# ---- serial_bus_unit ----
### Congestion heat map, serial_bus_unit

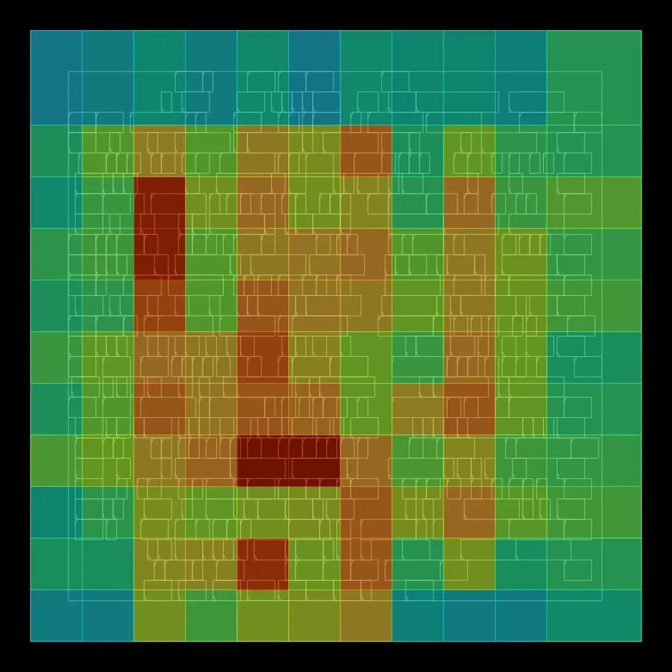

`config.mk`:
```
export PLATFORM = sky130hd
export DESIGN_NAME = serial_bus_unit
export DESIGN_NICKNAME = d
export VERILOG_FILES = /design/src/rtl/serial_bus_unit.sv
export SDC_FILE = /design/constraint.sdc
export NUM_CORES = 1
export LEC_CHECK = 0
export ABC_AREA = 1
export CORE_MARGIN = 5
export CORE_UTILIZATION = 46
export DETAILED_ROUTE_END_ITERATION = 16
export PLACE_DENSITY = 0.85
export SLEW_MARGIN = 20
export SYNTH_ARGS = -nofsm -noshare
export SYNTH_HDL_FRONTEND = slang
export SYNTH_SLANG_ARGS = --single-unit
```
`constraint.sdc`:
```
create_clock -name clk -period 2.5 [get_ports clk]
set_input_delay 0.375 -clock clk [delete_from_list [all_inputs] [get_ports clk]]
set_output_delay 0.375 -clock clk [all_outputs]
set_load 0.03 [all_outputs]
```
`src/rtl/serial_bus_unit.sv`:
```
// serial_bus_unit: external-bus interface for the serial CPU.
// Serialises DATA_W-bit words from NUM_CH sources onto a BUS_W-bit bus, MSB beat first,
// and assembles inbound BUS_W-bit beats into DATA_W-bit words.
// Optional feature macro: SBU_RR_ARB_EN selects round-robin arbitration
// (default: fixed priority, lowest channel index wins).
module serial_bus_unit #(
   parameter int DATA_W = 16,
   parameter int BUS_W  = 8,
   parameter int NUM_CH = 3
) (
   input  logic                     clk,
   input  logic                     rst,
   input  logic [NUM_CH-1:0]        tx_req,
   input  logic [NUM_CH*DATA_W-1:0] tx_data,
   output logic [NUM_CH-1:0]        tx_grant,
   output logic                     tx_done,
   output logic                     busy,
   output logic [NUM_CH-1:0]        bus_sel,
   output logic [BUS_W-1:0]         out_bus,
   input  logic                     ard_receive_ready,
   input  logic                     ard_data_ready,
   input  logic [BUS_W-1:0]         in_bus,
   output logic [DATA_W-1:0]        rx_data,
   output logic                     rx_valid,
   input  logic                     rx_ack,
   output logic                     rx_overrun,
   input  logic                     abort
);

   localparam int BEATS = DATA_W / BUS_W;
   localparam int CW    = (BEATS > 1) ? $clog2(BEATS) : 1;
   localparam logic [CW-1:0] LAST_BEAT = CW'(BEATS - 1);

   if ((BUS_W < 1) || (DATA_W < BUS_W) || ((DATA_W % BUS_W) != 0)) begin : g_bad_width
      $error("serial_bus_unit: DATA_W must be a positive integer multiple of BUS_W");
   end

   typedef enum logic {IDLE, SEND} tx_state_t;

   tx_state_t            state, state_next;
   logic [NUM_CH-1:0]    pick;
   logic [DATA_W-1:0]    load_word;
   logic [DATA_W-1:0]    tx_shift;
   logic [CW-1:0]        tx_cnt;
   logic [NUM_CH-1:0]    owner;
   logic                 tx_first;
   logic                 load, shift_beat, finish;

   logic [DATA_W-1:0]    rx_asm, rx_asm_next;
   logic [CW-1:0]        rx_cnt;
   logic                 rx_complete;

   // Isolate the lowest set bit (two's-complement trick).
   function automatic logic [NUM_CH-1:0] lowest_one(input logic [NUM_CH-1:0] v);
      return v & (~v + NUM_CH'(1));
   endfunction

`ifdef SBU_RR_ARB_EN
   logic [NUM_CH-1:0] rr_mask;
   logic [NUM_CH-1:0] req_hi;

   // Round-robin pick: prefer requesters above the last grant, else wrap to the lowest.
   always_comb begin
      req_hi = tx_req & rr_mask;
      pick   = (|req_hi) ? lowest_one(req_hi) : lowest_one(tx_req);
   end

   // Remember which channels rank above the last grant; all of them after reset.
   always_ff @(posedge clk) begin
      if (rst) begin
         rr_mask <= '1;
      end else if (load) begin
         rr_mask <= ~((pick << 1) - NUM_CH'(1));
      end
   end
`else
   // Fixed-priority pick: lowest requesting channel wins.
   always_comb begin
      pick = lowest_one(tx_req);
   end
`endif

   // Select the word of the picked channel.
   always_comb begin
      load_word = '0;
      for (int k = 0; k < NUM_CH; k++) begin
         if (pick[k]) begin
            load_word = load_word | tx_data[k*DATA_W +: DATA_W];
         end
      end
   end

   // Tx state register.
   always_ff @(posedge clk) begin
      if (rst) begin
         state <= IDLE;
      end else begin
         state <= state_next;
      end
   end

   // Tx next-state and bus outputs; abort overrides any transition in flight.
   always_comb begin
      state_next = state;
      load       = 1'b0;
      shift_beat = 1'b0;
      finish     = 1'b0;
      busy       = 1'b0;
      bus_sel    = '0;
      out_bus    = '0;
      tx_grant   = '0;
      case (state)
         IDLE: begin
            if (|tx_req) begin
               state_next = SEND;
               load       = 1'b1;
            end
         end
         SEND: begin
            busy    = 1'b1;
            bus_sel = owner;
            out_bus = tx_shift[DATA_W-1 -: BUS_W];
            if (tx_first) begin
               tx_grant = owner;
            end
            if (ard_receive_ready) begin
               if (tx_cnt == LAST_BEAT) begin
                  state_next = IDLE;
                  finish     = 1'b1;
               end else begin
                  shift_beat = 1'b1;
               end
            end
         end
         default: state_next = IDLE;
      endcase
      if (abort) begin
         state_next = IDLE;
         load       = 1'b0;
         shift_beat = 1'b0;
         finish     = 1'b0;
         tx_grant   = '0;
      end
   end

   // Tx datapath: latch the word on grant, shift out one beat per accepted cycle.
   always_ff @(posedge clk) begin
      if (rst) begin
         tx_shift <= '0;
         tx_cnt   <= '0;
         owner    <= '0;
         tx_first <= 1'b0;
         tx_done  <= 1'b0;
      end else begin
         tx_first <= load;
         tx_done  <= finish;
         if (load) begin
            tx_shift <= load_word;
            tx_cnt   <= '0;
            owner    <= pick;
         end else if (shift_beat) begin
            tx_shift <= tx_shift << BUS_W;
            tx_cnt   <= tx_cnt + 1'b1;
         end else if (finish || abort) begin
            tx_cnt <= '0;
            owner  <= '0;
         end
      end
   end

   // Rx assembler input: shift in the new beat and detect word completion.
   always_comb begin
      rx_asm_next = (rx_asm << BUS_W) | DATA_W'(in_bus);
      rx_complete = ard_data_ready && (rx_cnt == LAST_BEAT) && !abort;
   end

   // Rx path: assemble, hand off or drop completed words, track overrun.
   always_ff @(posedge clk) begin
      if (rst) begin
         rx_asm     <= '0;
         rx_cnt     <= '0;
         rx_data    <= '0;
         rx_valid   <= 1'b0;
         rx_overrun <= 1'b0;
      end else if (abort) begin
         rx_cnt <= '0;
      end else begin
         if (ard_data_ready) begin
            rx_asm <= rx_asm_next;
            rx_cnt <= (rx_cnt == LAST_BEAT) ? '0 : rx_cnt + 1'b1;
         end
         if (rx_complete) begin
            if (!rx_valid || rx_ack) begin
               rx_data  <= rx_asm_next;
               rx_valid <= 1'b1;
            end else begin
               rx_overrun <= 1'b1;
            end
         end else if (rx_ack) begin
            rx_valid <= 1'b0;
         end
      end
   end

endmodule

```
# ---- blueintegral_mat_seq ----
<file path="src/rtl/blueintegral_mat_pkg.sv">
// Shared opcodes, state encoding and result packing for the 2x2 binary
// matrix multiply sequencer.
package blueintegral_mat_pkg;

  localparam logic [1:0] CMD_LOAD_A    = 2'b00;
  localparam logic [1:0] CMD_LOAD_B_GO = 2'b01;
  localparam logic [1:0] CMD_CLEAR     = 2'b10;
  localparam logic [1:0] CMD_STATUS    = 2'b11;

  typedef enum logic [1:0] {
    ST_IDLE    = 2'd0,
    ST_HAVE_A  = 2'd1,
    ST_COMPUTE = 2'd2,
    ST_HOLD    = 2'd3
  } state_t;

  // LSB offsets of each 2-bit product entry inside the 8-bit result
  localparam int C00_LSB = 6;
  localparam int C01_LSB = 4;
  localparam int C10_LSB = 2;
  localparam int C11_LSB = 0;

  function automatic logic [1:0] dot2(input logic x0, input logic y0,
                                      input logic x1, input logic y1);
    return {1'b0, x0 & y0} + {1'b0, x1 & y1};
  endfunction

endpackage

</file>
<file path="src/rtl/blueintegral_mat_core.sv">
// Combinational 2x2 binary matrix product. Operand nibble is
// {m00,m01,m10,m11}; result entries are 2-bit sums (max 2).
module blueintegral_mat_core
  import blueintegral_mat_pkg::*;
(
  input  logic [3:0] a,
  input  logic [3:0] b,
  output logic [7:0] c
);

  logic a00, a01, a10, a11;
  logic b00, b01, b10, b11;

  assign {a00, a01, a10, a11} = a;
  assign {b00, b01, b10, b11} = b;

  assign c[C00_LSB +: 2] = dot2(a00, b00, a01, b10);
  assign c[C01_LSB +: 2] = dot2(a00, b01, a01, b11);
  assign c[C10_LSB +: 2] = dot2(a10, b00, a11, b10);
  assign c[C11_LSB +: 2] = dot2(a10, b01, a11, b11);

endmodule

</file>
<file path="src/rtl/blueintegral_mat_seq.sv">
// Command sequencer around the 2x2 binary matrix multiply core.
// state      | meaning
// ST_IDLE    | no A held, accepting commands
// ST_HAVE_A  | A held, accepting commands
// ST_COMPUTE | one cycle: register core product
// ST_HOLD    | result presented until out_ready
module blueintegral_mat_seq
  import blueintegral_mat_pkg::*;
#(
  parameter int CNT_W = 8
) (
  input  logic       clk,
  input  logic       rst,
  input  logic       in_valid,
  output logic       in_ready,
  input  logic [1:0] in_cmd,
  input  logic [3:0] in_data,
  output logic       out_valid,
  input  logic       out_ready,
  output logic       out_tag,
  output logic [7:0] out_data,
  output logic       err,
  output logic       a_held
);

  state_t             state;
  logic [3:0]         a_reg;
  logic [3:0]         b_reg;
  logic [CNT_W-1:0]   count;
  logic [7:0]         product;

  blueintegral_mat_core u_core (
    .a (a_reg),
    .b (b_reg),
    .c (product)
  );

  assign in_ready  = (state == ST_IDLE) || (state == ST_HAVE_A);
  assign out_valid = (state == ST_HOLD);

  always_ff @(posedge clk) begin
    if (rst) begin
      state    <= ST_IDLE;
      a_reg    <= 4'd0;
      b_reg    <= 4'd0;
      count    <= '0;
      out_tag  <= 1'b0;
      out_data <= 8'd0;
      err      <= 1'b0;
      a_held   <= 1'b0;
    end else begin
      case (state)
        ST_IDLE, ST_HAVE_A: begin
          if (in_valid) begin
            case (in_cmd)
              CMD_LOAD_A: begin
                a_reg  <= in_data;
                a_held <= 1'b1;
                state  <= ST_HAVE_A;
              end
              CMD_LOAD_B_GO: begin
                // a_held mirrors ST_HAVE_A while commands are accepted
                if (a_held) begin
                  b_reg <= in_data;
                  state <= ST_COMPUTE;
                end else begin
                  err <= 1'b1;
                end
              end
              CMD_CLEAR: begin
                a_held <= 1'b0;
                err    <= 1'b0;
                state  <= ST_IDLE;
              end
              default: begin
                out_data <= 8'(count);
                out_tag  <= 1'b1;
                state    <= ST_HOLD;
              end
            endcase
          end
        end
        ST_COMPUTE: begin
          out_data <= product;
          out_tag  <= 1'b0;
          count    <= count + CNT_W'(1);
          state    <= ST_HOLD;
        end
        ST_HOLD: begin
          if (out_ready) state <= a_held ? ST_HAVE_A : ST_IDLE;
        end
        default: state <= ST_IDLE;
      endcase
    end
  end

endmodule

</file>
<file path="config.mk">
export PLATFORM = sky130hd
export DESIGN_NAME = blueintegral_mat_seq
export DESIGN_NICKNAME = d
export VERILOG_FILES = /design/src/rtl/blueintegral_mat_pkg.sv /design/src/rtl/blueintegral_mat_core.sv /design/src/rtl/blueintegral_mat_seq.sv
export SDC_FILE = /design/constraint.sdc
export NUM_CORES = 1
export LEC_CHECK = 0
export CAP_MARGIN = 20
export CORE_UTILIZATION = 25
export DETAILED_ROUTE_END_ITERATION = 8
export GPL_TIMING_DRIVEN = 0
export PLACE_DENSITY_LB_ADDON = 0.08
export SETUP_SLACK_MARGIN = 0.2
export SLEW_MARGIN = 40
export SYNTH_ARGS = -nofsm -noshare
export SYNTH_HDL_FRONTEND = slang
export SYNTH_SLANG_ARGS = --single-unit
export TNS_END_PERCENT = 100
</file>
<file path="constraint.sdc">
create_clock -name clk -period 3.3 [get_ports clk]
set_input_delay 0.825 -clock clk [delete_from_list [all_inputs] [get_ports clk]]
set_output_delay 0.825 -clock clk [all_outputs]
set_load 0.005 [all_outputs]
</file>
# ---- wb_port_arbiter ----
==> config.mk <==
export PLATFORM = sky130hd
export DESIGN_NAME = wb_port_arbiter
export DESIGN_NICKNAME = d
export VERILOG_FILES = /design/src/rtl/wb_port_arbiter.sv
export SDC_FILE = /design/constraint.sdc
export NUM_CORES = 1
export LEC_CHECK = 0
export CAP_MARGIN = 10
export CORE_MARGIN = 2
export CORE_UTILIZATION = 40
export DETAILED_ROUTE_END_ITERATION = 7
export PLACE_DENSITY = 0.73
export SLEW_MARGIN = 20
export SYNTH_ARGS = -nofsm -noshare
export SYNTH_HDL_FRONTEND = slang
export SYNTH_SLANG_ARGS = --single-unit
==> constraint.sdc <==
create_clock -name clk -period 6.11 [get_ports clk]
set_clock_uncertainty 0.2 [all_clocks]
set_input_delay 1.833 -clock clk [delete_from_list [all_inputs] [get_ports clk]]
set_output_delay 1.833 -clock clk [all_outputs]
set_load 0.02 [all_outputs]
==> src/rtl/wb_port_arbiter.sv <==
// wb_port_arbiter
//   Owns the single register-file write port. It merges single-cycle pipeline
//   writeback results with long-latency results (divider, load miss path).
//   Long-latency results wait in a small in-order FIFO. At most one
//   registered write is issued per cycle.
//
// Ports
//   clk, rst                  clock; asynchronous active-high reset
//   pipe_valid/pipe_rd/_data  pipeline writeback result for this cycle
//   mc_valid/mc_ready         long-latency handshake; mc_rd/mc_data payload
//   query_rs1/rs2, busy1/2    decode sources vs. pending FIFO destinations
//   pipe_stall                pipeline result not consumed; upstream holds
//   wb_en/wb_reg/wb_data      registered register-file write
//   count                     FIFO occupancy
//
// Handshake: a long-latency transfer happens in every cycle where mc_valid
// and mc_ready are both high at the clock edge. mc_ready depends only on
// reset and on the current occupancy, never on mc_valid, and it does not
// rise for a dequeue in the same cycle. The producer keeps mc_valid and its
// payload stable until the transfer happens. A transfer to register 0
// completes but is discarded.
module wb_port_arbiter #(
  parameter int WIDTH        = 32,
  parameter int REG_COUNT    = 32,
  parameter int REG_BITS     = $clog2(REG_COUNT),
  parameter int DEPTH        = 4,
  parameter int STARVE_LIMIT = 8
) (
  input  logic                        clk,
  input  logic                        rst,
  input  logic                        pipe_valid,
  input  logic [REG_BITS-1:0]         pipe_rd,
  input  logic signed [WIDTH-1:0]     pipe_data,
  input  logic                        mc_valid,
  output logic                        mc_ready,
  input  logic [REG_BITS-1:0]         mc_rd,
  input  logic signed [WIDTH-1:0]     mc_data,
  input  logic [REG_BITS-1:0]         query_rs1,
  input  logic [REG_BITS-1:0]         query_rs2,
  output logic                        busy1,
  output logic                        busy2,
  output logic                        pipe_stall,
  output logic                        wb_en,
  output logic [REG_BITS-1:0]         wb_reg,
  output logic signed [WIDTH-1:0]     wb_data,
  output logic [$clog2(DEPTH+1)-1:0]  count
);

  localparam int CW = $clog2(DEPTH + 1);
  localparam int PW = $clog2(DEPTH);
  localparam int AW = $clog2(STARVE_LIMIT + 1);

  typedef enum logic [1:0] {
    SEL_IDLE = 2'd0,
    SEL_PIPE = 2'd1,
    SEL_FIFO = 2'd2
  } sel_e;

  logic [REG_BITS-1:0]     mem_rd   [DEPTH];
  logic signed [WIDTH-1:0] mem_data [DEPTH];
  logic [PW-1:0]           rd_ptr;
  logic [PW-1:0]           wr_ptr;
  logic [AW-1:0]           age;
  logic                    enq;
  logic                    deq;
  sel_e                    sel;
  logic [PW-1:0]           off;

  assign mc_ready   = !rst && (count < CW'(DEPTH));
  // Register 0 is never written, so a transfer to it is consumed and dropped.
  assign enq        = mc_valid && mc_ready && (mc_rd != '0);
  assign pipe_stall = (count != '0) && (age == AW'(STARVE_LIMIT));
  assign deq        = (sel == SEL_FIFO);

  // A starved head beats the pipeline. An rd==0 pipeline result counts as idle.
  always_comb begin
    sel = SEL_IDLE;
    if (pipe_stall) begin
      sel = SEL_FIFO;
    end else if (pipe_valid && (pipe_rd != '0)) begin
      sel = SEL_PIPE;
    end else if (count != '0) begin
      sel = SEL_FIFO;
    end
  end

  // Slot i is live when its distance from the read pointer (modulo DEPTH) is
  // below the occupancy. The head counts even while it is being dequeued.
  always_comb begin
    busy1 = 1'b0;
    busy2 = 1'b0;
    off   = '0;
    for (int i = 0; i < DEPTH; i++) begin
      off = PW'(i) - rd_ptr;
      if (CW'(off) < count) begin
        if ((query_rs1 != '0) && (mem_rd[i] == query_rs1)) busy1 = 1'b1;
        if ((query_rs2 != '0) && (mem_rd[i] == query_rs2)) busy2 = 1'b1;
      end
    end
  end

  // Payload storage needs no reset. Occupancy decides which slots are valid.
  always_ff @(posedge clk) begin
    if (enq) begin
      mem_rd[wr_ptr]   <= mc_rd;
      mem_data[wr_ptr] <= mc_data;
    end
  end

  always_ff @(posedge clk or posedge rst) begin
    if (rst) begin
      rd_ptr  <= '0;
      wr_ptr  <= '0;
      count   <= '0;
      age     <= '0;
      wb_en   <= 1'b0;
      wb_reg  <= '0;
      wb_data <= '0;
    end else begin
      if (enq) wr_ptr <= wr_ptr + PW'(1);
      if (deq) rd_ptr <= rd_ptr + PW'(1);

      if (enq && !deq) begin
        count <= count + CW'(1);
      end else if (!enq && deq) begin
        count <= count - CW'(1);
      end

      // Age is the wait time of the current head, so it restarts on every
      // dequeue. It saturates so that pipe_stall stays a simple compare.
      if (deq || (count == '0)) begin
        age <= '0;
      end else if (age != AW'(STARVE_LIMIT)) begin
        age <= age + AW'(1);
      end

      unique case (sel)
        SEL_PIPE: begin
          wb_en   <= 1'b1;
          wb_reg  <= pipe_rd;
          wb_data <= pipe_data;
        end
        SEL_FIFO: begin
          wb_en   <= 1'b1;
          wb_reg  <= mem_rd[rd_ptr];
          wb_data <= mem_data[rd_ptr];
        end
        default: begin
          wb_en   <= 1'b0;
        end
      endcase
    end
  end

endmodule


==> gallery <==
Layout detail.
Plate I
Window x 27 to 52, y 11 to 36 µm. Cells in grey, sequential cells in the stronger grey; small squares are vias.
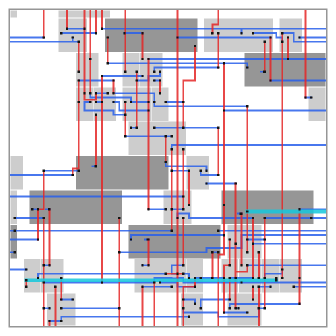
Plate II
Window x 62 to 87, y 32 to 57 µm. Cells in grey, sequential cells in the stronger grey; small squares are vias.
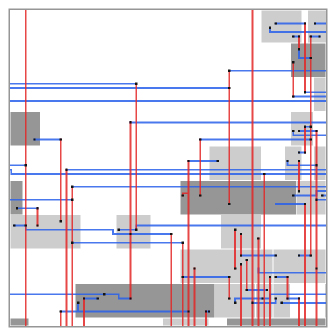
Plate III
Window x 28 to 53, y 12 to 37 µm. Cells in grey, sequential cells in the stronger grey; small squares are vias.
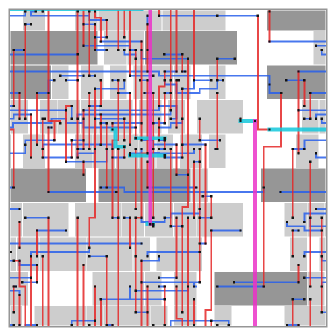
Plate III: serial_bus_unit
Plate II: wb_port_arbiter
Plate I: blueintegral_mat_seq

Key to Plate III:
legend:
  cyan:
    layer: M3
  red:
    layer: M2
  blue:
    layer: M1
  magenta:
    layer: M4
cells with their middle in the window: 69
netlist names of flops here include: tx_shift (4), rx_asm (3)
most frequent: nand3_1 (15), nand2_1 (14), clkdlybuf4s50_1 (9)
sequential cells in the window: 8

### Selected gate families, wb_port_arbiter

Drawn at 2 px/µm.
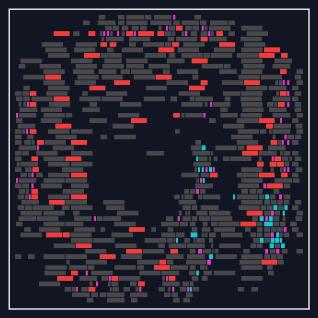
legend:
  red:
    family: mux cells
    cells: 76
    where: widely spread
  magenta:
    family: nand cells
    cells: 54
    most_used: nand2_1
    where: widely spread
  cyan:
    family: nor cells
    cells: 26

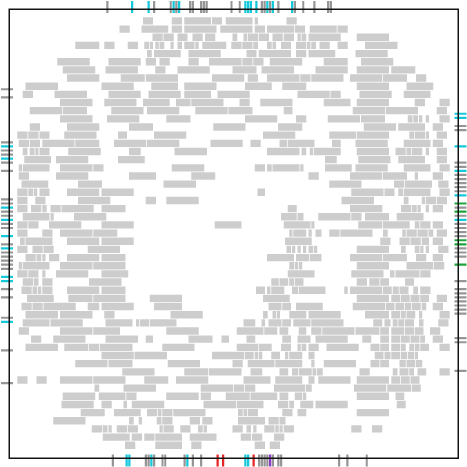
*Pin placement, wb_port_arbiter*
Drawn at 3 px/µm. Pins as bars across the die edge, other pins in grey.
legend:
  cyan:
    port: pipe_data
    pins: 32
    direction: input
    edge: 11 north, 9 west, 6 east, 6 south
  green:
    port: wb_reg
    pins: 5
    direction: output
    edge: east
  red:
    port: count
    pins: 3
    direction: output
    edge: south
  purple:
    port: mc_valid
    pins: 1
    direction: input
    edge: south

==> metrics.log, wb_port_arbiter <==
[flow] final metrics
[metrics] area fraction in full adders, half adders and majority gates: 0.02019
[metrics] Top-area cell share: 0.5272
[metrics] horizontal die dimension: 149.2 µm
[metrics] total of buffers placed on input and output ports: 132
[metrics] total global routing track utilization: 0.1680
[metrics] Critical Path Slowest Stage Cell: clkdlybuf4s50_1
[metrics] via count: 4746
[metrics] Well Taps: 275
[metrics] max FFs per register: 128
[metrics] Starting DRT DRC Count: 248
[metrics] insertion delay to the later sink of the worst-skew pair: 0.42 ns
[metrics] met1 demand-to-capacity share in global routing: 0.2141
[metrics] sequential area share after synthesis: 0.6727
[metrics] Worst Setup End Kind: output port
[metrics] most area-hungry cell type in the Yosys netlist: edfxtp_1
[metrics] Hold Path Sink: wb_data[2]
[metrics] startpoint of the worst register-to-register path: count[0]
[metrics] multi-input combinational area share: 0.2375
[metrics] register with the most flip-flops: mem_data
[metrics] count of multi-input gates: 275
[metrics] hold path startpoint: wb_data[2]
[metrics] diode count: 0
[metrics] final slew viol count: 0
[metrics] end of the worst register-to-register path: count[2]
[metrics] share of the final layout cell area in sequential cells: 0.5357
[metrics] Floorplan Core Area: 20820 µm²
[metrics] buffers inserted by post-CTS timing repair: 0
[metrics] data arrival time of the worst path: 4.03 ns
[metrics] Max Cap Viol: 0
[metrics] final-layout non-clock buffer area share: 0.1282
[metrics] aggregate negative setup slack: 0 ns
[metrics] Period Utilization, post-route: 0.9926
[metrics] Main power group: registers
[metrics] footprint of the multi-input gates: 2516 µm²
[metrics] critical path endpoint: busy2
[metrics] run status: finished, final reports clean
[metrics] global-route track usage on met2: 0.2880
[metrics] Final Hold Vio Count: 0
[metrics] clock tree from TritonCTS: built
[metrics] number of nets in the synthesized netlist: 619
[metrics] aggregate routed wire length: 17.85 mm
[metrics] Yosys warning count: 0
[wb_port_arbiter: metrics by stage]
step                      hold slack [ns]  instance area (µm²)  setup WS (ns)  total power, W  instances
final                              0.2943                10600        0.04504        0.004620        929
after global routing               0.3171                10600       0.007959        0.004877        929
after CTS                          0.2979                10580        0.08037        0.004671        929
after detailed placement           0.2796                 9935        0.08436        0.003463        897
after global placement             0.2728                 9932         0.2934        0.003394        897
after floorplan                    0.3044                 8429          1.138        0.002900        518
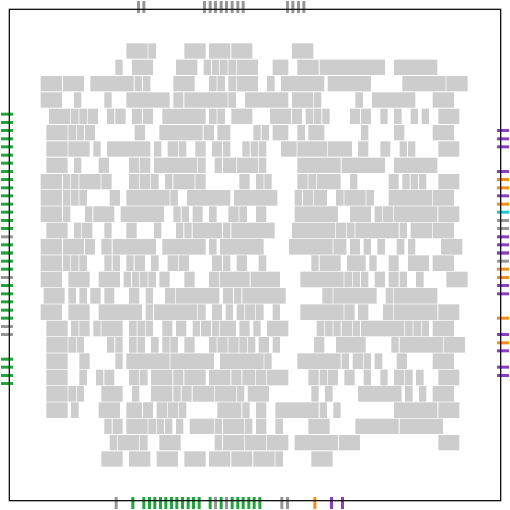
*Pin placement, serial_bus_unit*
Drawn at 6 px/µm. Pins as bars across the die edge, other pins in grey.
legend:
  orange:
    port: in_bus
    pins: 8
    direction: input
    edge: 7 east, 1 south
  purple:
    port: rx_data
    pins: 16
    direction: output
    edge: 14 east, 2 south
  cyan:
    port: rx_overrun
    pins: 1
    direction: output
    edge: east
  green:
    port: tx_data
    pins: 48
    direction: input
    edge: 28 west, 20 south
all pins by edge: 32 west, 28 south, 25 east, 14 north

## Picture notes: 'Congestion heat map' of serial_bus_unit
global routing usage on met3: 0.04825
total global routing track utilization: 0.1848

==> metrics.log, serial_bus_unit <==
[flow] final metrics
[metrics] Final Hold Vio Count: 0
[metrics] area added between synthesis and finish: 47.32%
[metrics] placer congestion estimate: 0.7555
[metrics] final cell utilization of the core: 0.6898
[metrics] netlist area before placement: 2361 µm²
[metrics] clock sinks: 50
[metrics] placed wire-length estimate: 4.732 mm
[metrics] IO Pins: 99
[metrics] number of non-clock inverters in the layout: 39
[metrics] aggregate negative setup slack: 0 ns
[metrics] run status: finished, final reports clean
[metrics] slew at the pin closest to its max-slew limit: 0.5163 ns
[metrics] number of antenna violations at the first check in global routing: 0
[metrics] Avg Vias per Cell: 4.739
[metrics] end of the worst register-to-register path: tx_shift[13]
[metrics] via count: 2455
[metrics] Clock Root Buffer: clkbuf_8
[metrics] routed metal-1 wirelength: 2.363 mm
[metrics] XOR Share, Synth: 0
[metrics] cell count after synthesis: 351
[metrics] buffers inserted by post-CTS timing repair: 0
[metrics] # placed instances: 510
[metrics] dominant class by area: combinational gates
==> serial_bus_unit: power breakdown <==
part	switching [W]	internal [W]	total, W	leakage [nW]
clock	0.000255	0.000299	0.000554	0.0514
sequential	0.0000197	0.000831	0.000851	0.408
combinational	0.000147	0.000157	0.000304	1.11
total	0.000422	0.00129	0.00171	1.57
==> serial_bus_unit: synth_stat cells (all sizes together) <==
cell     n  area [µm²]
buf     10       83.82
nor2    62       274.0
a21oi   18       90.09
inv     39       153.9
nand3   38       195.2
nand2   93       361.6
dfxtp   50        1001
a31oi    1       6.260
nor3     2       10.01
clkbuf   4       15.01
o21ai   34       170.2
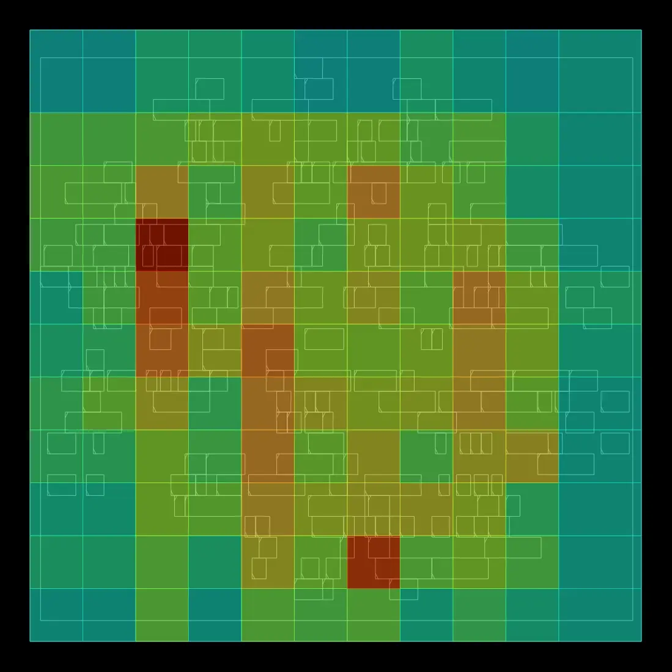
*Congestion heat map, blueintegral_mat_seq*
final cell utilization of the core: 0.3364
total global routing track utilization: 0.1227
final routed wire length divided by cell count: 13.45 µm
layer with the highest usage after global routing: met2
global routing usage on met3: 0.03086

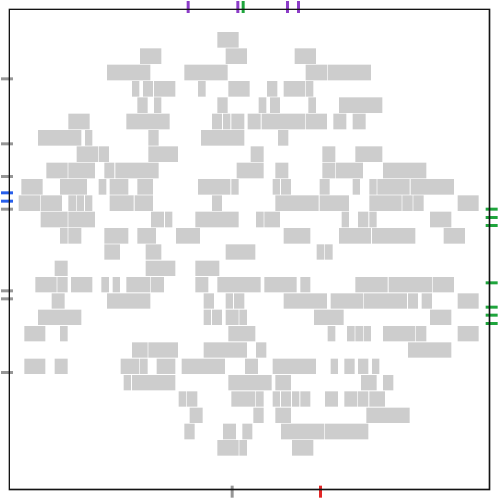
*Pin placement, blueintegral_mat_seq*
Drawn at 6 px/µm. Pins as bars across the die edge, other pins in grey.
legend:
  purple:
    port: in_data
    pins: 4
    direction: input
    edge: north
  blue:
    port: in_cmd
    pins: 2
    direction: input
    edge: west
  green:
    port: out_data
    pins: 8
    direction: output
    edge: 7 east, 1 north
  red:
    port: out_tag
    pins: 1
    direction: output
    edge: south

==> metrics.log, blueintegral_mat_seq <==
[flow] final metrics
[metrics] run status: finished, final reports clean
[metrics] buffers inserted by post-CTS timing repair: 0
[metrics] number of non-clock inverters in the layout: 7
[metrics] cell area after placement: 1823 µm²
[metrics] hold buffer count at cts: 0
[metrics] Layout Cells excl Fill: 270
[metrics] met1 demand-to-capacity share in global routing: 0.1555
[metrics] final slew viol count: 0
[metrics] number of enable flip-flop cells: 0
[metrics] total power draw: 0.0007808 W
[metrics] type of the worst setup path: reg -> out
[metrics] number of nets in the synthesized netlist: 187
[metrics] number of storage elements in the synthesis netlist: 29
[metrics] Comb. pwr: 0.000115 W
[metrics] netlist area before placement: 1513 µm²
[metrics] sequential area share after synthesis: 0.3838
[metrics] final-stage net count: 216
[metrics] P_seq: 0.000377 W
[metrics] routed metal-1 wirelength: 1.715 mm
[metrics] Clock Power Share: 0.370
[metrics] CTS buffer count: 5
==> blueintegral_mat_seq: worst paths after layout <==
path | endpoint | slack (ns) | depth (start not counted)
worst max-delay path | out_valid | 1.05 | 3
worst min-delay path | a_reg[3] | 0.47 | 2
worst max register to register | out_data[0] | 1.89 | 5
worst min register to register | a_reg[3] | 0.47 | 2
==> blueintegral_mat_seq: critical path, cell delays in order, from the launching register on <==
cell and delay [ns]:
dfxtp_1 0.37, buf_6 0.16, and2_1 0.13, clkdlybuf4s50_1 0.49

# ---- switch_encoder ----
--- src/rtl/switch_pkg.sv ---
`default_nettype none
// +-----------------------------------------------------------------------+
// | switch_pkg : shared types and default constants for switch_encoder    |
// | Rev 1.0                                                               |
// +-----------------------------------------------------------------------+
package switch_pkg;

  localparam int N_SW_DEF       = 10;
  localparam int DEB_CYCLES_DEF = 16;

  typedef enum logic [0:0] {
    IDLE = 1'b0,
    PEND = 1'b1
  } evt_state_t;

endpackage
`default_nettype wire

--- src/rtl/sw_debounce.sv ---
`default_nettype none
// +-----------------------------------------------------------------------+
// | sw_debounce : 2-flop synchroniser plus stability counter, one channel |
// | Rev 1.0                                                               |
// +-----------------------------------------------------------------------+
module sw_debounce #(
  parameter int DEB_CYCLES = 16
) (
  input  logic clk,
  input  logic rst_n,
  input  logic sw_in,
  output logic db
);

  localparam int CNT_W = (DEB_CYCLES > 1) ? $clog2(DEB_CYCLES) : 1;
  localparam logic [CNT_W-1:0] C_CNT_LAST = CNT_W'(DEB_CYCLES - 1);

  logic             r_sync1;
  logic             r_sync2;
  logic             r_db;
  logic [CNT_W-1:0] r_cnt;

  always_ff @(posedge clk or negedge rst_n) begin
    if (!rst_n) begin
      r_sync1 <= 1'b0;
      r_sync2 <= 1'b0;
      r_db    <= 1'b0;
      r_cnt   <= '0;
    end else begin
      r_sync1 <= sw_in;
      r_sync2 <= r_sync1;
      if (r_sync2 == r_db) begin
        r_cnt <= '0;
      end else if (r_cnt == C_CNT_LAST) begin
        // DEB_CYCLES-th consecutive mismatch: accept the new level
        r_db  <= r_sync2;
        r_cnt <= '0;
      end else begin
        r_cnt <= r_cnt + 1'b1;
      end
    end
  end

  assign db = r_db;

endmodule
`default_nettype wire

--- src/rtl/switch_encoder.sv ---
`default_nettype none
// +-----------------------------------------------------------------------+
// | switch_encoder : debounced switch bank, priority encoder, event FSM   |
// | Option macro SWITCH_ENCODER_STRICT_EN : multi-on is an error state    |
// | Rev 1.0                                                               |
// +-----------------------------------------------------------------------+
module switch_encoder
  import switch_pkg::*;
#(
  parameter int  N_SW       = N_SW_DEF,
  parameter int  DEB_CYCLES = DEB_CYCLES_DEF,
  localparam int CODE_W     = ($clog2(N_SW) > 1) ? $clog2(N_SW) : 1
) (
  input  logic              clk,
  input  logic              rst_n,
  input  logic [N_SW-1:0]   sw,
  output logic [CODE_W-1:0] code,
  output logic              valid,
  output logic              multi,
  output logic              err,
  output logic              evt_valid,
  input  logic              evt_ready,
  output logic [CODE_W-1:0] evt_code,
  output logic              evt_ovf
);

  logic [N_SW-1:0]   w_db;
  logic [5:0]        w_pop;
  logic [CODE_W-1:0] w_code_enc;
  logic [CODE_W-1:0] w_code_nxt;
  logic              w_valid_nxt;
  logic              w_multi_nxt;
  logic              w_chg;

  logic [CODE_W-1:0] r_code;
  logic              r_valid;
  logic              r_multi;
  logic [CODE_W-1:0] r_evt_code;
  logic              r_evt_ovf;

  evt_state_t        r_state;
  evt_state_t        w_state_nxt;

  generate
    for (genvar gi = 0; gi < N_SW; gi++) begin : g_chan
      sw_debounce #(
        .DEB_CYCLES (DEB_CYCLES)
      ) u_deb (
        .clk   (clk),
        .rst_n (rst_n),
        .sw_in (sw[gi]),
        .db    (w_db[gi])
      );
    end
  endgenerate

  // Downward scan so the lowest set bit is the last assignment
  always_comb begin
    w_pop      = '0;
    w_code_enc = '0;
    for (int i = N_SW - 1; i >= 0; i--) begin
      w_pop = w_pop + 6'(w_db[i]);
      if (w_db[i]) begin
        w_code_enc = CODE_W'(i);
      end
    end
    w_multi_nxt = (w_pop >= 6'd2);
`ifdef SWITCH_ENCODER_STRICT_EN
    w_valid_nxt = (w_pop != 6'd0) && !w_multi_nxt;
    w_code_nxt  = w_multi_nxt ? r_code : w_code_enc;
    w_chg       = !w_multi_nxt && ({w_valid_nxt, w_code_nxt} != {r_valid, r_code});
`else
    w_valid_nxt = (w_pop != 6'd0);
    w_code_nxt  = w_code_enc;
    w_chg       = ({w_valid_nxt, w_code_nxt} != {r_valid, r_code});
`endif
  end

  always_ff @(posedge clk or negedge rst_n) begin
    if (!rst_n) begin
      r_code     <= '0;
      r_valid    <= 1'b0;
      r_multi    <= 1'b0;
      r_evt_code <= '0;
      r_evt_ovf  <= 1'b0;
    end else begin
      r_code  <= w_code_nxt;
      r_valid <= w_valid_nxt;
      r_multi <= w_multi_nxt;
      if (w_chg) begin
        r_evt_code <= w_code_nxt;
      end
      if (w_chg && (r_state == PEND) && !evt_ready) begin
        r_evt_ovf <= 1'b1;
      end
    end
  end

`ifdef SWITCH_ENCODER_STRICT_EN
  logic r_err;
  always_ff @(posedge clk or negedge rst_n) begin
    if (!rst_n) begin
      r_err <= 1'b0;
    end else begin
      r_err <= w_multi_nxt;
    end
  end
  assign err = r_err;
`else
  assign err = 1'b0;
`endif

  always_ff @(posedge clk or negedge rst_n) begin
    if (!rst_n) begin
      r_state <= IDLE;
    end else begin
      r_state <= w_state_nxt;
    end
  end

  always_comb begin
    w_state_nxt = r_state;
    case (r_state)
      IDLE:    if (w_chg) w_state_nxt = PEND;
      PEND:    if (!w_chg && evt_ready) w_state_nxt = IDLE;
      default: w_state_nxt = IDLE;
    endcase
  end

  always_comb begin
    evt_valid = (r_state == PEND);
  end

  assign code     = r_code;
  assign valid    = r_valid;
  assign multi    = r_multi;
  assign evt_code = r_evt_code;
  assign evt_ovf  = r_evt_ovf;

endmodule
`default_nettype wire

--- config.mk ---
export PLATFORM = sky130hd
export DESIGN_NAME = switch_encoder
export DESIGN_NICKNAME = d
export VERILOG_FILES = /design/src/rtl/switch_pkg.sv /design/src/rtl/sw_debounce.sv /design/src/rtl/switch_encoder.sv
export SDC_FILE = /design/constraint.sdc
export NUM_CORES = 1
export LEC_CHECK = 0
export CAP_MARGIN = 0
export CORE_AREA = 2 2 85 87
export DETAILED_ROUTE_END_ITERATION = 6
export DIE_AREA = 0 0 87 89
export PLACE_DENSITY_LB_ADDON = 0.25
export SYNTH_ARGS = -nofsm -noshare
export SYNTH_HDL_FRONTEND = slang
export SYNTH_HIERARCHICAL = 1
export SYNTH_SLANG_ARGS = --single-unit
--- constraint.sdc ---
create_clock -name clk -period 12 [get_ports clk]
set_input_delay 2.4 -clock clk [delete_from_list [all_inputs] [get_ports clk]]
set_output_delay 2.4 -clock clk [all_outputs]
set_load 0.05 [all_outputs]
# ---- systolic_ctrl ----
==> src/rtl/systolic_ctrl.sv <==
// Sequencer for an NxN output-stationary systolic array: buffers A and B,
// streams them skewed into the array edges, then returns C row by row.
module systolic_ctrl #(
  parameter int DATA_W    = 16,
  parameter int ACC_W     = 32,
  parameter int N         = 4,
  parameter int DRAIN_CYC = 4
) (
  input  logic                              clk,
  input  logic                              rst_n,
  input  logic                              ld_valid,
  output logic                              ld_ready,
  input  logic                              ld_sel,
  input  logic [$clog2(N)-1:0]              ld_row,
  input  logic [$clog2(N)-1:0]              ld_col,
  input  logic [DATA_W-1:0]                 ld_data,
  input  logic                              start,
  output logic                              busy,
  output logic                              done,
  output logic                              arr_clear,
  output logic                              arr_valid,
  output logic [N-1:0][DATA_W-1:0]          arr_a,
  output logic [N-1:0][DATA_W-1:0]          arr_b,
  input  logic [N-1:0][N-1:0][ACC_W-1:0]    arr_c,
  output logic                              res_valid,
  input  logic                              res_ready,
  output logic [$clog2(N)-1:0]              res_row,
  output logic [N-1:0][ACC_W-1:0]           res_data
);

  localparam int RW = $clog2(N);
  localparam int FW = $clog2(3*N-1);
  localparam int DW = $clog2(DRAIN_CYC+1);
  localparam logic [FW-1:0] FEED_LAST  = FW'(3*N-3);
  localparam logic [DW-1:0] DRAIN_LAST = DW'(DRAIN_CYC-1);
  localparam logic [RW-1:0] ROW_LAST   = RW'(N-1);

  typedef enum logic [2:0] {
    S_IDLE,
    S_CLEAR,
    S_FEED,
    S_DRAIN,
    S_OUT
  } state_t;

  state_t state_reg, state_next;
  logic [FW-1:0] feed_cnt_reg, feed_cnt_next;
  logic [DW-1:0] drain_cnt_reg, drain_cnt_next;
  logic [RW-1:0] row_reg, row_next;
  logic          last_accept;

  logic [N-1:0][N-1:0][DATA_W-1:0] a_buf_reg;
  logic [N-1:0][N-1:0][DATA_W-1:0] b_buf_reg;
  logic [N-1:0][N-1:0][ACC_W-1:0]  cbuf_reg;

  logic [N-1:0][DATA_W-1:0] a_feed, b_feed;
  logic [N-1:0][ACC_W-1:0]  res_data_next;
  logic                     ld_wr;
  logic                     capture;

  assign ld_wr   = ld_valid && (state_reg == S_IDLE);
  assign capture = (state_reg == S_DRAIN) && (drain_cnt_reg == DRAIN_LAST);

  // Operand buffers: written only while idle, kept across runs.
  always_ff @(posedge clk or negedge rst_n) begin
    if (!rst_n) begin
      a_buf_reg <= '0;
      b_buf_reg <= '0;
    end else if (ld_wr) begin
      for (int i = 0; i < N; i++) begin
        for (int j = 0; j < N; j++) begin
          if (ld_row == RW'(i) && ld_col == RW'(j)) begin
            if (ld_sel) b_buf_reg[i][j] <= ld_data;
            else        a_buf_reg[i][j] <= ld_data;
          end
        end
      end
    end
  end

  always_ff @(posedge clk or negedge rst_n) begin
    if (!rst_n) cbuf_reg <= '0;
    else if (capture) cbuf_reg <= arr_c;
  end

  always_comb begin
    state_next     = state_reg;
    feed_cnt_next  = feed_cnt_reg;
    drain_cnt_next = drain_cnt_reg;
    row_next       = row_reg;
    last_accept    = 1'b0;
    case (state_reg)
      S_IDLE: begin
        if (start) state_next = S_CLEAR;
      end
      S_CLEAR: begin
        state_next    = S_FEED;
        feed_cnt_next = '0;
      end
      S_FEED: begin
        if (feed_cnt_reg == FEED_LAST) begin
          state_next     = S_DRAIN;
          drain_cnt_next = '0;
        end else begin
          feed_cnt_next = feed_cnt_reg + FW'(1);
        end
      end
      S_DRAIN: begin
        if (drain_cnt_reg == DRAIN_LAST) begin
          state_next = S_OUT;
          row_next   = '0;
        end else begin
          drain_cnt_next = drain_cnt_reg + DW'(1);
        end
      end
      S_OUT: begin
        if (res_ready) begin
          if (row_reg == ROW_LAST) begin
            state_next  = S_IDLE;
            last_accept = 1'b1;
          end else begin
            row_next = row_reg + RW'(1);
          end
        end
      end
      default: state_next = S_IDLE;
    endcase
  end

  // Skew: element (i,j) enters both edges on feed step i+j, so an
  // out-of-range index simply never matches and the edge stays zero.
  always_comb begin
    a_feed = '0;
    b_feed = '0;
    for (int i = 0; i < N; i++) begin
      for (int j = 0; j < N; j++) begin
        if (int'(feed_cnt_next) == i + j) begin
          a_feed[i] = a_buf_reg[i][j];
          b_feed[j] = b_buf_reg[i][j];
        end
      end
    end
  end

  // Row 0 is presented in the same cycle the capture lands, so bypass it.
  always_comb begin
    res_data_next = cbuf_reg[row_next];
    if (state_reg == S_DRAIN) res_data_next = arr_c[0];
  end

  always_ff @(posedge clk or negedge rst_n) begin
    if (!rst_n) begin
      state_reg     <= S_IDLE;
      feed_cnt_reg  <= '0;
      drain_cnt_reg <= '0;
      row_reg       <= '0;
      ld_ready      <= 1'b1;
      busy          <= 1'b0;
      done          <= 1'b0;
      arr_clear     <= 1'b0;
      arr_valid     <= 1'b0;
      arr_a         <= '0;
      arr_b         <= '0;
      res_valid     <= 1'b0;
      res_row       <= '0;
      res_data      <= '0;
    end else begin
      state_reg     <= state_next;
      feed_cnt_reg  <= feed_cnt_next;
      drain_cnt_reg <= drain_cnt_next;
      row_reg       <= row_next;
      ld_ready      <= (state_next == S_IDLE);
      busy          <= (state_next != S_IDLE);
      done          <= last_accept;
      arr_clear     <= (state_next == S_CLEAR);
      arr_valid     <= (state_next == S_FEED);
      arr_a         <= (state_next == S_FEED) ? a_feed : '0;
      arr_b         <= (state_next == S_FEED) ? b_feed : '0;
      res_valid     <= (state_next == S_OUT);
      res_row       <= (state_next == S_OUT) ? row_next : '0;
      res_data      <= (state_next == S_OUT) ? res_data_next : '0;
    end
  end

endmodule

==> config.mk <==
export PLATFORM = sky130hd
export DESIGN_NAME = systolic_ctrl
export DESIGN_NICKNAME = d
export VERILOG_FILES = /design/src/rtl/systolic_ctrl.sv
export SDC_FILE = /design/constraint.sdc
export NUM_CORES = 2
export LEC_CHECK = 0
export CAP_MARGIN = 20
export CORE_UTILIZATION = 40
export CTS_CLUSTER_SIZE = 28
export DETAILED_ROUTE_END_ITERATION = 12
export PLACE_DENSITY = 0.71
export SYNTH_ARGS = -nofsm -noshare
export SYNTH_HDL_FRONTEND = slang
export SYNTH_SLANG_ARGS = --single-unit
==> constraint.sdc <==
create_clock -name clk -period 3.7 [get_ports clk]
set_input_delay 0.74 -clock clk [delete_from_list [all_inputs] [get_ports clk]]
set_output_delay 0.74 -clock clk [all_outputs]
set_load 0.1 [all_outputs]
# ---- ratfl_chkpt_ctrl ----
--- src/rtl/ratfl_chkpt_ctrl.sv ---
// Branch checkpoint table holding RAT and free-list snapshots, with mispredict recovery.
// Optional CHKPT_STATS_EN adds mispredict and full-cycle counters.
module ratfl_chkpt_ctrl #(
    parameter int DEPTH  = 4,
    parameter int TAG_W  = 4,
    parameter int PREGS  = 64,
    parameter int PREG_W = 6
) (
    input  logic                  clk_i,
    input  logic                  rst_ni,
    input  logic                  chkpt_we_i,
    input  logic [32*PREG_W-1:0]  chkpt_rat_map_i,
    input  logic [PREG_W-1:0]     chkpt_fl_head_i,
    input  logic [PREG_W-1:0]     chkpt_fl_tail_i,
    input  logic [PREG_W:0]       chkpt_fl_free_count_i,
    output logic [TAG_W-1:0]      chkpt_tag_o,
    output logic                  chkpt_full_o,
    input  logic                  commit_free_valid_i,
    input  logic                  resolve_valid_i,
    input  logic [TAG_W-1:0]      resolve_tag_i,
    input  logic                  resolve_mispredict_i,
    output logic                  rat_recover_o,
    output logic [32*PREG_W-1:0]  rat_recover_map_o,
    output logic                  fl_recover_o,
    output logic [PREG_W-1:0]     fl_recover_head_o,
    output logic [PREG_W-1:0]     fl_recover_tail_o,
    output logic [PREG_W:0]       fl_recover_free_count_o,
    output logic                  overflow_err_o
`ifdef CHKPT_STATS_EN
    ,
    output logic [31:0]           stat_mispredicts_o,
    output logic [31:0]           stat_full_cycles_o
`endif
);
    localparam int IDX_W = $clog2(DEPTH);
    localparam int PTR_W = IDX_W + 1;
    localparam int MAP_W = 32 * PREG_W;
    localparam int CNT_W = PREG_W + 1;

    logic [MAP_W-1:0]  map_q       [DEPTH];
    logic [PREG_W-1:0] snap_head_q [DEPTH];
    logic [PREG_W-1:0] snap_tail_q [DEPTH];
    logic [CNT_W-1:0]  snap_cnt_q  [DEPTH];
    logic [CNT_W-1:0]  frees_q     [DEPTH];
    logic [DEPTH-1:0]  valid_q, valid_d, resolved_q, resolved_d;
    logic [PTR_W-1:0]  head_q, tail_q;
    logic              overflow_q, recover_q;
    logic [MAP_W-1:0]  rec_map_q;
    logic [PREG_W-1:0] rec_head_q, rec_tail_q;
    logic [CNT_W-1:0]  rec_cnt_q;

    logic [IDX_W-1:0]  head_idx, tail_idx, res_idx, mp_off, age;
    logic              full, res_hit, mp, wr_acc, retire;
    logic [CNT_W-1:0]  mp_frees;

    function automatic logic [CNT_W-1:0] sat_inc(input logic [CNT_W-1:0] v);
        return (v >= CNT_W'(PREGS)) ? v : v + CNT_W'(1);
    endfunction

    assign head_idx = head_q[IDX_W-1:0];
    assign tail_idx = tail_q[IDX_W-1:0];
    assign full     = (head_idx == tail_idx) && (head_q[IDX_W] != tail_q[IDX_W]);
    assign res_idx  = resolve_tag_i[IDX_W-1:0];
    assign res_hit  = resolve_valid_i && ({1'b0, resolve_tag_i} < (TAG_W+1)'(DEPTH)) && valid_q[res_idx];
    assign mp       = res_hit && resolve_mispredict_i;
    // Age of the mispredicted slot relative to head; it and everything at or beyond it is flushed.
    assign mp_off   = res_idx - head_idx;
    assign wr_acc   = chkpt_we_i && !full && !mp;
    assign retire   = valid_q[head_idx] && resolved_q[head_idx] && !(mp && (res_idx == head_idx));
    assign mp_frees = commit_free_valid_i ? sat_inc(frees_q[res_idx]) : frees_q[res_idx];

    always_comb begin
        valid_d    = valid_q;
        resolved_d = resolved_q;
        age        = '0;
        if (res_hit && !resolve_mispredict_i) resolved_d[res_idx] = 1'b1;
        if (retire) begin
            valid_d[head_idx]    = 1'b0;
            resolved_d[head_idx] = 1'b0;
        end
        if (mp) begin
            for (int i = 0; i < DEPTH; i++) begin
                age = IDX_W'(i) - head_idx;
                if (age >= mp_off) begin
                    valid_d[i]    = 1'b0;
                    resolved_d[i] = 1'b0;
                end
            end
        end
        if (wr_acc) begin
            valid_d[tail_idx]    = 1'b1;
            resolved_d[tail_idx] = 1'b0;
        end
    end

    always_ff @(posedge clk_i or negedge rst_ni) begin
        if (!rst_ni) begin
            valid_q    <= '0;
            resolved_q <= '0;
            head_q     <= '0;
            tail_q     <= '0;
            overflow_q <= 1'b0;
            recover_q  <= 1'b0;
            rec_map_q  <= '0;
            rec_head_q <= '0;
            rec_tail_q <= '0;
            rec_cnt_q  <= '0;
        end else begin
            valid_q    <= valid_d;
            resolved_q <= resolved_d;
            recover_q  <= mp;
            if (mp) begin
                rec_map_q  <= map_q[res_idx];
                rec_head_q <= snap_head_q[res_idx];
                rec_tail_q <= snap_tail_q[res_idx] + mp_frees[PREG_W-1:0];
                rec_cnt_q  <= snap_cnt_q[res_idx] + mp_frees;
                tail_q     <= head_q + PTR_W'(mp_off);
            end else if (wr_acc) begin
                tail_q <= tail_q + PTR_W'(1);
            end
            if (retire) head_q <= head_q + PTR_W'(1);
            if (chkpt_we_i && full && !mp) overflow_q <= 1'b1;
        end
    end

    // Snapshot payload and free counters; only meaningful while the slot is valid.
    always_ff @(posedge clk_i) begin
        for (int i = 0; i < DEPTH; i++) begin
            if (commit_free_valid_i && valid_q[i]) frees_q[i] <= sat_inc(frees_q[i]);
        end
        if (wr_acc) begin
            map_q[tail_idx]       <= chkpt_rat_map_i;
            snap_head_q[tail_idx] <= chkpt_fl_head_i;
            snap_tail_q[tail_idx] <= chkpt_fl_tail_i;
            snap_cnt_q[tail_idx]  <= chkpt_fl_free_count_i;
            frees_q[tail_idx]     <= commit_free_valid_i ? CNT_W'(1) : CNT_W'(0);
        end
    end

`ifdef CHKPT_STATS_EN
    logic [31:0] stat_mp_q, stat_full_q;
    always_ff @(posedge clk_i or negedge rst_ni) begin
        if (!rst_ni) begin
            stat_mp_q   <= '0;
            stat_full_q <= '0;
        end else begin
            if (mp)   stat_mp_q   <= stat_mp_q + 32'd1;
            if (full) stat_full_q <= stat_full_q + 32'd1;
        end
    end
    assign stat_mispredicts_o = stat_mp_q;
    assign stat_full_cycles_o = stat_full_q;
`endif

    assign chkpt_tag_o             = TAG_W'(tail_idx);
    assign chkpt_full_o            = full;
    assign rat_recover_o           = recover_q;
    assign fl_recover_o            = recover_q;
    assign rat_recover_map_o       = rec_map_q;
    assign fl_recover_head_o       = rec_head_q;
    assign fl_recover_tail_o       = rec_tail_q;
    assign fl_recover_free_count_o = rec_cnt_q;
    assign overflow_err_o          = overflow_q;
endmodule

--- config.mk ---
export PLATFORM = sky130hd
export DESIGN_NAME = ratfl_chkpt_ctrl
export DESIGN_NICKNAME = d
export VERILOG_FILES = /design/src/rtl/ratfl_chkpt_ctrl.sv
export SDC_FILE = /design/constraint.sdc
export NUM_CORES = 1
export LEC_CHECK = 0
export CELL_PAD_IN_SITES_DETAIL_PLACEMENT = 1
export CELL_PAD_IN_SITES_GLOBAL_PLACEMENT = 1
export CORE_MARGIN = 1
export CORE_UTILIZATION = 44
export DETAILED_ROUTE_END_ITERATION = 7
export GPL_ROUTABILITY_DRIVEN = 0
export PLACE_DENSITY_LB_ADDON = 0.1
export SYNTH_ARGS = -nofsm -noshare
export SYNTH_HDL_FRONTEND = slang
export SYNTH_SLANG_ARGS = --single-unit
--- constraint.sdc ---
create_clock -name clk_i -period 8.4 [get_ports clk_i]
set_clock_uncertainty 0.15 [all_clocks]
set_input_delay 0.84 -clock clk_i [delete_from_list [all_inputs] [get_ports clk_i]]
set_output_delay 0.84 -clock clk_i [all_outputs]
set_load 0.02 [all_outputs]
### Cell classes on the final placement, systolic_ctrl

Drawn at 1 px/µm.
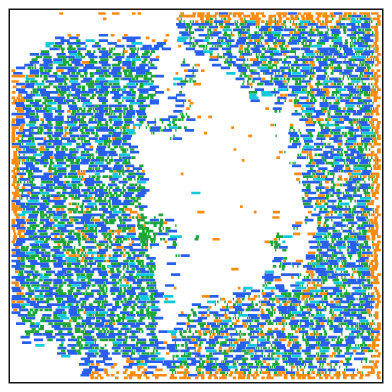
legend:
  green:
    class: remaining logic cells
    cells: 3278
    share_of_their_area: 31%
  blue:
    class: registers
    cells: 1300
    share_of_their_area: 48%
  cyan:
    class: clock drivers and dummy loads
    cells: 257
    share_of_their_area: 7.3%
  orange:
    class: remaining buffers and delay cells
    cells: 941
    share_of_their_area: 14%

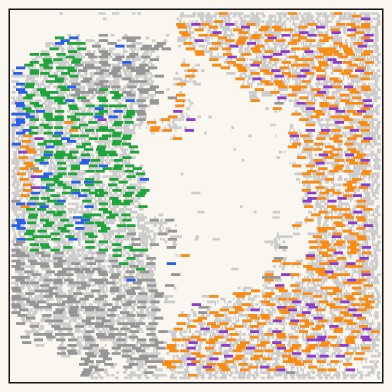
*Sequential cells grouped by signal name, systolic_ctrl*
Drawn at 1 px/µm. Other sequential cells in the stronger grey, the rest of the logic in the fainter grey.
legend:
  orange:
    signal: cbuf_reg
    sequential_cells: 512
  green:
    signal: b_buf_reg
    sequential_cells: 256
  purple:
    signal: res_data
    sequential_cells: 128
  blue:
    signal: arr_b
    sequential_cells: 64
not coloured: 340

==> metrics.log, systolic_ctrl <==
[flow] final metrics
[metrics] aggregate routed wire length: 173.4 mm
[metrics] Worst Setup SP: state_reg[1]
[metrics] startpoint of the worst register-to-register path: state_reg[1]
[metrics] global-route congestion overflow total: 0
[metrics] worst min-delay path category: reg -> reg
[metrics] hold buffer count at cts: 1
[metrics] main area contributors after synthesis: dfrtp_1 59%, mux2_2 11%, nand2_1 11%
[metrics] fin worst setup slack: 0.4245 ns
[metrics] number of nets in the synthesized netlist: 5483
[metrics] Clock Root Buffer: clkbuf_16
[metrics] flip-flop cell with the highest count after synthesis: dfrtp_1
[metrics] Main power group: registers
[metrics] maximum number of pins on one net before global-route repair: 161
[metrics] WHS Path Cells: 2
[metrics] DRC errors left: 0
[metrics] data required time at the worst endpoint: 4.32 ns
[metrics] floorplan core density: 0.4038
[metrics] count of multi-input gates: 3269
[metrics] type of the worst setup path: reg -> reg
[metrics] slew at the pin closest to its max-slew limit: 1.132 ns
[metrics] Max Cap Viol: 0
[metrics] Flops: 1300
[metrics] horizontal die dimension: 372.1 µm
[metrics] share of the final layout cell area in sequential cells: 0.4658
[metrics] vertical die dimension: 372.1 µm
[metrics] clock sinks: 1300
[metrics] share of flip-flops with an asynchronous set or reset after synthesis: 1.000
[metrics] count of different cell masters after synthesis: 60
[metrics] clock tree from TritonCTS: built
[metrics] cell area after placement: 64840 µm²
[metrics] std cell rows: 135
[metrics] number of storage elements in the synthesis netlist: 1300
[metrics] run status: finished, final reports clean
[metrics] Worst Setup End Kind: flop
[metrics] cell count after synthesis: 4941
[metrics] top library cells by usage in the layout, fill and taps aside: 1622 x nand2_1, 1299 x dfrtp_1, 740 x clkdlybuf4s50_1, 552 x mux2_2, 257 x mux2i_1
[metrics] headroom to the max-slew limit: 0.2431
[metrics] setup repair after global routing missed its margin: false
[metrics] total internal power: 0.03416 W
[metrics] Clock Power Share: 0.266
[metrics] leakage power total: 33.46 nW
[metrics] Yosys chip area: 54780 µm²
[metrics] placer congestion estimate: 0.9064
[metrics] Hold Path Sink: cbuf_reg[6]
[metrics] CTS buffer count: 140
==> systolic_ctrl: kinds of logic (layout without fill, tap and decap cells) <==
kind of cell    after synthesis  count (layout)  share of synthesized area
xor+xnor                      1               1                  0.0001599
mux                         835             835                     0.1672
other cells                   0              21                          0
fa+ha+maj                     4               4                  0.0009137
compound gates              567             567                    0.06773
flops                      1300            1300                     0.5939
simple gates               1862            1862                     0.1399
buf+inv                     372            1207                    0.03020
==> systolic_ctrl: layer usage <==
metal  vias up  track usage
met2      1350       0.3958
met5         -            0
met3       315      0.05310
met4        32       0.1014
li1      18090            -
met1     20470       0.3201
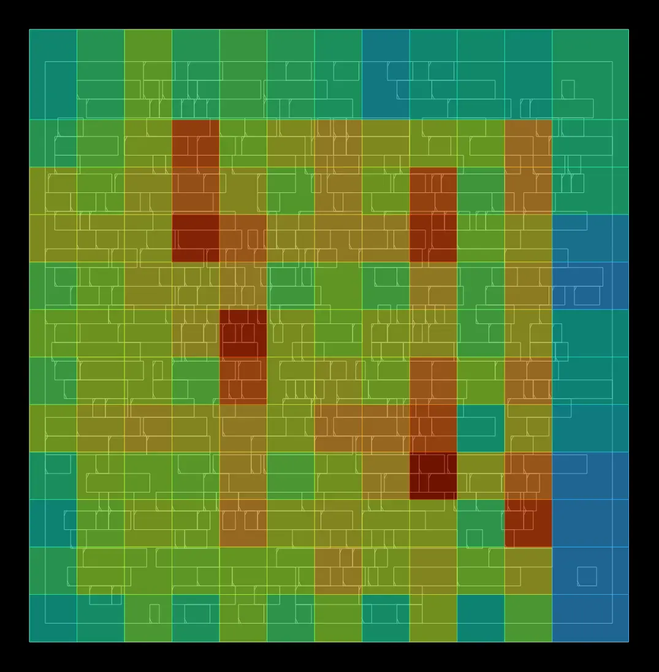
*Congestion heat map, switch_encoder*
total global routing track utilization: 0.1713
met1 demand-to-capacity share in global routing: 0.2370
final routed wire length divided by cell count: 14.11 µm

==> metrics.log, switch_encoder <==
[flow] final metrics
[metrics] Main power group: registers
[metrics] number of standard cells reported by yosys: 286
[metrics] via count of the first global-routing pass: 2176
[metrics] run status: finished, final reports clean
[metrics] Worst Setup End Kind: flop
[metrics] startpoint of the worst register-to-register path: g_chan[0].u_deb/db
[metrics] worst path buffer plus inverter count: 3
[metrics] total of buffers placed on input and output ports: 24
[metrics] highest routed layer: met4
[metrics] hold buffer count at cts: 0
[metrics] insertion delay to the later sink of the worst-skew pair: 0.35 ns
[metrics] Worst path depth: 14
[metrics] total iterations of the first detailed-routing run: 4
[metrics] Starting DRT DRC Count: 100
[metrics] WHS Path Cells: 0
[metrics] multi-input combinational area share: 0.3636
[metrics] P per Cell Area: 125.8 nW/µm²
[metrics] global-route track usage on met2: 0.2491
[metrics] setup repair after global routing missed its margin: false
[metrics] post-synthesis simple-gate area fraction: 0.1567
[metrics] aggregate routed wire length: 5.700 mm
[metrics] slew at the pin closest to its max-slew limit: 0.9996 ns
[metrics] netlist area before placement: 3672 µm²
-- switch_encoder: flip-flops by register name, indices dropped and copies added, names as in the netlist --
| register | cells |
|---|---|
| evt_code | 4 |
| g_chan.u_deb/db | 10 |
| evt_valid | 1 |
| evt_ovf | 1 |
| valid | 1 |
| g_chan.u_deb/r_cnt | 40 |
| code | 4 |
| g_chan.u_deb/r_sync1 | 10 |
| g_chan.u_deb/r_sync2 | 10 |
| multi | 1 |
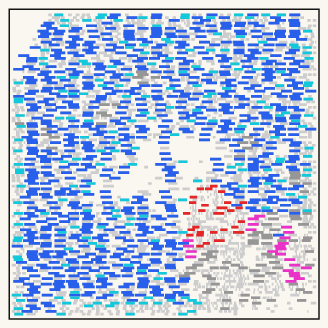
*Sequential cells grouped by signal name, ratfl_chkpt_ctrl*
Drawn at 1 px/µm. Other sequential cells in the stronger grey, the rest of the logic in the fainter grey.
legend:
  red:
    signal: frees_q
    sequential_cells: 28
  blue:
    signal: map_q
    sequential_cells: 768
    where: widely spread
  magenta:
    signal: snap_tail_q
    sequential_cells: 24
    where: south-east
  cyan:
    signal: rat_recover_map_o
    sequential_cells: 192
    where: widely spread
not coloured: 87

==> metrics.log, ratfl_chkpt_ctrl <==
[flow] final metrics
[metrics] run status: finished with violations
[metrics] failing checks: negative hold slack
[metrics] global routing usage on met3: 0.05373
[metrics] hold buffer count at cts: 0
[metrics] Gates resized, CTS repair: 0
[metrics] buffers inserted by post-CTS timing repair: 0
[metrics] startpoint of the worst register-to-register path: valid_q[3]
[metrics] share of layout cells above drive strength 1: 0.2583
[metrics] final cell utilization of the core: 0.5543
[metrics] timing-limited maximum frequency: 212.4 MHz
[metrics] clock tree from TritonCTS: built
[metrics] Avg Vias per Cell: 5.278
[metrics] aggregate routed wire length: 94.37 mm
[metrics] Period Utilization, post-route: 0.5605
[metrics] critical path, cell by cell: buf_8 -> mux4_2 -> nand3_2 -> inv_8 -> nor2_1 -> and2_4 -> buf_12
[metrics] final worst hold slack: -0.005774 ns
[metrics] total of buffers placed on input and output ports: 437
[metrics] Floorplan Core Area: 92220 µm²
[metrics] end of the worst register-to-register path: map_q[2][80]
[metrics] fin worst setup slack: 3.692 ns
[metrics] total iterations of the first detailed-routing run: 4
[metrics] leading cell type by number of instances after synthesis: edfxtp_1
[metrics] # placed instances: 3524
[metrics] number of storage elements in the synthesis netlist: 1099
[metrics] Setup crit start kind: input pin
[metrics] Final Hold Vio Count: 2
[metrics] average size of a mapped cell: 21.61 µm²
[metrics] Yosys chip area: 41240 µm²
[metrics] Synth mux share: 0.1747
[metrics] global-route track usage on met2: 0.3485
[metrics] horizontal die dimension: 308.1 µm
## ratfl_chkpt_ctrl: final cells by class
class / instances / area [µm²]
clock inverters: 75 / 893.4
clock buffers: 145 / 3166
multi-input cells: 702 / 9146
repair buffers: 459 / 4629
fillers: 8047 / 41100
inverters: 21 / 86.33
diodes: 7 / 17.52
flip-flops and latches: 1099 / 31630
well taps: 1243 / 1555
## ratfl_chkpt_ctrl: report_power, final
part | switching, W | internal, W | leakage (nW)
Sequential | 0.000619 | 0.00747 | 10.7
Combinational | 0.00230 | 0.00192 | 4.95
Clock | 0.00210 | 0.00325 | 1.99

# ---- button_conditioner ----
### Sequential cells grouped by signal name, button_conditioner

Drawn at 2 px/µm. Other sequential cells in the stronger grey, the rest of the logic in the fainter grey.
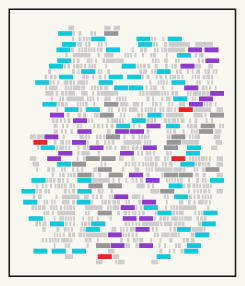

===== config.mk =====
export PLATFORM = sky130hd
export DESIGN_NAME = button_conditioner
export DESIGN_NICKNAME = d
export VERILOG_FILES = /design/src/rtl/clockbox_pkg.sv /design/src/rtl/btn_channel.sv /design/src/rtl/button_conditioner.sv
export SDC_FILE = /design/constraint.sdc
export NUM_CORES = 1
export LEC_CHECK = 0
export ABC_AREA = 1
export CORE_ASPECT_RATIO = 1.2
export CORE_MARGIN = 5
export CORE_UTILIZATION = 45
export DETAILED_ROUTE_END_ITERATION = 6
export PLACE_DENSITY = 0.67
export SLEW_MARGIN = 20
export SYNTH_ARGS = -nofsm -noshare
export SYNTH_HDL_FRONTEND = slang
export SYNTH_SLANG_ARGS = --single-unit
export TNS_END_PERCENT = 20

===== constraint.sdc =====
create_clock -name clock -period 3.4 [get_ports clock]
set_input_delay 0.68 -clock clock [delete_from_list [all_inputs] [get_ports clock]]
set_output_delay 0.68 -clock clock [all_outputs]
set_load 0.03 [all_outputs]

===== src/rtl/clockbox_pkg.sv =====
// Shared clockbox constants and button channel indices.
// Latency: n/a (declarations only).
// Backpressure: n/a.
package clockbox_pkg;

    // Channel order on the raw button bus {start, stop, power, mode}
    typedef enum logic [1:0] {
        BTN_MODE  = 2'd0,
        BTN_POWER = 2'd1,
        BTN_STOP  = 2'd2,
        BTN_START = 2'd3
    } btn_idx_t;

    localparam int CLK_HZ              = 10000;
    // 20 ms of stable level before a change is accepted
    localparam int DEBOUNCE_CYCLES_DEF = CLK_HZ / 50;
    // 2 s of debounced hold counts as a long press
    localparam int LONG_CYCLES_DEF     = CLK_HZ * 2;
    localparam int N_BTN_DEF           = 4;

endpackage


===== src/rtl/btn_channel.sv =====
// One button: 2-flop synchroniser, counter debounce, press/short/long event pulses.
// Latency: level and press appear DEBOUNCE_CYCLES+1 edges after raw is first sampled stable.
// Backpressure: none; outputs are free-running registered pulses/levels.
module btn_channel
    import clockbox_pkg::*;
#(
    parameter int DEBOUNCE_CYCLES = DEBOUNCE_CYCLES_DEF,
    parameter int LONG_CYCLES     = LONG_CYCLES_DEF
) (
    input  logic clock,
    input  logic reset,
    input  logic raw,
    output logic level_o,
    output logic press_o,
    output logic short_o,
    output logic long_o
);

    localparam int DB_W   = $clog2(DEBOUNCE_CYCLES + 1);
    localparam int HOLD_W = $clog2(LONG_CYCLES + 1);

    localparam logic [DB_W-1:0]   DB_LAST   = DB_W'(DEBOUNCE_CYCLES - 1);
    localparam logic [DB_W-1:0]   DB_ONE    = DB_W'(1);
    localparam logic [HOLD_W-1:0] HOLD_LAST = HOLD_W'(LONG_CYCLES - 1);
    localparam logic [HOLD_W-1:0] HOLD_MAX  = HOLD_W'(LONG_CYCLES);
    localparam logic [HOLD_W-1:0] HOLD_ONE  = HOLD_W'(1);

    logic              s1_q, s1_d;
    logic              s2_q, s2_d;
    logic              level_q, level_d;
    logic [DB_W-1:0]   db_cnt_q, db_cnt_d;
    logic [HOLD_W-1:0] hold_cnt_q, hold_cnt_d;
    logic              long_fired_q, long_fired_d;
    logic              press_q, press_d;
    logic              short_q, short_d;
    logic              long_q, long_d;

    // Next-state: synchroniser shift, debounce count, hold count and event decode
    always_comb begin
        s1_d     = raw;
        s2_d     = s1_q;

        // Any sample equal to the current level wipes accumulated credit
        level_d  = level_q;
        db_cnt_d = '0;
        if (s2_q != level_q) begin
            if (db_cnt_q == DB_LAST) begin
                level_d = s2_q;
            end else begin
                db_cnt_d = db_cnt_q + DB_ONE;
            end
        end

        // Saturating hold time of the debounced press
        hold_cnt_d = '0;
        if (level_q) begin
            hold_cnt_d = (hold_cnt_q == HOLD_MAX) ? hold_cnt_q : hold_cnt_q + HOLD_ONE;
        end

        press_d = ~level_q & level_d;
        // A release landing on the long threshold reports as short, keeping pulses exclusive
        long_d  = level_q & level_d & (hold_cnt_q == HOLD_LAST);
        short_d = level_q & ~level_d & ~long_fired_q;

        long_fired_d = long_fired_q;
        if (long_d) begin
            long_fired_d = 1'b1;
        end
        if (level_q & ~level_d) begin
            long_fired_d = 1'b0;
        end
    end

    // State registers with synchronous reset; a held button re-presses after reset
    always_ff @(posedge clock) begin
        if (reset) begin
            s1_q         <= 1'b0;
            s2_q         <= 1'b0;
            level_q      <= 1'b0;
            db_cnt_q     <= '0;
            hold_cnt_q   <= '0;
            long_fired_q <= 1'b0;
            press_q      <= 1'b0;
            short_q      <= 1'b0;
            long_q       <= 1'b0;
        end else begin
            s1_q         <= s1_d;
            s2_q         <= s2_d;
            level_q      <= level_d;
            db_cnt_q     <= db_cnt_d;
            hold_cnt_q   <= hold_cnt_d;
            long_fired_q <= long_fired_d;
            press_q      <= press_d;
            short_q      <= short_d;
            long_q       <= long_d;
        end
    end

    assign level_o = level_q;
    assign press_o = press_q;
    assign short_o = short_q;
    assign long_o  = long_q;

endmodule


===== src/rtl/button_conditioner.sv =====
// Conditions N_BTN raw push-buttons into debounced levels and press/short/long pulses.
// Latency: DEBOUNCE_CYCLES+1 edges from stable raw sample to level/press.
// Backpressure: none; each channel runs independently every cycle.
module button_conditioner
    import clockbox_pkg::*;
#(
    parameter int N_BTN           = N_BTN_DEF,
    parameter int DEBOUNCE_CYCLES = DEBOUNCE_CYCLES_DEF,
    parameter int LONG_CYCLES     = LONG_CYCLES_DEF
) (
    input  logic             clock,
    input  logic             reset,
    input  logic [N_BTN-1:0] btn_raw,
    output logic [N_BTN-1:0] btn_level,
    output logic [N_BTN-1:0] btn_press,
    output logic [N_BTN-1:0] btn_short,
    output logic [N_BTN-1:0] btn_long
);

    // One independent conditioning channel per button
    for (genvar g = 0; g < N_BTN; g++) begin : g_chan
        btn_channel #(
            .DEBOUNCE_CYCLES (DEBOUNCE_CYCLES),
            .LONG_CYCLES     (LONG_CYCLES)
        ) u_chan (
            .clock   (clock),
            .reset   (reset),
            .raw     (btn_raw[g]),
            .level_o (btn_level[g]),
            .press_o (btn_press[g]),
            .short_o (btn_short[g]),
            .long_o  (btn_long[g])
        );
    end

endmodule


# ---- hamming_stream_decoder ----
==> config.mk <==
export PLATFORM = sky130hd
export DESIGN_NAME = hamming_stream_decoder
export DESIGN_NICKNAME = d
export VERILOG_FILES = /design/src/rtl/hamming_pkg.sv /design/src/rtl/ham16_correct.sv /design/src/rtl/hamming_stream_decoder.sv
export SDC_FILE = /design/constraint.sdc
export NUM_CORES = 1
export LEC_CHECK = 0
export CAP_MARGIN = 0
export CORE_MARGIN = 3
export CORE_UTILIZATION = 45
export CTS_CLUSTER_SIZE = 14
export DETAILED_ROUTE_END_ITERATION = 7
export PLACE_DENSITY = 0.69
export SLEW_MARGIN = 30
export SYNTH_ARGS = -nofsm -noshare
export SYNTH_HDL_FRONTEND = slang
export SYNTH_HIERARCHICAL = 1
export SYNTH_SLANG_ARGS = --single-unit
==> constraint.sdc <==
create_clock -name clk -period 7.2 [get_ports clk]
set_input_delay 1.08 -clock clk [delete_from_list [all_inputs] [get_ports clk]]
set_output_delay 1.08 -clock clk [all_outputs]
set_load 0.01 [all_outputs]
==> src/rtl/hamming_pkg.sv <==
// Shared definitions for the Hamming(16,11) SEC-DED stream decoder: FSM states,
// codeword bit positions and status-byte layout.
package hamming_pkg;

   typedef enum logic [2:0] {
      ST_GET_LSB = 3'd0,
      ST_GET_MSB = 3'd1,
      ST_DECODE  = 3'd2,
      ST_SEND_LO = 3'd3,
      ST_SEND_HI = 3'd4
   } state_t;

   localparam int CODE_W = 16;
   localparam int DATA_W = 11;

   // Parity bit positions; P0 is the overall parity bit.
   localparam int P0 = 0;
   localparam int P1 = 1;
   localparam int P2 = 2;
   localparam int P4 = 4;
   localparam int P8 = 8;

   localparam int SYN_POS [4]         = '{P1, P2, P4, P8};
   localparam int DATA_POS [DATA_W]   = '{3, 5, 6, 7, 9, 10, 11, 12, 13, 14, 15};

   localparam int STAT_DED = 7;
   localparam int STAT_SEC = 6;

   // Positions covered by syndrome bit k: every index i with (i & k) != 0.
   function automatic logic [CODE_W-1:0] syn_mask(input int k);
      logic [CODE_W-1:0] m;
      for (int i = 0; i < CODE_W; i++) begin
         m[i] = ((i & k) != 0);
      end
      return m;
   endfunction

endpackage

==> src/rtl/ham16_correct.sv <==
// Combinational SEC-DED check of one 16-bit codeword: syndrome, classification,
// single-bit correction and data extraction.
import hamming_pkg::*;

module ham16_correct (
   input  logic [CODE_W-1:0] code,
   output logic [DATA_W-1:0] data,
   output logic              sec,
   output logic              ded
);

   logic [3:0]        syn;
   logic              s0;
   logic [CODE_W-1:0] flip;
   logic [CODE_W-1:0] fixed;

   genvar gi;
   generate
      for (gi = 0; gi < 4; gi++) begin : g_syn
         assign syn[gi] = ^(code & syn_mask(SYN_POS[gi]));
      end
   endgenerate

   assign s0  = ^code;
   assign sec = s0;
   assign ded = ~s0 & (syn != 4'd0);

   // Odd overall parity means one flipped bit at index syn (syn==0 -> p0).
   assign flip  = sec ? (16'd1 << syn) : 16'd0;
   assign fixed = code ^ flip;

   generate
      for (gi = 0; gi < DATA_W; gi++) begin : g_data
         assign data[gi] = fixed[DATA_POS[gi]];
      end
   endgenerate

endmodule

==> src/rtl/hamming_stream_decoder.sv <==
// Byte-stream Hamming(16,11) SEC-DED decoder: collects two codeword bytes, decodes,
// emits data-low and status/data-high bytes, and keeps saturating error counters.
import hamming_pkg::*;

module hamming_stream_decoder #(
   parameter int CNT_W = 8
) (
   input  logic             clk,
   input  logic             reset_n,
   input  logic             in_valid,
   output logic             in_ready,
   input  logic [7:0]       in_byte,
   output logic             out_valid,
   input  logic             out_ready,
   output logic [7:0]       out_byte,
   input  logic             clear_stats,
   output logic [CNT_W-1:0] sec_count,
   output logic [CNT_W-1:0] ded_count
);

   localparam logic [CNT_W-1:0] CNT_ONE = {{(CNT_W-1){1'b0}}, 1'b1};
   localparam logic [CNT_W-1:0] CNT_MAX = {CNT_W{1'b1}};

   state_t            state_reg;
   state_t            state_next;
   logic [7:0]        lsb_reg;
   logic [7:0]        msb_reg;
   logic [7:0]        lo_reg;
   logic [7:0]        hi_reg;
   logic [CNT_W-1:0]  sec_cnt_reg;
   logic [CNT_W-1:0]  ded_cnt_reg;
   logic              in_xfer;
   logic              out_xfer;
   logic [DATA_W-1:0] dec_data;
   logic              dec_sec;
   logic              dec_ded;

   assign in_xfer  = in_valid & in_ready;
   assign out_xfer = out_valid & out_ready;

   ham16_correct u_correct (
      .code (({msb_reg, lsb_reg})),
      .data (dec_data),
      .sec  (dec_sec),
      .ded  (dec_ded)
   );

   always_ff @(posedge clk or negedge reset_n) begin
      if (!reset_n) begin
         state_reg <= ST_GET_LSB;
      end else begin
         state_reg <= state_next;
      end
   end

   always_comb begin
      state_next = state_reg;
      case (state_reg)
         ST_GET_LSB: if (in_xfer)  state_next = ST_GET_MSB;
         ST_GET_MSB: if (in_xfer)  state_next = ST_DECODE;
         ST_DECODE:                state_next = ST_SEND_LO;
         ST_SEND_LO: if (out_xfer) state_next = ST_SEND_HI;
         ST_SEND_HI: if (out_xfer) state_next = ST_GET_LSB;
         default:                  state_next = ST_GET_LSB;
      endcase
   end

   // in_ready is gated by reset_n so it reads 0 throughout reset.
   always_comb begin
      in_ready  = reset_n & ((state_reg == ST_GET_LSB) | (state_reg == ST_GET_MSB));
      out_valid = (state_reg == ST_SEND_LO) | (state_reg == ST_SEND_HI);
      out_byte  = (state_reg == ST_SEND_HI) ? hi_reg : lo_reg;
   end

   always_ff @(posedge clk or negedge reset_n) begin
      if (!reset_n) begin
         lsb_reg <= 8'h00;
         msb_reg <= 8'h00;
         lo_reg  <= 8'h00;
         hi_reg  <= 8'h00;
      end else begin
         if (in_xfer && state_reg == ST_GET_LSB) lsb_reg <= in_byte;
         if (in_xfer && state_reg == ST_GET_MSB) msb_reg <= in_byte;
         if (state_reg == ST_DECODE) begin
            lo_reg           <= dec_data[7:0];
            hi_reg           <= {5'b00000, dec_data[10:8]};
            hi_reg[STAT_DED] <= dec_ded;
            hi_reg[STAT_SEC] <= dec_sec;
         end
      end
   end

   always_ff @(posedge clk or negedge reset_n) begin
      if (!reset_n) begin
         sec_cnt_reg <= '0;
         ded_cnt_reg <= '0;
      end else if (clear_stats) begin
         sec_cnt_reg <= '0;
         ded_cnt_reg <= '0;
      end else if (state_reg == ST_DECODE) begin
         if (dec_sec && sec_cnt_reg != CNT_MAX) sec_cnt_reg <= sec_cnt_reg + CNT_ONE;
         if (dec_ded && ded_cnt_reg != CNT_MAX) ded_cnt_reg <= ded_cnt_reg + CNT_ONE;
      end
   end

   assign sec_count = sec_cnt_reg;
   assign ded_count = ded_cnt_reg;

endmodule

# ---- ex_stage_flat ----
File: src/rtl/ex_stage_if.sv
// Decode-to-execute bus: decode operands in, EX/MEM register and stall back out.
// The master side is the decode stage, the slave side is ex_stage.
interface ex_stage_if #(
   parameter int WIDTH = 32
);
   logic [WIDTH-1:0] imm_in;
   logic [WIDTH-1:0] val_rs_in;
   logic [WIDTH-1:0] val_rt_in;
   logic [4:0]       rwd_in;
   logic [5:0]       opcode_in;
   logic             valid_in;
   logic             stall_out;
   logic [WIDTH-1:0] alu_res_out;
   logic [WIDTH-1:0] val_rt_out;
   logic [4:0]       rwd_out;
   logic [5:0]       opcode_out;
   logic             branch_taken_out;
   logic             valid_out;

   modport master (
      output imm_in, val_rs_in, val_rt_in, rwd_in, opcode_in, valid_in,
      input  stall_out, alu_res_out, val_rt_out, rwd_out, opcode_out,
             branch_taken_out, valid_out
   );

   modport slave (
      input  imm_in, val_rs_in, val_rt_in, rwd_in, opcode_in, valid_in,
      output stall_out, alu_res_out, val_rt_out, rwd_out, opcode_out,
             branch_taken_out, valid_out
   );
endinterface

File: src/rtl/ex_stage.sv
// Execute stage: single-cycle ALU/address/branch plus an iterative shift-add MUL,
// all results registered into the EX/MEM boundary.
module ex_stage #(
   parameter int WIDTH     = 32,
   parameter int MUL_STEPS = 32
) (
   input logic     clk,
   input logic     rst,
   ex_stage_if.slave bus
);
   localparam logic [5:0] OP_ADD  = 6'd1;
   localparam logic [5:0] OP_SUB  = 6'd2;
   localparam logic [5:0] OP_AND  = 6'd3;
   localparam logic [5:0] OP_OR   = 6'd4;
   localparam logic [5:0] OP_LDW  = 6'd5;
   localparam logic [5:0] OP_SDW  = 6'd6;
   localparam logic [5:0] OP_BEQ  = 6'd7;
   localparam logic [5:0] OP_JUMP = 6'd8;
   localparam logic [5:0] OP_MUL  = 6'd9;

   localparam int            CW   = $clog2(MUL_STEPS) + 1;
   localparam logic [CW-1:0] LAST = CW'(MUL_STEPS - 1);

   typedef enum logic [0:0] {
      IDLE = 1'b0,
      BUSY = 1'b1
   } state_t;

   state_t           state_r;
   logic [CW-1:0]    cnt_r;
   logic [WIDTH-1:0] acc_r;
   logic [WIDTH-1:0] mcand_r;
   logic [WIDTH-1:0] mplier_r;
   logic [WIDTH-1:0] rt_r;
   logic [4:0]       rwd_r;
   logic [5:0]       op_r;

   logic [WIDTH-1:0] alu_s;
   logic [WIDTH-1:0] acc_next_s;
   logic             br_s;
   logic             nop_s;
   logic             mul_req_s;

   assign mul_req_s  = bus.valid_in && (bus.opcode_in == OP_MUL);
   assign acc_next_s = mplier_r[0] ? (acc_r + mcand_r) : acc_r;

   // Released one edge early so upstream advances on the same edge the product lands.
   assign bus.stall_out = ((state_r == IDLE) && mul_req_s) ||
                          ((state_r == BUSY) && (cnt_r != LAST));

   // Single-cycle result for every opcode except MUL.
   always_comb begin
      alu_s = '0;
      br_s  = 1'b0;
      nop_s = 1'b0;
      case (bus.opcode_in)
         OP_ADD:  alu_s = bus.val_rs_in + bus.val_rt_in;
         OP_SUB:  alu_s = bus.val_rs_in - bus.val_rt_in;
         OP_AND:  alu_s = bus.val_rs_in & bus.val_rt_in;
         OP_OR:   alu_s = bus.val_rs_in | bus.val_rt_in;
         OP_LDW:  alu_s = bus.val_rs_in + bus.imm_in;
         OP_SDW:  alu_s = bus.val_rs_in + bus.imm_in;
         OP_BEQ: begin
            alu_s = bus.val_rs_in - bus.val_rt_in;
            br_s  = (bus.val_rs_in == bus.val_rt_in);
         end
         OP_JUMP: alu_s = bus.imm_in;
         OP_MUL:  alu_s = '0;
         default: nop_s = 1'b1;
      endcase
   end

   // Control FSM, multiplier datapath and the EX/MEM output register.
   always_ff @(posedge clk) begin
      if (rst) begin
         state_r              <= IDLE;
         cnt_r                <= '0;
         acc_r                <= '0;
         mcand_r              <= '0;
         mplier_r             <= '0;
         rt_r                 <= '0;
         rwd_r                <= 5'd0;
         op_r                 <= 6'd0;
         bus.alu_res_out      <= '0;
         bus.val_rt_out       <= '0;
         bus.rwd_out          <= 5'd0;
         bus.opcode_out       <= 6'd0;
         bus.branch_taken_out <= 1'b0;
         bus.valid_out        <= 1'b0;
      end else begin
         case (state_r)
            IDLE: begin
               if (mul_req_s) begin
                  mcand_r              <= bus.val_rs_in;
                  mplier_r             <= bus.val_rt_in;
                  rt_r                 <= bus.val_rt_in;
                  rwd_r                <= bus.rwd_in;
                  op_r                 <= bus.opcode_in;
                  acc_r                <= '0;
                  cnt_r                <= '0;
                  bus.alu_res_out      <= '0;
                  bus.val_rt_out       <= '0;
                  bus.rwd_out          <= 5'd0;
                  bus.opcode_out       <= 6'd0;
                  bus.branch_taken_out <= 1'b0;
                  bus.valid_out        <= 1'b0;
                  state_r              <= BUSY;
               end else if (bus.valid_in) begin
                  bus.alu_res_out      <= alu_s;
                  bus.val_rt_out       <= bus.val_rt_in;
                  bus.rwd_out          <= nop_s ? 5'd0 : bus.rwd_in;
                  bus.opcode_out       <= bus.opcode_in;
                  bus.branch_taken_out <= br_s;
                  bus.valid_out        <= 1'b1;
               end else begin
                  bus.alu_res_out      <= '0;
                  bus.val_rt_out       <= '0;
                  bus.rwd_out          <= 5'd0;
                  bus.opcode_out       <= 6'd0;
                  bus.branch_taken_out <= 1'b0;
                  bus.valid_out        <= 1'b0;
               end
            end
            BUSY: begin
               acc_r    <= acc_next_s;
               mcand_r  <= mcand_r << 1;
               mplier_r <= mplier_r >> 1;
               cnt_r    <= cnt_r + CW'(1);
               if (cnt_r == LAST) begin
                  bus.alu_res_out      <= acc_next_s;
                  bus.val_rt_out       <= rt_r;
                  bus.rwd_out          <= rwd_r;
                  bus.opcode_out       <= op_r;
                  bus.branch_taken_out <= 1'b0;
                  bus.valid_out        <= 1'b1;
                  state_r              <= IDLE;
               end else begin
                  bus.valid_out <= 1'b0;
               end
            end
            default: state_r <= IDLE;
         endcase
      end
   end
endmodule

File: src/flat_wrapper.sv
// flat-port wrapper written by rule: the top's interface ports become plain ports
module ex_stage_flat 
#(
   parameter int WIDTH     = 32,
   parameter int MUL_STEPS = 32
)
  (clk, rst, bus_imm_in, bus_val_rs_in, bus_val_rt_in, bus_rwd_in, bus_opcode_in, bus_valid_in, bus_stall_out, bus_alu_res_out, bus_val_rt_out, bus_rwd_out, bus_opcode_out, bus_branch_taken_out, bus_valid_out);
  ex_stage_if #(.WIDTH(WIDTH)) bus_i ();
  input logic clk;
  input logic rst;
  input wire logic [$bits(bus_i.imm_in)-1:0] bus_imm_in;
  input wire logic [$bits(bus_i.val_rs_in)-1:0] bus_val_rs_in;
  input wire logic [$bits(bus_i.val_rt_in)-1:0] bus_val_rt_in;
  input wire logic [$bits(bus_i.rwd_in)-1:0] bus_rwd_in;
  input wire logic [$bits(bus_i.opcode_in)-1:0] bus_opcode_in;
  input wire logic [$bits(bus_i.valid_in)-1:0] bus_valid_in;
  output wire logic [$bits(bus_i.stall_out)-1:0] bus_stall_out;
  output wire logic [$bits(bus_i.alu_res_out)-1:0] bus_alu_res_out;
  output wire logic [$bits(bus_i.val_rt_out)-1:0] bus_val_rt_out;
  output wire logic [$bits(bus_i.rwd_out)-1:0] bus_rwd_out;
  output wire logic [$bits(bus_i.opcode_out)-1:0] bus_opcode_out;
  output wire logic [$bits(bus_i.branch_taken_out)-1:0] bus_branch_taken_out;
  output wire logic [$bits(bus_i.valid_out)-1:0] bus_valid_out;
  assign bus_i.imm_in = bus_imm_in;
  assign bus_i.val_rs_in = bus_val_rs_in;
  assign bus_i.val_rt_in = bus_val_rt_in;
  assign bus_i.rwd_in = bus_rwd_in;
  assign bus_i.opcode_in = bus_opcode_in;
  assign bus_i.valid_in = bus_valid_in;
  assign bus_stall_out = bus_i.stall_out;
  assign bus_alu_res_out = bus_i.alu_res_out;
  assign bus_val_rt_out = bus_i.val_rt_out;
  assign bus_rwd_out = bus_i.rwd_out;
  assign bus_opcode_out = bus_i.opcode_out;
  assign bus_branch_taken_out = bus_i.branch_taken_out;
  assign bus_valid_out = bus_i.valid_out;
  ex_stage #(.WIDTH(WIDTH), .MUL_STEPS(MUL_STEPS)) u_core (.clk(clk), .rst(rst), .bus(bus_i));
endmodule
File: config.mk
export PLATFORM = sky130hd
export DESIGN_NAME = ex_stage_flat
export DESIGN_NICKNAME = d
export VERILOG_FILES = /design/src/rtl/ex_stage_if.sv /design/src/rtl/ex_stage.sv /design/src/flat_wrapper.sv
export SDC_FILE = /design/constraint.sdc
export NUM_CORES = 1
export LEC_CHECK = 0
export CAP_MARGIN = 15
export CORE_UTILIZATION = 40
export DETAILED_ROUTE_END_ITERATION = 7
export SYNTH_ARGS = -nofsm -noshare
export SYNTH_HDL_FRONTEND = slang
export SYNTH_SLANG_ARGS = --single-unit
File: constraint.sdc
create_clock -name clk -period 5.65 [get_ports clk]
set_input_delay 1.13 -clock clk [delete_from_list [all_inputs] [get_ports clk]]
set_output_delay 1.13 -clock clk [all_outputs]
set_load 0.03 [all_outputs]
### Congestion heat map, button_conditioner

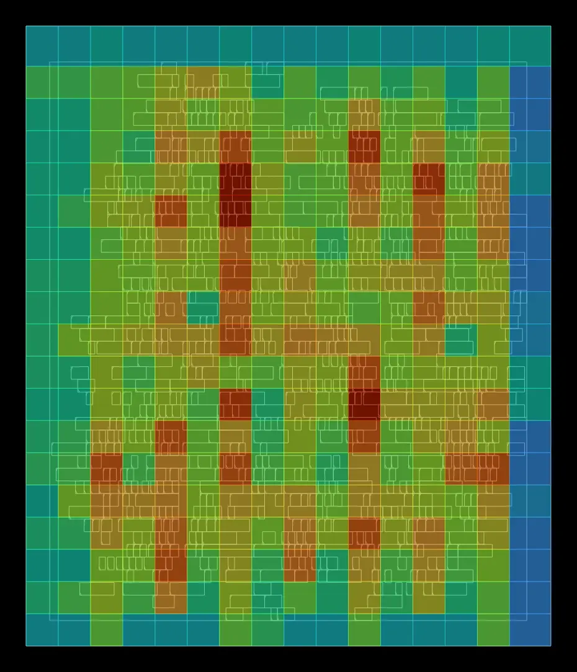
final cell utilization of the core: 0.5354
global-route track usage on met2: 0.2581

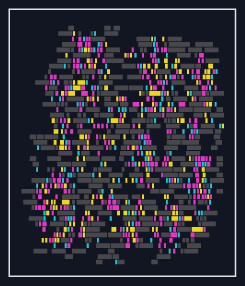
*Selected gate families, button_conditioner*
Drawn at 2 px/µm.
legend:
  cyan:
    family: inv cells
    cells: 129
    most_used: inv_1
  yellow:
    family: nor cells
    cells: 168
    most_used: nor2_1
  magenta:
    family: nand cells
    cells: 260
    most_used: nand2_1
    where: widely spread

Notes on 'Sequential cells grouped by signal name' of button_conditioner above:
legend:
  cyan:
    signal: g_chan.u_chan.hold_cnt_q
    sequential_cells: 60
    where: widely spread
  red:
    signal: g_chan.u_chan.short_o
    sequential_cells: 4
  purple:
    signal: g_chan.u_chan.db_cnt_q
    sequential_cells: 32
    where: widely spread
not coloured: 24

==> metrics.log, button_conditioner <==
[flow] final metrics
[metrics] cell count after synthesis: 816
[metrics] Reg2Reg Depth: 6
[metrics] CTS buffer count: 17
[metrics] data arrival time of the worst path: 1.67 ns
[metrics] floorplan die area: 14920 µm²
[metrics] headroom to the max-slew limit: 0.5841
[metrics] number of non-clock inverters in the layout: 129
[metrics] IO Pins: 22
[metrics] total iterations of the first detailed-routing run: 4
[metrics] count of fill cells added during filler insertion: 1242
[metrics] Synth mux share: 0
[metrics] run status: finished, final reports clean
[metrics] footprint of the multi-input gates: 2614 µm²
[metrics] met1 demand-to-capacity share in global routing: 0.1812
[metrics] Worst Setup Slack post-DPL: 0.9339 ns
[metrics] fin worst setup slack: 1.053 ns
[metrics] aggregate negative setup slack: 0 ns
[metrics] Avg Vias per Cell: 4.732
[metrics] Tmin final: 2.347 ns
[metrics] most common logic cell in the routed design: nand2_1
[metrics] number of standard cells reported by yosys: 816
[metrics] final design area excluding fillers: 6544 µm²
[metrics] Repair and plain buffers: 25
[metrics] leading cell type by number of instances after synthesis: nand2_1
-- button_conditioner: state kept, by name, summed over array words and instances, names as in the netlist --
register                    count
g_chan.u_chan.hold_cnt_q       60
g_chan.u_chan.db_cnt_q         32
g_chan.u_chan.level_o           4
g_chan.u_chan.long_fired_q      4
g_chan.u_chan.long_o            4
g_chan.u_chan.press_o           4
g_chan.u_chan.s1_q              4
g_chan.u_chan.s2_q              4
g_chan.u_chan.short_o           4
-- button_conditioner: worst min-delay path, stage by stage (launching register included) --
cell and delay [ns]:
dfxtp_1 0.29, inv_1 0.04, nor2_1 0.03
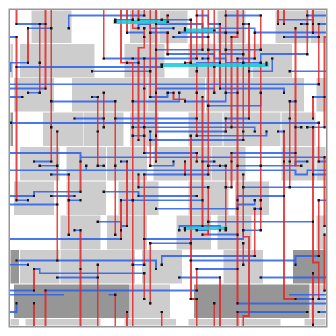
*Layout detail, hamming_stream_decoder*
Window x 31 to 56, y 13 to 38 µm. Cells in grey, sequential cells in the stronger grey; small squares are vias.
legend:
  red:
    layer: M2
  blue:
    layer: M1
  cyan:
    layer: M3
sequential cells in the window: 2
most frequent: xnor2_1 (14), o211ai_1 (8), xor2_1 (5)
netlist names of flops here include: hi_reg (1), lsb_reg (1)
cells with their middle in the window: 42

==> metrics.log, hamming_stream_decoder <==
[flow] final metrics
[metrics] placer congestion estimate: 0.9058
[metrics] final slew viol count: 0
[metrics] buffers inserted by post-CTS timing repair: 0
[metrics] floorplan core density: 0.4754
[metrics] layer with the highest usage after global routing: met1
[metrics] number of standard cells reported by yosys: 251
[metrics] Yosys warning count: 6
[metrics] Top-area cell share: 0.4168
[metrics] clk_skew: 0.004822 ns
[metrics] number of antenna violations at the first check in global routing: 0
[metrics] met2 WL post-DR: 2.407 mm
[metrics] top library cells by usage in the layout, fill and taps aside: 48 x dfrtp_1, 37 x clkdlybuf4s50_1, 32 x mux2_2, 28 x xnor2_1, 18 x nor2_1
[metrics] final number of setup-violating endpoints: 0
[metrics] leading cell type by number of instances after synthesis: dfrtp_1
[metrics] met1 demand-to-capacity share in global routing: 0.2346
[metrics] run status: finished, final reports clean
[metrics] hold buffer count at cts: 0
[metrics] area added between synthesis and finish: 18.32%
-- hamming_stream_decoder: worst paths after layout --
path	from	end	slack [ns]
setup reg to reg	lsb_reg[7]	ded_count[6]	4.16
hold / removal	lo_reg[3]	lo_reg[3]	0.50
hold reg to reg	lo_reg[3]	lo_reg[3]	0.50
max in group asynchronous	reset_n	lo_reg[2]	5.90
min in group asynchronous	reset_n	ded_count[0]	0.87
setup / recovery	reset_n	in_ready	3.64
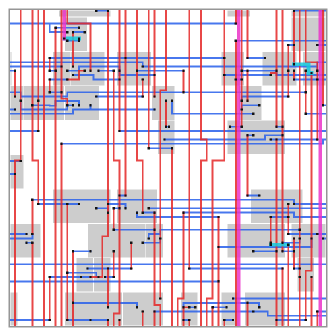
*Layout detail, ex_stage_flat*
Window x 90 to 115, y 49 to 74 µm. Cells in grey, sequential cells in the stronger grey; small squares are vias.
legend:
  magenta:
    layer: M4
  red:
    layer: M2
  blue:
    layer: M1
  cyan:
    layer: M3
sequential cells in the window: 0
most frequent: ha_1 (6), inv_1 (4), nor2_1 (4)
cells with their middle in the window: 31

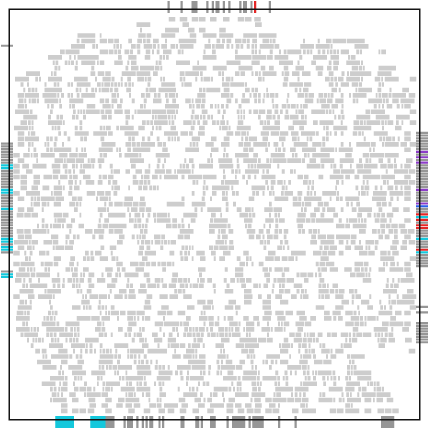
*Pin placement, ex_stage_flat*
Drawn at 2 px/µm. Pins as bars across the die edge, other pins in grey.
legend:
  purple:
    port: bus_rwd_in
    pins: 5
    direction: input
    edge: east
  cyan:
    port: bus_val_rt_in
    pins: 32
    direction: input
    edge: 18 south, 11 west, 3 east
  blue:
    port: bus_valid_in
    pins: 1
    direction: input
    edge: east
  red:
    port: bus_opcode_in
    pins: 6
    direction: input
    edge: 5 east, 1 north

==> metrics.log, ex_stage_flat <==
[flow] final metrics
[metrics] Setup crit start kind: input pin
[metrics] run status: finished, final reports clean
[metrics] aggregate routed wire length: 63.23 mm
[metrics] area fraction in full adders, half adders and majority gates: 0.1295
[metrics] global-route wire length before repair: 95.41 mm
[metrics] startpoint of the worst register-to-register path: u_core.mcand_r[0]
[metrics] number of standard cells reported by yosys: 2195
[metrics] floorplan core density: 0.4092
[metrics] Well Taps: 525
[metrics] via count of the first global-routing pass: 15570
[metrics] clock buffer instance count of the final layout: 38
[metrics] total iterations of the first detailed-routing run: 7
[metrics] Yosys warning count: 0
[metrics] Worst Setup Slack post-DPL: 0.1589 ns
[ex_stage_flat: metal layers]
| layer | track usage | vias up | routed length [µm] |
|---|---|---|---|
| met1 | 0.3859 | 7987 | 27400 |
| met4 | 0.09995 | 0 | 2156 |
| li1 | - | 8044 | - |
| met3 | 0.03452 | 116 | 3487 |
| met2 | 0.5102 | 545 | 30190 |
| met5 | 0 | - | 0 |
[ex_stage_flat: worst min-delay path: stages, from the launching register on]
cell and delay (ns):
dfxtp_1 0.30, nand2_1 0.05, a21oi_1 0.05

# ---- hilo_muldiv_controller ----
### Congestion heat map, hilo_muldiv_controller

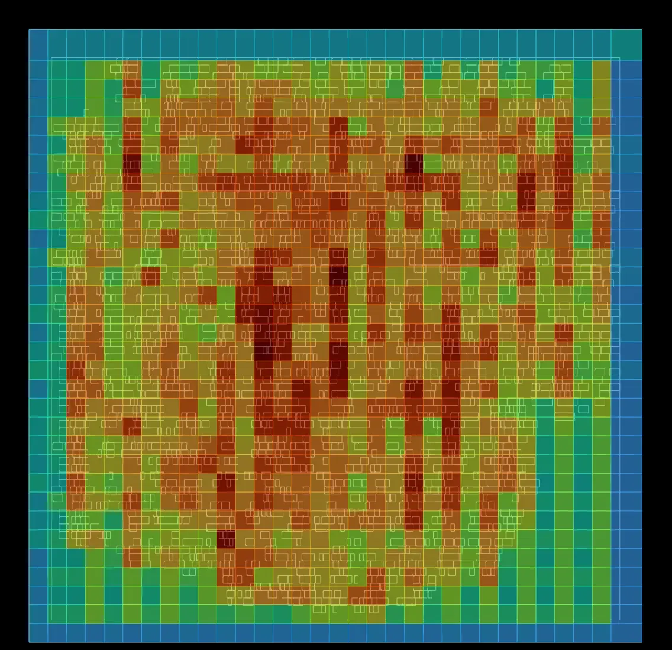

==> src/rtl/muldiv_pkg.sv <==
// muldiv_pkg: shared op codes, FSM states and step count for the HI/LO multiply/divide controller
package muldiv_pkg;
    typedef enum logic [2:0] {
        OP_MULT, OP_MULTU, OP_DIV, OP_DIVU, OP_MTHI, OP_MTLO, OP_RSV6, OP_RSV7
    } muldiv_op_t;
    typedef enum logic [1:0] {ST_IDLE, ST_MUL, ST_DIV, ST_DONE} muldiv_state_t;
    localparam int MULDIV_STEPS = 32;
endpackage

==> src/rtl/muldiv_shift_datapath.sv <==
// muldiv_shift_datapath: one-bit-per-cycle shift-add multiply / restoring divide on unsigned magnitudes
module muldiv_shift_datapath #(
    parameter int W = 32
) (
    input  logic           clk,
    input  logic           reset,
    input  logic           load,
    input  logic           step,
    input  logic           is_div,
    input  logic [W-1:0]   a_mag,
    input  logic [W-1:0]   b_mag,
    output logic [2*W-1:0] raw_result,
    output logic           div_carry
);
    logic [W-1:0] hi_q, hi_d, lo_q, lo_d, m_q, m_d, hi_step, lo_step;
    logic [W:0]   add, shl, diff;
    // raw_result is the post-step value so the last step can be registered straight into the outputs
    always_comb begin
        add        = {1'b0, hi_q} + (lo_q[0] ? {1'b0, m_q} : '0);
        shl        = {hi_q, lo_q[W-1]};
        diff       = shl - {1'b0, m_q};
        div_carry  = !diff[W];
        hi_step    = is_div ? (div_carry ? diff[W-1:0] : shl[W-1:0]) : add[W:1];
        lo_step    = is_div ? {lo_q[W-2:0], div_carry} : {add[0], lo_q[W-1:1]};
        raw_result = {hi_step, lo_step};
        hi_d       = load ? '0 : step ? hi_step : hi_q;
        lo_d       = load ? a_mag : step ? lo_step : lo_q;
        m_d        = load ? b_mag : m_q;
    end
    always_ff @(posedge clk) begin
        if (reset) begin
            hi_q <= '0;
            lo_q <= '0;
            m_q  <= '0;
        end else begin
            hi_q <= hi_d;
            lo_q <= lo_d;
            m_q  <= m_d;
        end
    end
endmodule

==> src/rtl/hilo_muldiv_controller.sv <==
// hilo_muldiv_controller: sequences MULT/MULTU/DIV/DIVU/MTHI/MTLO into paired HI/LO write pulses
import muldiv_pkg::*;
module hilo_muldiv_controller #(
    parameter int               WIDTH   = 32,
    parameter logic [WIDTH-1:0] DIV0_LO = '1
) (
    input  logic             clk,
    input  logic             reset,
    input  logic             op_valid,
    input  logic [2:0]       op_code,
    input  logic [WIDTH-1:0] operand_a,
    input  logic [WIDTH-1:0] operand_b,
    output logic             op_ready,
    input  logic             mfhilo_request,
    output logic             stall,
    output logic             busy,
    output logic             HI_write_enable,
    output logic             LO_write_enable,
    output logic [WIDTH-1:0] HI_write_data,
    output logic [WIDTH-1:0] LO_write_data
);
    muldiv_state_t      state_q, state_d;
    muldiv_op_t         op;
    logic [5:0]         cnt_q, cnt_d;
    logic               neg_q, neg_d, rneg_q, rneg_d;
    logic               hi_we_q, hi_we_d, lo_we_q, lo_we_d;
    logic [WIDTH-1:0]   hi_data_q, hi_data_d, lo_data_q, lo_data_d;
    logic               accept, sgn, mul_op, div_op, load, step, is_div, last, unused_div_carry;
    logic [WIDTH-1:0]   a_mag, b_mag, quo, rem;
    logic [2*WIDTH-1:0] raw_result, prod;

    muldiv_shift_datapath #(.W(WIDTH)) u_dp (
        .clk(clk), .reset(reset), .load(load), .step(step), .is_div(is_div),
        .a_mag(a_mag), .b_mag(b_mag), .raw_result(raw_result), .div_carry(unused_div_carry)
    );

    always_comb begin
        op        = muldiv_op_t'(op_code);
        accept    = op_valid && state_q == ST_IDLE;
        sgn       = op == OP_MULT || op == OP_DIV;
        mul_op    = op == OP_MULT || op == OP_MULTU;
        div_op    = op == OP_DIV || op == OP_DIVU;
        a_mag     = (sgn && operand_a[WIDTH-1]) ? -operand_a : operand_a;
        b_mag     = (sgn && operand_b[WIDTH-1]) ? -operand_b : operand_b;
        load      = accept && (mul_op || (div_op && operand_b != '0));
        step      = state_q == ST_MUL || state_q == ST_DIV;
        is_div    = state_q == ST_DIV;
        last      = cnt_q == 6'(MULDIV_STEPS - 1);
        prod      = neg_q ? -raw_result : raw_result;
        quo       = neg_q ? -raw_result[WIDTH-1:0] : raw_result[WIDTH-1:0];
        rem       = rneg_q ? -raw_result[2*WIDTH-1:WIDTH] : raw_result[2*WIDTH-1:WIDTH];
        state_d   = state_q;
        cnt_d     = cnt_q;
        neg_d     = neg_q;
        rneg_d    = rneg_q;
        hi_we_d   = 1'b0;
        lo_we_d   = 1'b0;
        hi_data_d = hi_data_q;
        lo_data_d = lo_data_q;
        if (accept && op == OP_MTHI) begin
            hi_we_d   = 1'b1;
            hi_data_d = operand_a;
        end
        if (accept && op == OP_MTLO) begin
            lo_we_d   = 1'b1;
            lo_data_d = operand_a;
        end
        if (accept && (mul_op || div_op)) begin
            neg_d  = sgn && (operand_a[WIDTH-1] ^ operand_b[WIDTH-1]);
            rneg_d = sgn && operand_a[WIDTH-1];
            cnt_d  = '0;
            state_d = mul_op ? ST_MUL : load ? ST_DIV : ST_DONE;
        end
        // divide-by-zero skips the iteration and writes its fixed result immediately
        if (accept && div_op && !load) begin
            hi_we_d   = 1'b1;
            lo_we_d   = 1'b1;
            hi_data_d = operand_a;
            lo_data_d = DIV0_LO;
        end
        if (step) begin
            cnt_d = cnt_q + 6'd1;
            if (last) begin
                state_d   = ST_DONE;
                cnt_d     = '0;
                hi_we_d   = 1'b1;
                lo_we_d   = 1'b1;
                hi_data_d = is_div ? rem : prod[2*WIDTH-1:WIDTH];
                lo_data_d = is_div ? quo : prod[WIDTH-1:0];
            end
        end
        if (state_q == ST_DONE) state_d = ST_IDLE;
    end

    always_ff @(posedge clk) begin
        if (reset) begin
            state_q   <= ST_IDLE;
            cnt_q     <= '0;
            neg_q     <= 1'b0;
            rneg_q    <= 1'b0;
            hi_we_q   <= 1'b0;
            lo_we_q   <= 1'b0;
            hi_data_q <= '0;
            lo_data_q <= '0;
        end else begin
            state_q   <= state_d;
            cnt_q     <= cnt_d;
            neg_q     <= neg_d;
            rneg_q    <= rneg_d;
            hi_we_q   <= hi_we_d;
            lo_we_q   <= lo_we_d;
            hi_data_q <= hi_data_d;
            lo_data_q <= lo_data_d;
        end
    end

    assign op_ready        = state_q == ST_IDLE;
    assign busy            = state_q != ST_IDLE;
    assign stall           = mfhilo_request && (busy || hi_we_q || lo_we_q);
    assign HI_write_enable = hi_we_q;
    assign LO_write_enable = lo_we_q;
    assign HI_write_data   = hi_data_q;
    assign LO_write_data   = lo_data_q;
endmodule
==> config.mk <==
export PLATFORM = sky130hd
export DESIGN_NAME = hilo_muldiv_controller
export DESIGN_NICKNAME = d
export VERILOG_FILES = /design/src/rtl/muldiv_pkg.sv /design/src/rtl/muldiv_shift_datapath.sv /design/src/rtl/hilo_muldiv_controller.sv
export SDC_FILE = /design/constraint.sdc
export NUM_CORES = 1
export LEC_CHECK = 0
export CAP_MARGIN = 10
export CORE_MARGIN = 8
export CORE_UTILIZATION = 35
export CTS_CLUSTER_SIZE = 25
export DETAILED_ROUTE_END_ITERATION = 8
export GPL_TIMING_DRIVEN = 0
export PLACE_DENSITY = 0.53
export SLEW_MARGIN = 0
export SYNTH_ARGS = -nofsm -noshare
export SYNTH_HDL_FRONTEND = slang
export SYNTH_SLANG_ARGS = --single-unit
==> constraint.sdc <==
create_clock -name clk -period 7.1 [get_ports clk]
set_input_delay 1.065 -clock clk [delete_from_list [all_inputs] [get_ports clk]]
set_output_delay 1.065 -clock clk [all_outputs]
set_load 0.03 [all_outputs]
# ---- muldiv_sequencer ----
==> src/rtl/muldiv_pkg.sv <==
// ---------------------------------------------------------------------------
// muldiv_pkg
// Shared definitions for the RV32M iterative multiply/divide unit:
//   XLEN_DEFAULT : default operand/result width (also the iteration count)
//   F3_*         : funct3 encodings handled by the unit
//   state_t      : controller state encoding
// ---------------------------------------------------------------------------
package muldiv_pkg;

    localparam int XLEN_DEFAULT = 32;

    localparam logic [2:0] F3_MUL = 3'b000;
    localparam logic [2:0] F3_DIV = 3'b100;
    localparam logic [2:0] F3_REM = 3'b110;

    typedef enum logic [2:0] {
        ST_IDLE,
        ST_MUL,
        ST_DIV,
        ST_FIX,
        ST_DONE
    } state_t;

endpackage

==> src/rtl/muldiv_datapath.sv <==
// ---------------------------------------------------------------------------
// muldiv_datapath
// Shift registers, accumulator, trial subtractor and sign fix-up shared by
// the shift-add multiply and the restoring divide.
//   i_load      : capture operands (start of an operation)
//   i_load_div  : with i_load, capture magnitudes and signs for a divide
//   i_mul_step  : perform one multiply step
//   i_div_step  : perform one divide step
//   i_src_a/b   : rs1 / rs2 operands
//   o_mul_next  : accumulator value after the current multiply step
//   o_quot      : sign-corrected quotient
//   o_rem       : sign-corrected remainder
// Register roles:
//   MUL : r_a = multiplicand, r_b = multiplier, r_acc = product
//   DIV : r_a = dividend shifting out / quotient shifting in,
//         r_b = divisor, r_acc = partial remainder
// ---------------------------------------------------------------------------
module muldiv_datapath
    import muldiv_pkg::*;
#(
    parameter int XLEN = XLEN_DEFAULT
) (
    input  logic            clk,
    input  logic            rst_n,
    input  logic            i_load,
    input  logic            i_load_div,
    input  logic            i_mul_step,
    input  logic            i_div_step,
    input  logic [XLEN-1:0] i_src_a,
    input  logic [XLEN-1:0] i_src_b,
    output logic [XLEN-1:0] o_mul_next,
    output logic [XLEN-1:0] o_quot,
    output logic [XLEN-1:0] o_rem
);

    logic [XLEN-1:0] r_a;
    logic [XLEN-1:0] r_b;
    logic [XLEN-1:0] r_acc;
    logic            r_sign_a;
    logic            r_sign_b;

    logic [XLEN-1:0] w_abs_a;
    logic [XLEN-1:0] w_abs_b;
    logic [XLEN:0]   w_rem_shift;
    logic [XLEN:0]   w_diff;
    logic            w_q_bit;

    // The most negative value maps onto itself, which is the correct
    // unsigned magnitude.
    assign w_abs_a = i_src_a[XLEN-1] ? -i_src_a : i_src_a;
    assign w_abs_b = i_src_b[XLEN-1] ? -i_src_b : i_src_b;

    assign o_mul_next = r_acc + (r_b[0] ? r_a : '0);

    // Remainder is always below the divisor, so XLEN+1 bits hold the shifted
    // value and the borrow lands in the top bit.
    assign w_rem_shift = {r_acc, r_a[XLEN-1]};
    assign w_diff      = w_rem_shift - {1'b0, r_b};
    assign w_q_bit     = ~w_diff[XLEN];

    always_ff @(posedge clk or negedge rst_n) begin
        if (!rst_n) begin
            r_a      <= '0;
            r_b      <= '0;
            r_acc    <= '0;
            r_sign_a <= 1'b0;
            r_sign_b <= 1'b0;
        end else if (i_load) begin
            r_a      <= i_load_div ? w_abs_a : i_src_a;
            r_b      <= i_load_div ? w_abs_b : i_src_b;
            r_acc    <= '0;
            r_sign_a <= i_load_div & i_src_a[XLEN-1];
            r_sign_b <= i_load_div & i_src_b[XLEN-1];
        end else if (i_mul_step) begin
            r_acc <= o_mul_next;
            r_a   <= r_a << 1;
            r_b   <= r_b >> 1;
        end else if (i_div_step) begin
            r_acc <= w_q_bit ? w_diff[XLEN-1:0] : {r_acc[XLEN-2:0], r_a[XLEN-1]};
            r_a   <= {r_a[XLEN-2:0], w_q_bit};
        end
    end

    assign o_quot = (r_sign_a ^ r_sign_b) ? -r_a : r_a;
    assign o_rem  = r_sign_a ? -r_acc : r_acc;

endmodule

==> src/rtl/muldiv_sequencer.sv <==
// ---------------------------------------------------------------------------
// muldiv_sequencer
// EX-stage RV32M MUL/DIV/REM unit: controller FSM, step counter and pipeline
// handshake around muldiv_datapath.
//   clk, rst_n : clock, asynchronous active-low reset
//   Start      : EX instruction is a muldiv op (held while stalled)
//   funct3     : 000 MUL, 100 DIV, 110 REM; anything else returns 0
//   SrcA/SrcB  : rs1 / rs2 operands
//   Flush      : kill the in-flight operation
//   Stall      : freeze PC, IF/ID and ID/EX
//   Busy       : controller not idle
//   Valid      : Result valid this cycle
//   Result     : operation result (holds outside the valid cycle)
// ---------------------------------------------------------------------------
module muldiv_sequencer
    import muldiv_pkg::*;
#(
    parameter int XLEN = XLEN_DEFAULT
) (
    input  logic            clk,
    input  logic            rst_n,
    input  logic            Start,
    input  logic [2:0]      funct3,
    input  logic [XLEN-1:0] SrcA,
    input  logic [XLEN-1:0] SrcB,
    input  logic            Flush,
    output logic            Stall,
    output logic            Busy,
    output logic            Valid,
    output logic [XLEN-1:0] Result
);

    localparam int              CW       = $clog2(XLEN);
    localparam logic [CW-1:0]   CNT_LAST = CW'(XLEN - 1);
    localparam logic [XLEN-1:0] MOST_NEG = {1'b1, {(XLEN-1){1'b0}}};

    state_t          r_state;
    logic [CW-1:0]   r_count;
    logic [2:0]      r_f3;
    logic [XLEN-1:0] r_result;
    logic            r_valid;

    logic            w_accept;
    logic            w_is_divrem;
    logic [XLEN-1:0] w_mul_next;
    logic [XLEN-1:0] w_quot;
    logic [XLEN-1:0] w_rem;

    assign w_accept    = (r_state == ST_IDLE) && Start && !Flush;
    assign w_is_divrem = (funct3 == F3_DIV) || (funct3 == F3_REM);

    muldiv_datapath #(.XLEN(XLEN)) u_datapath (
        .clk        (clk),
        .rst_n      (rst_n),
        .i_load     (w_accept),
        .i_load_div (w_is_divrem),
        .i_mul_step ((r_state == ST_MUL) && !Flush),
        .i_div_step ((r_state == ST_DIV) && !Flush),
        .i_src_a    (SrcA),
        .i_src_b    (SrcB),
        .o_mul_next (w_mul_next),
        .o_quot     (w_quot),
        .o_rem      (w_rem)
    );

    always_ff @(posedge clk or negedge rst_n) begin
        if (!rst_n) begin
            r_state  <= ST_IDLE;
            r_count  <= '0;
            r_f3     <= '0;
            r_result <= '0;
            r_valid  <= 1'b0;
        end else begin
            r_valid <= 1'b0;
            if (Flush) begin
                r_state <= ST_IDLE;
            end else begin
                case (r_state)
                    ST_IDLE: begin
                        if (Start) begin
                            r_f3    <= funct3;
                            r_count <= '0;
                            if (funct3 == F3_MUL) begin
                                r_state <= ST_MUL;
                            end else if (w_is_divrem && SrcB == '0) begin
                                r_result <= (funct3 == F3_DIV) ? '1 : SrcA;
                                r_state  <= ST_DONE;
                                r_valid  <= 1'b1;
                            end else if (w_is_divrem && SrcA == MOST_NEG && SrcB == '1) begin
                                r_result <= (funct3 == F3_DIV) ? MOST_NEG : '0;
                                r_state  <= ST_DONE;
                                r_valid  <= 1'b1;
                            end else if (w_is_divrem) begin
                                r_state <= ST_DIV;
                            end else begin
                                r_result <= '0;
                                r_state  <= ST_DONE;
                                r_valid  <= 1'b1;
                            end
                        end
                    end
                    ST_MUL: begin
                        r_count <= r_count + 1'b1;
                        if (r_count == CNT_LAST) begin
                            // Capture the accumulator including this final step.
                            r_result <= w_mul_next;
                            r_state  <= ST_DONE;
                            r_valid  <= 1'b1;
                        end
                    end
                    ST_DIV: begin
                        r_count <= r_count + 1'b1;
                        if (r_count == CNT_LAST) begin
                            r_state <= ST_FIX;
                        end
                    end
                    ST_FIX: begin
                        r_result <= (r_f3 == F3_DIV) ? w_quot : w_rem;
                        r_state  <= ST_DONE;
                        r_valid  <= 1'b1;
                    end
                    ST_DONE: begin
                        // Start here still belongs to the completing instruction.
                        r_state <= ST_IDLE;
                    end
                    default: begin
                        r_state <= ST_IDLE;
                    end
                endcase
            end
        end
    end

    // Gated by rst_n so the issuing-cycle term cannot assert Stall in reset.
    assign Stall  = rst_n && ((r_state == ST_MUL) || (r_state == ST_DIV) ||
                              (r_state == ST_FIX) || w_accept);
    assign Busy   = (r_state != ST_IDLE);
    assign Valid  = r_valid;
    assign Result = r_result;

endmodule

==> config.mk <==
export PLATFORM = sky130hd
export DESIGN_NAME = muldiv_sequencer
export DESIGN_NICKNAME = d
export VERILOG_FILES = /design/src/rtl/muldiv_pkg.sv /design/src/rtl/muldiv_datapath.sv /design/src/rtl/muldiv_sequencer.sv
export SDC_FILE = /design/constraint.sdc
export NUM_CORES = 1
export LEC_CHECK = 0
export ABC_AREA = 0
export CORE_UTILIZATION = 50
export DETAILED_ROUTE_END_ITERATION = 8
export GPL_TIMING_DRIVEN = 0
export PLACE_DENSITY = 0.78
export SLEW_MARGIN = 20
export SYNTH_ARGS = -nofsm -noshare
export SYNTH_HDL_FRONTEND = slang
export SYNTH_SLANG_ARGS = --single-unit
==> constraint.sdc <==
create_clock -name clk -period 4.3 [get_ports clk]
set_input_delay 0.645 -clock clk [delete_from_list [all_inputs] [get_ports clk]]
set_output_delay 0.645 -clock clk [all_outputs]
set_load 0.01 [all_outputs]
# ---- uart_tx_arbiter ----
## config.mk

```make
export PLATFORM = sky130hd
export DESIGN_NAME = uart_tx_arbiter
export DESIGN_NICKNAME = d
export VERILOG_FILES = /design/src/rtl/uart_pkg.sv /design/src/rtl/uart_rr_arb.sv /design/src/rtl/uart_tx_arbiter.sv
export SDC_FILE = /design/constraint.sdc
export NUM_CORES = 1
export LEC_CHECK = 0
export CAP_MARGIN = 20
export CORE_UTILIZATION = 45
export DETAILED_ROUTE_END_ITERATION = 8
export PLACE_DENSITY_LB_ADDON = 0.1
export SLEW_MARGIN = 20
export SYNTH_ARGS = -nofsm -noshare
export SYNTH_HDL_FRONTEND = slang
export SYNTH_SLANG_ARGS = --single-unit
export TNS_END_PERCENT = 10
```

## constraint.sdc

```tcl
create_clock -name clk -period 3 [get_ports clk]
set_input_delay 0.45 -clock clk [delete_from_list [all_inputs] [get_ports clk]]
set_output_delay 0.45 -clock clk [all_outputs]
set_load 0.02 [all_outputs]
```

## src/rtl/uart_pkg.sv

```systemverilog
// Shared types for the uart_tx arbiter slice: FSM state encoding and byte width.
package uart_pkg;

  localparam int UART_BYTE_W = 8;

  typedef enum logic [1:0] {
    IDLE,
    LOAD,
    DRAIN
  } uart_arb_state_t;

endpackage

```

## src/rtl/uart_rr_arb.sv

```systemverilog
// Combinational winner select over the request valids. Round-robin from ptr by default;
// with UART_TX_ARB_FIXED_PRIO_EN defined the lowest-index valid channel wins and ptr is ignored.
module uart_rr_arb #(
  parameter int NREQ = 4,
  parameter int GW   = $clog2(NREQ)
) (
  input  logic [NREQ-1:0] req_valid,
  input  logic [GW-1:0]   ptr,
  output logic [GW-1:0]   winner,
  output logic            any
);

  assign any = |req_valid;

`ifdef UART_TX_ARB_FIXED_PRIO_EN
  always_comb begin
    winner = '0;
    for (int i = NREQ - 1; i >= 0; i--) begin
      if (req_valid[i]) winner = GW'(i);
    end
  end
`else
  // Scan upward from ptr, wrapping at NREQ-1; the first valid channel wins.
  always_comb begin
    int   idx;
    logic found;
    winner = '0;
    found  = 1'b0;
    idx    = 0;
    for (int k = 0; k < NREQ; k++) begin
      idx = int'(ptr) + k;
      if (idx >= NREQ) idx = idx - NREQ;
      if (!found && req_valid[GW'(idx)]) begin
        winner = GW'(idx);
        found  = 1'b1;
      end
    end
  end
`endif

endmodule

```

## src/rtl/uart_tx_arbiter.sv

```systemverilog
// Shares one uart_tx among NREQ byte requesters: arbitrates, drives fill/tx_data, tracks empty.
// Build option: UART_TX_ARB_FIXED_PRIO_EN selects fixed lowest-index priority (no RR pointer).
module uart_tx_arbiter
  import uart_pkg::*;
#(
  parameter  int NREQ    = 4,
  parameter  int TIMEOUT = 1024,
  localparam int GW      = $clog2(NREQ)
) (
  input  logic                        clk,
  input  logic                        rstn,
  input  logic                        enable,
  input  logic [NREQ-1:0]             req_valid,
  input  logic [UART_BYTE_W*NREQ-1:0] req_data,
  output logic [NREQ-1:0]             req_ready,
  output logic                        fill,
  output logic [UART_BYTE_W-1:0]      tx_data,
  input  logic                        empty,
  output logic [GW-1:0]               grant,
  output logic                        busy,
  output logic                        err,
  output uart_arb_state_t             dbg_state
);

  localparam int             CW       = $clog2(TIMEOUT) + 1;
  localparam logic [CW-1:0]  CNT_LAST = CW'(TIMEOUT - 1);

  uart_arb_state_t         state_q, state_d;
  logic [GW-1:0]           grant_q, grant_d;
  logic [UART_BYTE_W-1:0]  tx_data_q, tx_data_d;
  logic                    fill_q, fill_d;
  logic                    busy_q, busy_d;
  logic                    err_q, err_d;
  logic [NREQ-1:0]         req_ready_q, req_ready_d;
  logic [CW-1:0]           cnt_q, cnt_d;
  logic [GW-1:0]           ptr_q;
  logic [GW-1:0]           winner;
  logic                    any;
  logic                    take;
  logic [UART_BYTE_W-1:0]  win_byte;

  uart_rr_arb #(
    .NREQ (NREQ),
    .GW   (GW)
  ) u_arb (
    .req_valid (req_valid),
    .ptr       (ptr_q),
    .winner    (winner),
    .any       (any)
  );

  assign take = (state_q == IDLE) && enable && any;

  always_comb begin
    win_byte = '0;
    for (int i = 0; i < NREQ; i++) begin
      if (winner == GW'(i)) win_byte = req_data[UART_BYTE_W*i +: UART_BYTE_W];
    end
  end

`ifdef UART_TX_ARB_FIXED_PRIO_EN
  assign ptr_q = '0;
`else
  logic [GW-1:0] ptr_d;

  always_comb begin
    ptr_d = ptr_q;
    if (take) ptr_d = (winner == GW'(NREQ - 1)) ? '0 : winner + GW'(1);
  end

  always_ff @(posedge clk or negedge rstn) begin
    if (!rstn) ptr_q <= '0;
    else       ptr_q <= ptr_d;
  end
`endif

  always_comb begin
    state_d     = state_q;
    grant_d     = grant_q;
    tx_data_d   = tx_data_q;
    fill_d      = fill_q;
    busy_d      = busy_q;
    err_d       = 1'b0;
    req_ready_d = '0;
    cnt_d       = cnt_q;
    unique case (state_q)
      IDLE: begin
        if (take) begin
          grant_d   = winner;
          tx_data_d = win_byte;
          fill_d    = 1'b1;
          busy_d    = 1'b1;
          cnt_d     = '0;
          state_d   = LOAD;
        end
      end
      LOAD: begin
        // A latched byte is acknowledged even if enable drops in the same cycle,
        // otherwise the requester would resend a byte the transmitter already took.
        if (!empty) begin
          fill_d               = 1'b0;
          req_ready_d[grant_q] = 1'b1;
          state_d              = DRAIN;
        end else if (!enable) begin
          fill_d  = 1'b0;
          busy_d  = 1'b0;
          state_d = IDLE;
        end else if (cnt_q == CNT_LAST) begin
          fill_d  = 1'b0;
          busy_d  = 1'b0;
          err_d   = 1'b1;
          state_d = IDLE;
        end else if (cnt_q != '1) begin
          cnt_d = cnt_q + CW'(1);
        end
      end
      DRAIN: begin
        if (empty) begin
          busy_d  = 1'b0;
          state_d = IDLE;
        end
      end
      default: begin
        fill_d  = 1'b0;
        busy_d  = 1'b0;
        state_d = IDLE;
      end
    endcase
  end

  always_ff @(posedge clk or negedge rstn) begin
    if (!rstn) begin
      state_q     <= IDLE;
      grant_q     <= '0;
      tx_data_q   <= '0;
      fill_q      <= 1'b0;
      busy_q      <= 1'b0;
      err_q       <= 1'b0;
      req_ready_q <= '0;
      cnt_q       <= '0;
    end else begin
      state_q     <= state_d;
      grant_q     <= grant_d;
      tx_data_q   <= tx_data_d;
      fill_q      <= fill_d;
      busy_q      <= busy_d;
      err_q       <= err_d;
      req_ready_q <= req_ready_d;
      cnt_q       <= cnt_d;
    end
  end

  assign req_ready = req_ready_q;
  assign fill      = fill_q;
  assign tx_data   = tx_data_q;
  assign grant     = grant_q;
  assign busy      = busy_q;
  assign err       = err_q;
  assign dbg_state = state_q;

endmodule
```

### Pin placement, uart_tx_arbiter

Drawn at 8 px/µm. Pins as bars across the die edge, other pins in grey.
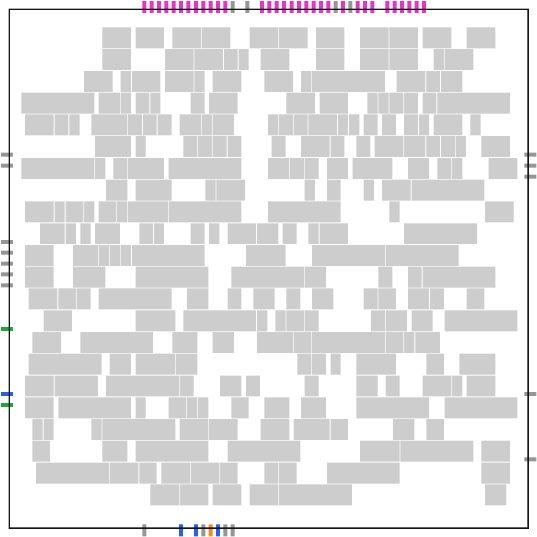
legend:
  orange:
    port: fill
    pins: 1
    direction: output
    edge: south
  blue:
    port: req_ready
    pins: 4
    direction: output
    edge: 3 south, 1 west
  green:
    port: grant
    pins: 2
    direction: output
    edge: west
  magenta:
    port: req_data
    pins: 32
    direction: input
    edge: north

==> metrics.log, uart_tx_arbiter <==
[flow] final metrics
[metrics] run status: finished, final reports clean
[metrics] Sw Share: 0.3740
[metrics] Clock transition at path regs: 0.06 ns
[metrics] power in the clock group: 0.000358 W
[metrics] max FFs per register: 11
[metrics] critical path, cell by cell: clkdlybuf4s50_1 -> nand2b_1 -> o2bb2ai_1 -> o22a_1 -> inv_1 -> ha_1 -> a21oi_1 -> o21ai_0 -> a22oi_1 -> a21oi_1
[metrics] largest buffer count on any clock path: 2
[metrics] clock tree from TritonCTS: built
[metrics] via count: 1642
[metrics] placed wire-length estimate: 3.033 mm
[metrics] maximum number of pins on one net before global-route repair: 33
[metrics] biggest fanout along the worst timing path: 16
[metrics] final slew viol count: 0
[metrics] diode count: 0
[metrics] routed metal-1 wirelength: 1.824 mm
[metrics] most area-hungry cell type in the Yosys netlist: dfrtp_1
[metrics] Starting DRT DRC Count: 53
==> uart_tx_arbiter: Yosys cell counts (2+ instances only) <==
cell	instances
a22oi_1	8
nor2_1	14
nand2_1	19
and3_1	3
inv_1	13
and4b_1	2
nand2b_1	5
dfrtp_1	32
o211ai_1	2
o31ai_1	5
nor3_1	2
nand4_1	2
ha_1	5
or3_1	2
buf_6	3
nand3_1	5
a21oi_1	31
o21a_1	2
o21ai_0	11
clkbuf_1	6
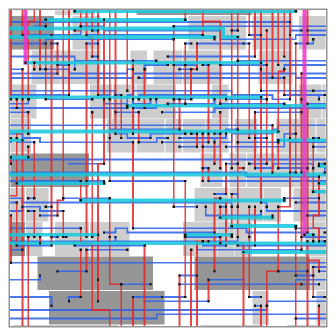
*Layout detail, muldiv_sequencer*
Window x 71 to 96, y 38 to 63 µm. Cells in grey, sequential cells in the stronger grey; small squares are vias.
legend:
  red:
    layer: M2
  cyan:
    layer: M3
  blue:
    layer: M1
  magenta:
    layer: M4
netlist names of flops here include: u_datapath.r_acc (4)
sequential cells in the window: 4
most frequent: a21oi_1 (6), o21ai_0 (5), nor2_1 (5)
cells with their middle in the window: 47

==> metrics.log, muldiv_sequencer <==
[flow] final metrics
[metrics] run status: finished, final reports clean
[metrics] DRT antenna net count: 0
[metrics] Gates resized, CTS repair: 7
[metrics] global routing usage on met3: 0.08414
[metrics] via count of the first global-routing pass: 13890
[metrics] sequential area share after synthesis: 0.2607
[metrics] Top-area cell share: 0.2607
[metrics] Reg2Reg Depth: 12
[metrics] placed wire-length estimate: 41.57 mm
[metrics] worst min-delay path category: in -> async
[metrics] floorplan core density: 0.5072
[metrics] area added between synthesis and finish: 16.40%
[metrics] number of warnings the tools reported: 29
[metrics] data arrival time of the worst path: 4.59 ns
[metrics] total iterations of the first detailed-routing run: 5
[metrics] Critical Path Slowest Stage Cell: dfrtp_1
[metrics] critical path, cell by cell: ha_1 -> fa_1 -> nand2b_1 -> a21oi_1 -> o21ai_0 -> o21ai_2 -> o21a_1 -> o211a_1 -> clkbuf_2 -> clkbuf_2 -> o211ai_1 -> a32o_1
[metrics] horizontal die dimension: 167.1 µm
[metrics] insertion delay to the later sink of the worst-skew pair: 0.45 ns
[metrics] total global routing track utilization: 0.3744
[metrics] number of non-clock inverters in the layout: 62
[metrics] Well Taps: 341
[metrics] biggest fanout along the worst timing path: 10
-- muldiv_sequencer: state kept, by name (all words and copies together) (netlist names) --
signal               count
u_datapath.r_b          32
r_count                  5
r_state                  3
Valid                    1
u_datapath.r_acc        32
Result                  32
u_datapath.r_a          32
r_f3                     3
u_datapath.r_sign_b      1
u_datapath.r_sign_a      1
-- muldiv_sequencer: where the power goes --
group / leakage (nW) / switching [W] / internal [W]
registers: 1.76 / 0.000746 / 0.00180
clock network: 0.300 / 0.000678 / 0.000991
logic: 4.53 / 0.00371 / 0.00248
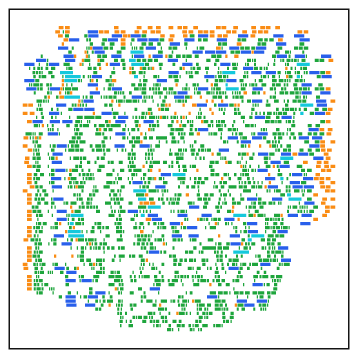
*Cell classes on the final placement, hilo_muldiv_controller*
Drawn at 1.5 px/µm.
legend:
  green:
    class: remaining logic cells
    cells: 1759
    share_of_their_area: 65%
  orange:
    class: remaining buffers and delay cells
    cells: 273
    share_of_their_area: 11%
  cyan:
    class: clock drivers and dummy loads
    cells: 32
    share_of_their_area: 3.7%
  blue:
    class: registers
    cells: 172
    share_of_their_area: 20%

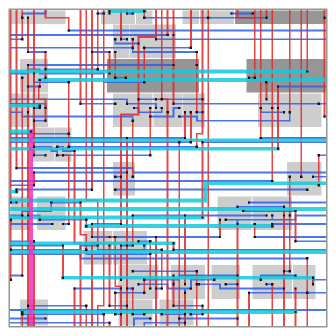
*Layout detail, hilo_muldiv_controller*
Window x 100 to 125, y 55 to 80 µm. Cells in grey, sequential cells in the stronger grey; small squares are vias.
legend:
  cyan:
    layer: M3
  red:
    layer: M2
  blue:
    layer: M1
  magenta:
    layer: M4
most frequent: nor2_1 (4), a211oi_1 (3)
netlist names of flops here include: u_dp.hi_q (2)
cells with their middle in the window: 29
sequential cells in the window: 2

## Picture notes: 'Congestion heat map' of hilo_muldiv_controller
final cell utilization of the core: 0.4206
global-route track usage on met2: 0.3995
layer with the highest usage after global routing: met2

==> metrics.log, hilo_muldiv_controller <==
[flow] final metrics
[metrics] sequential area share after synthesis: 0.2246
[metrics] final slew viol count: 0
[metrics] Logic pwr share: 0.419
[metrics] clk_skew: 0.02663 ns
[metrics] count of different cell masters after synthesis: 87
[metrics] timing-limited maximum frequency: 146.9 MHz
[metrics] floorplan die area: 50760 µm²
[metrics] slew at the pin closest to its max-slew limit: 1.093 ns
[metrics] run status: finished, final reports clean
[metrics] Hold Path Sink: u_dp.m_q[27]
[metrics] Flops: 172
[metrics] std cell rows: 76
[metrics] met1 demand-to-capacity share in global routing: 0.3920
[metrics] main area contributors after synthesis: dfxtp_1 22%, mux2i_1 7.0%, xnor2_1 6.5%
[metrics] DRT antenna net count: 0
[metrics] insertion delay to the later sink of the worst-skew pair: 0.49 ns
[metrics] number of warnings the tools reported: 28
[metrics] Post-Synth AOI/OAI Area: 0.2761
[metrics] share of the final layout cell area in sequential cells: 0.1896
[metrics] final worst hold slack: 0.4871 ns
[metrics] Yosys chip area: 15330 µm²
[metrics] netlist area before placement: 15330 µm²
[metrics] Max Cap Viol: 0
[metrics] Top-area cell share: 0.2246
[metrics] Worst Setup End Kind: flop
[metrics] Comb. pwr: 0.00157 W
[metrics] multi-input combinational area share: 0.6134
[metrics] global-route wire length before repair: 104.2 mm
[metrics] placer congestion estimate: 0.9701
[metrics] worst path buffer plus inverter count: 5
[metrics] horizontal die dimension: 225.3 µm
[metrics] placed wire-length estimate: 57.10 mm
## hilo_muldiv_controller: layer usage
layer / up-vias / routed length, µm
met3: 105 / 6178
met1: 8231 / 32950
met2: 858 / 29670
met5: - / 13
li1: 7870 / -
met4: 2 / 1648
## hilo_muldiv_controller: sequential cells by signal (all words and copies together), names as in the netlist, 2 cells and up
signal         cells
state_q            2
HI_write_data     32
u_dp.lo_q         32
LO_write_data     32
u_dp.hi_q         32
cnt_q              6
u_dp.m_q          32


==> notes/layouts.md <==
Pictures saved along the way, in no particular order.

Sequential cells grouped by signal name.
shot_01.png
Drawn at 3 px/µm. Other sequential cells in the stronger grey, the rest of the logic in the fainter grey.
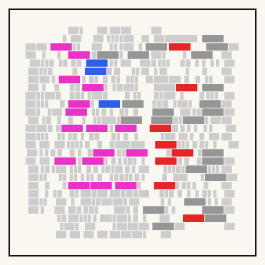
shot_02.png
Drawn at 3 px/µm. Other sequential cells in the stronger grey, the rest of the logic in the fainter grey.
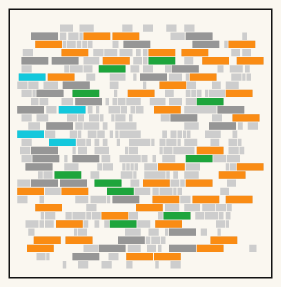
shot_03.png
Drawn at 2 px/µm. Other sequential cells in the stronger grey, the rest of the logic in the fainter grey.
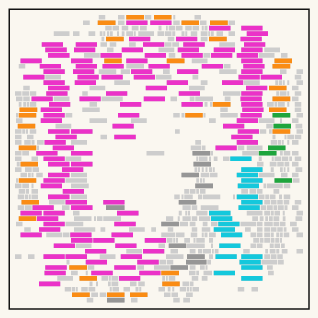
shot_04.png
Drawn at 1.5 px/µm. Other sequential cells in the stronger grey, the rest of the logic in the fainter grey.
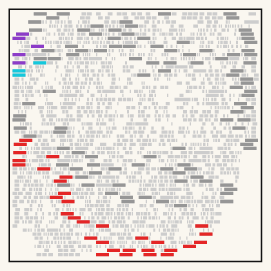
shot_05.png
Drawn at 3 px/µm. Other sequential cells in the stronger grey, the rest of the logic in the fainter grey.
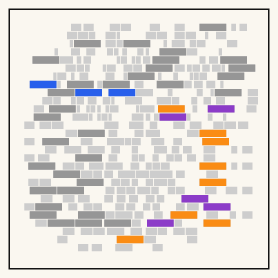
shot_06.png
Drawn at 4 px/µm. Other sequential cells in the stronger grey, the rest of the logic in the fainter grey.
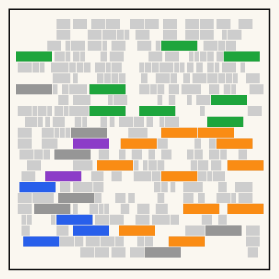
- smallest die: shot_06.png
- uart_tx_arbiter = shot_06.png
- hamming_stream_decoder = shot_05.png
- wb_port_arbiter = shot_03.png
- switch_encoder = shot_02.png
- serial_bus_unit = shot_01.png
- muldiv_sequencer = shot_04.png

Key to shot_01.png:
legend:
  blue:
    signal: owner
    sequential_cells: 3
  magenta:
    signal: tx_shift
    sequential_cells: 16
  red:
    signal: rx_asm
    sequential_cells: 8


==> notes/layouts.md <==
Pictures saved along the way, in no particular order.

Layout detail.
(a)
Window x 20 to 45, y 7 to 32 µm. Cells in grey, sequential cells in the stronger grey; small squares are vias.
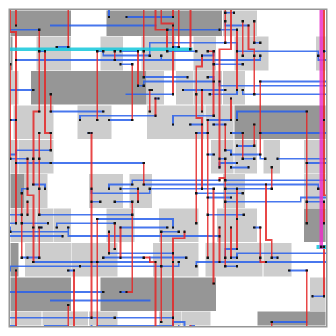
(b)
Window x 31 to 56, y 14 to 39 µm. Cells in grey, sequential cells in the stronger grey; small squares are vias.
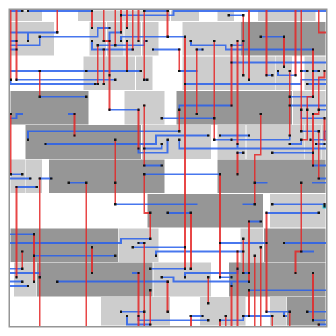
(c)
Window x 44 to 69, y 27 to 52 µm. Cells in grey, sequential cells in the stronger grey; small squares are vias.
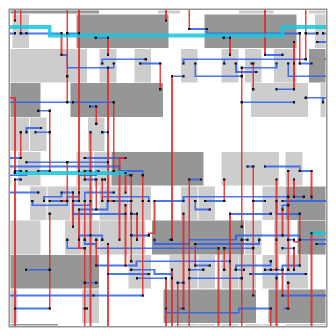
(d)
Window x 142 to 167, y 80 to 105 µm. Cells in grey, sequential cells in the stronger grey; small squares are vias.
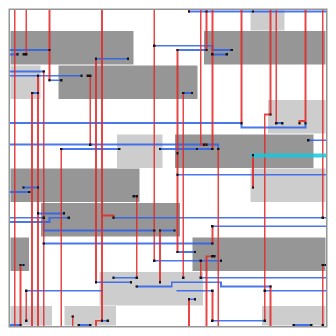
| from | picture |
|---|---|
| uart_tx_arbiter | (a) |
| ratfl_chkpt_ctrl | (d) |
| switch_encoder | (b) |
| button_conditioner | (c) |

Key to (c):
legend:
  red:
    layer: M2
  cyan:
    layer: M3
  blue:
    layer: M1
cells with their middle in the window: 46
netlist names of flops here include: g_chan.u_chan.db_cnt_q (5)
most frequent: nor2_1 (9), inv_1 (8), dfxtp_1 (8)
sequential cells in the window: 8

No activity file was given, so power comes from the tool's default toggle rates.
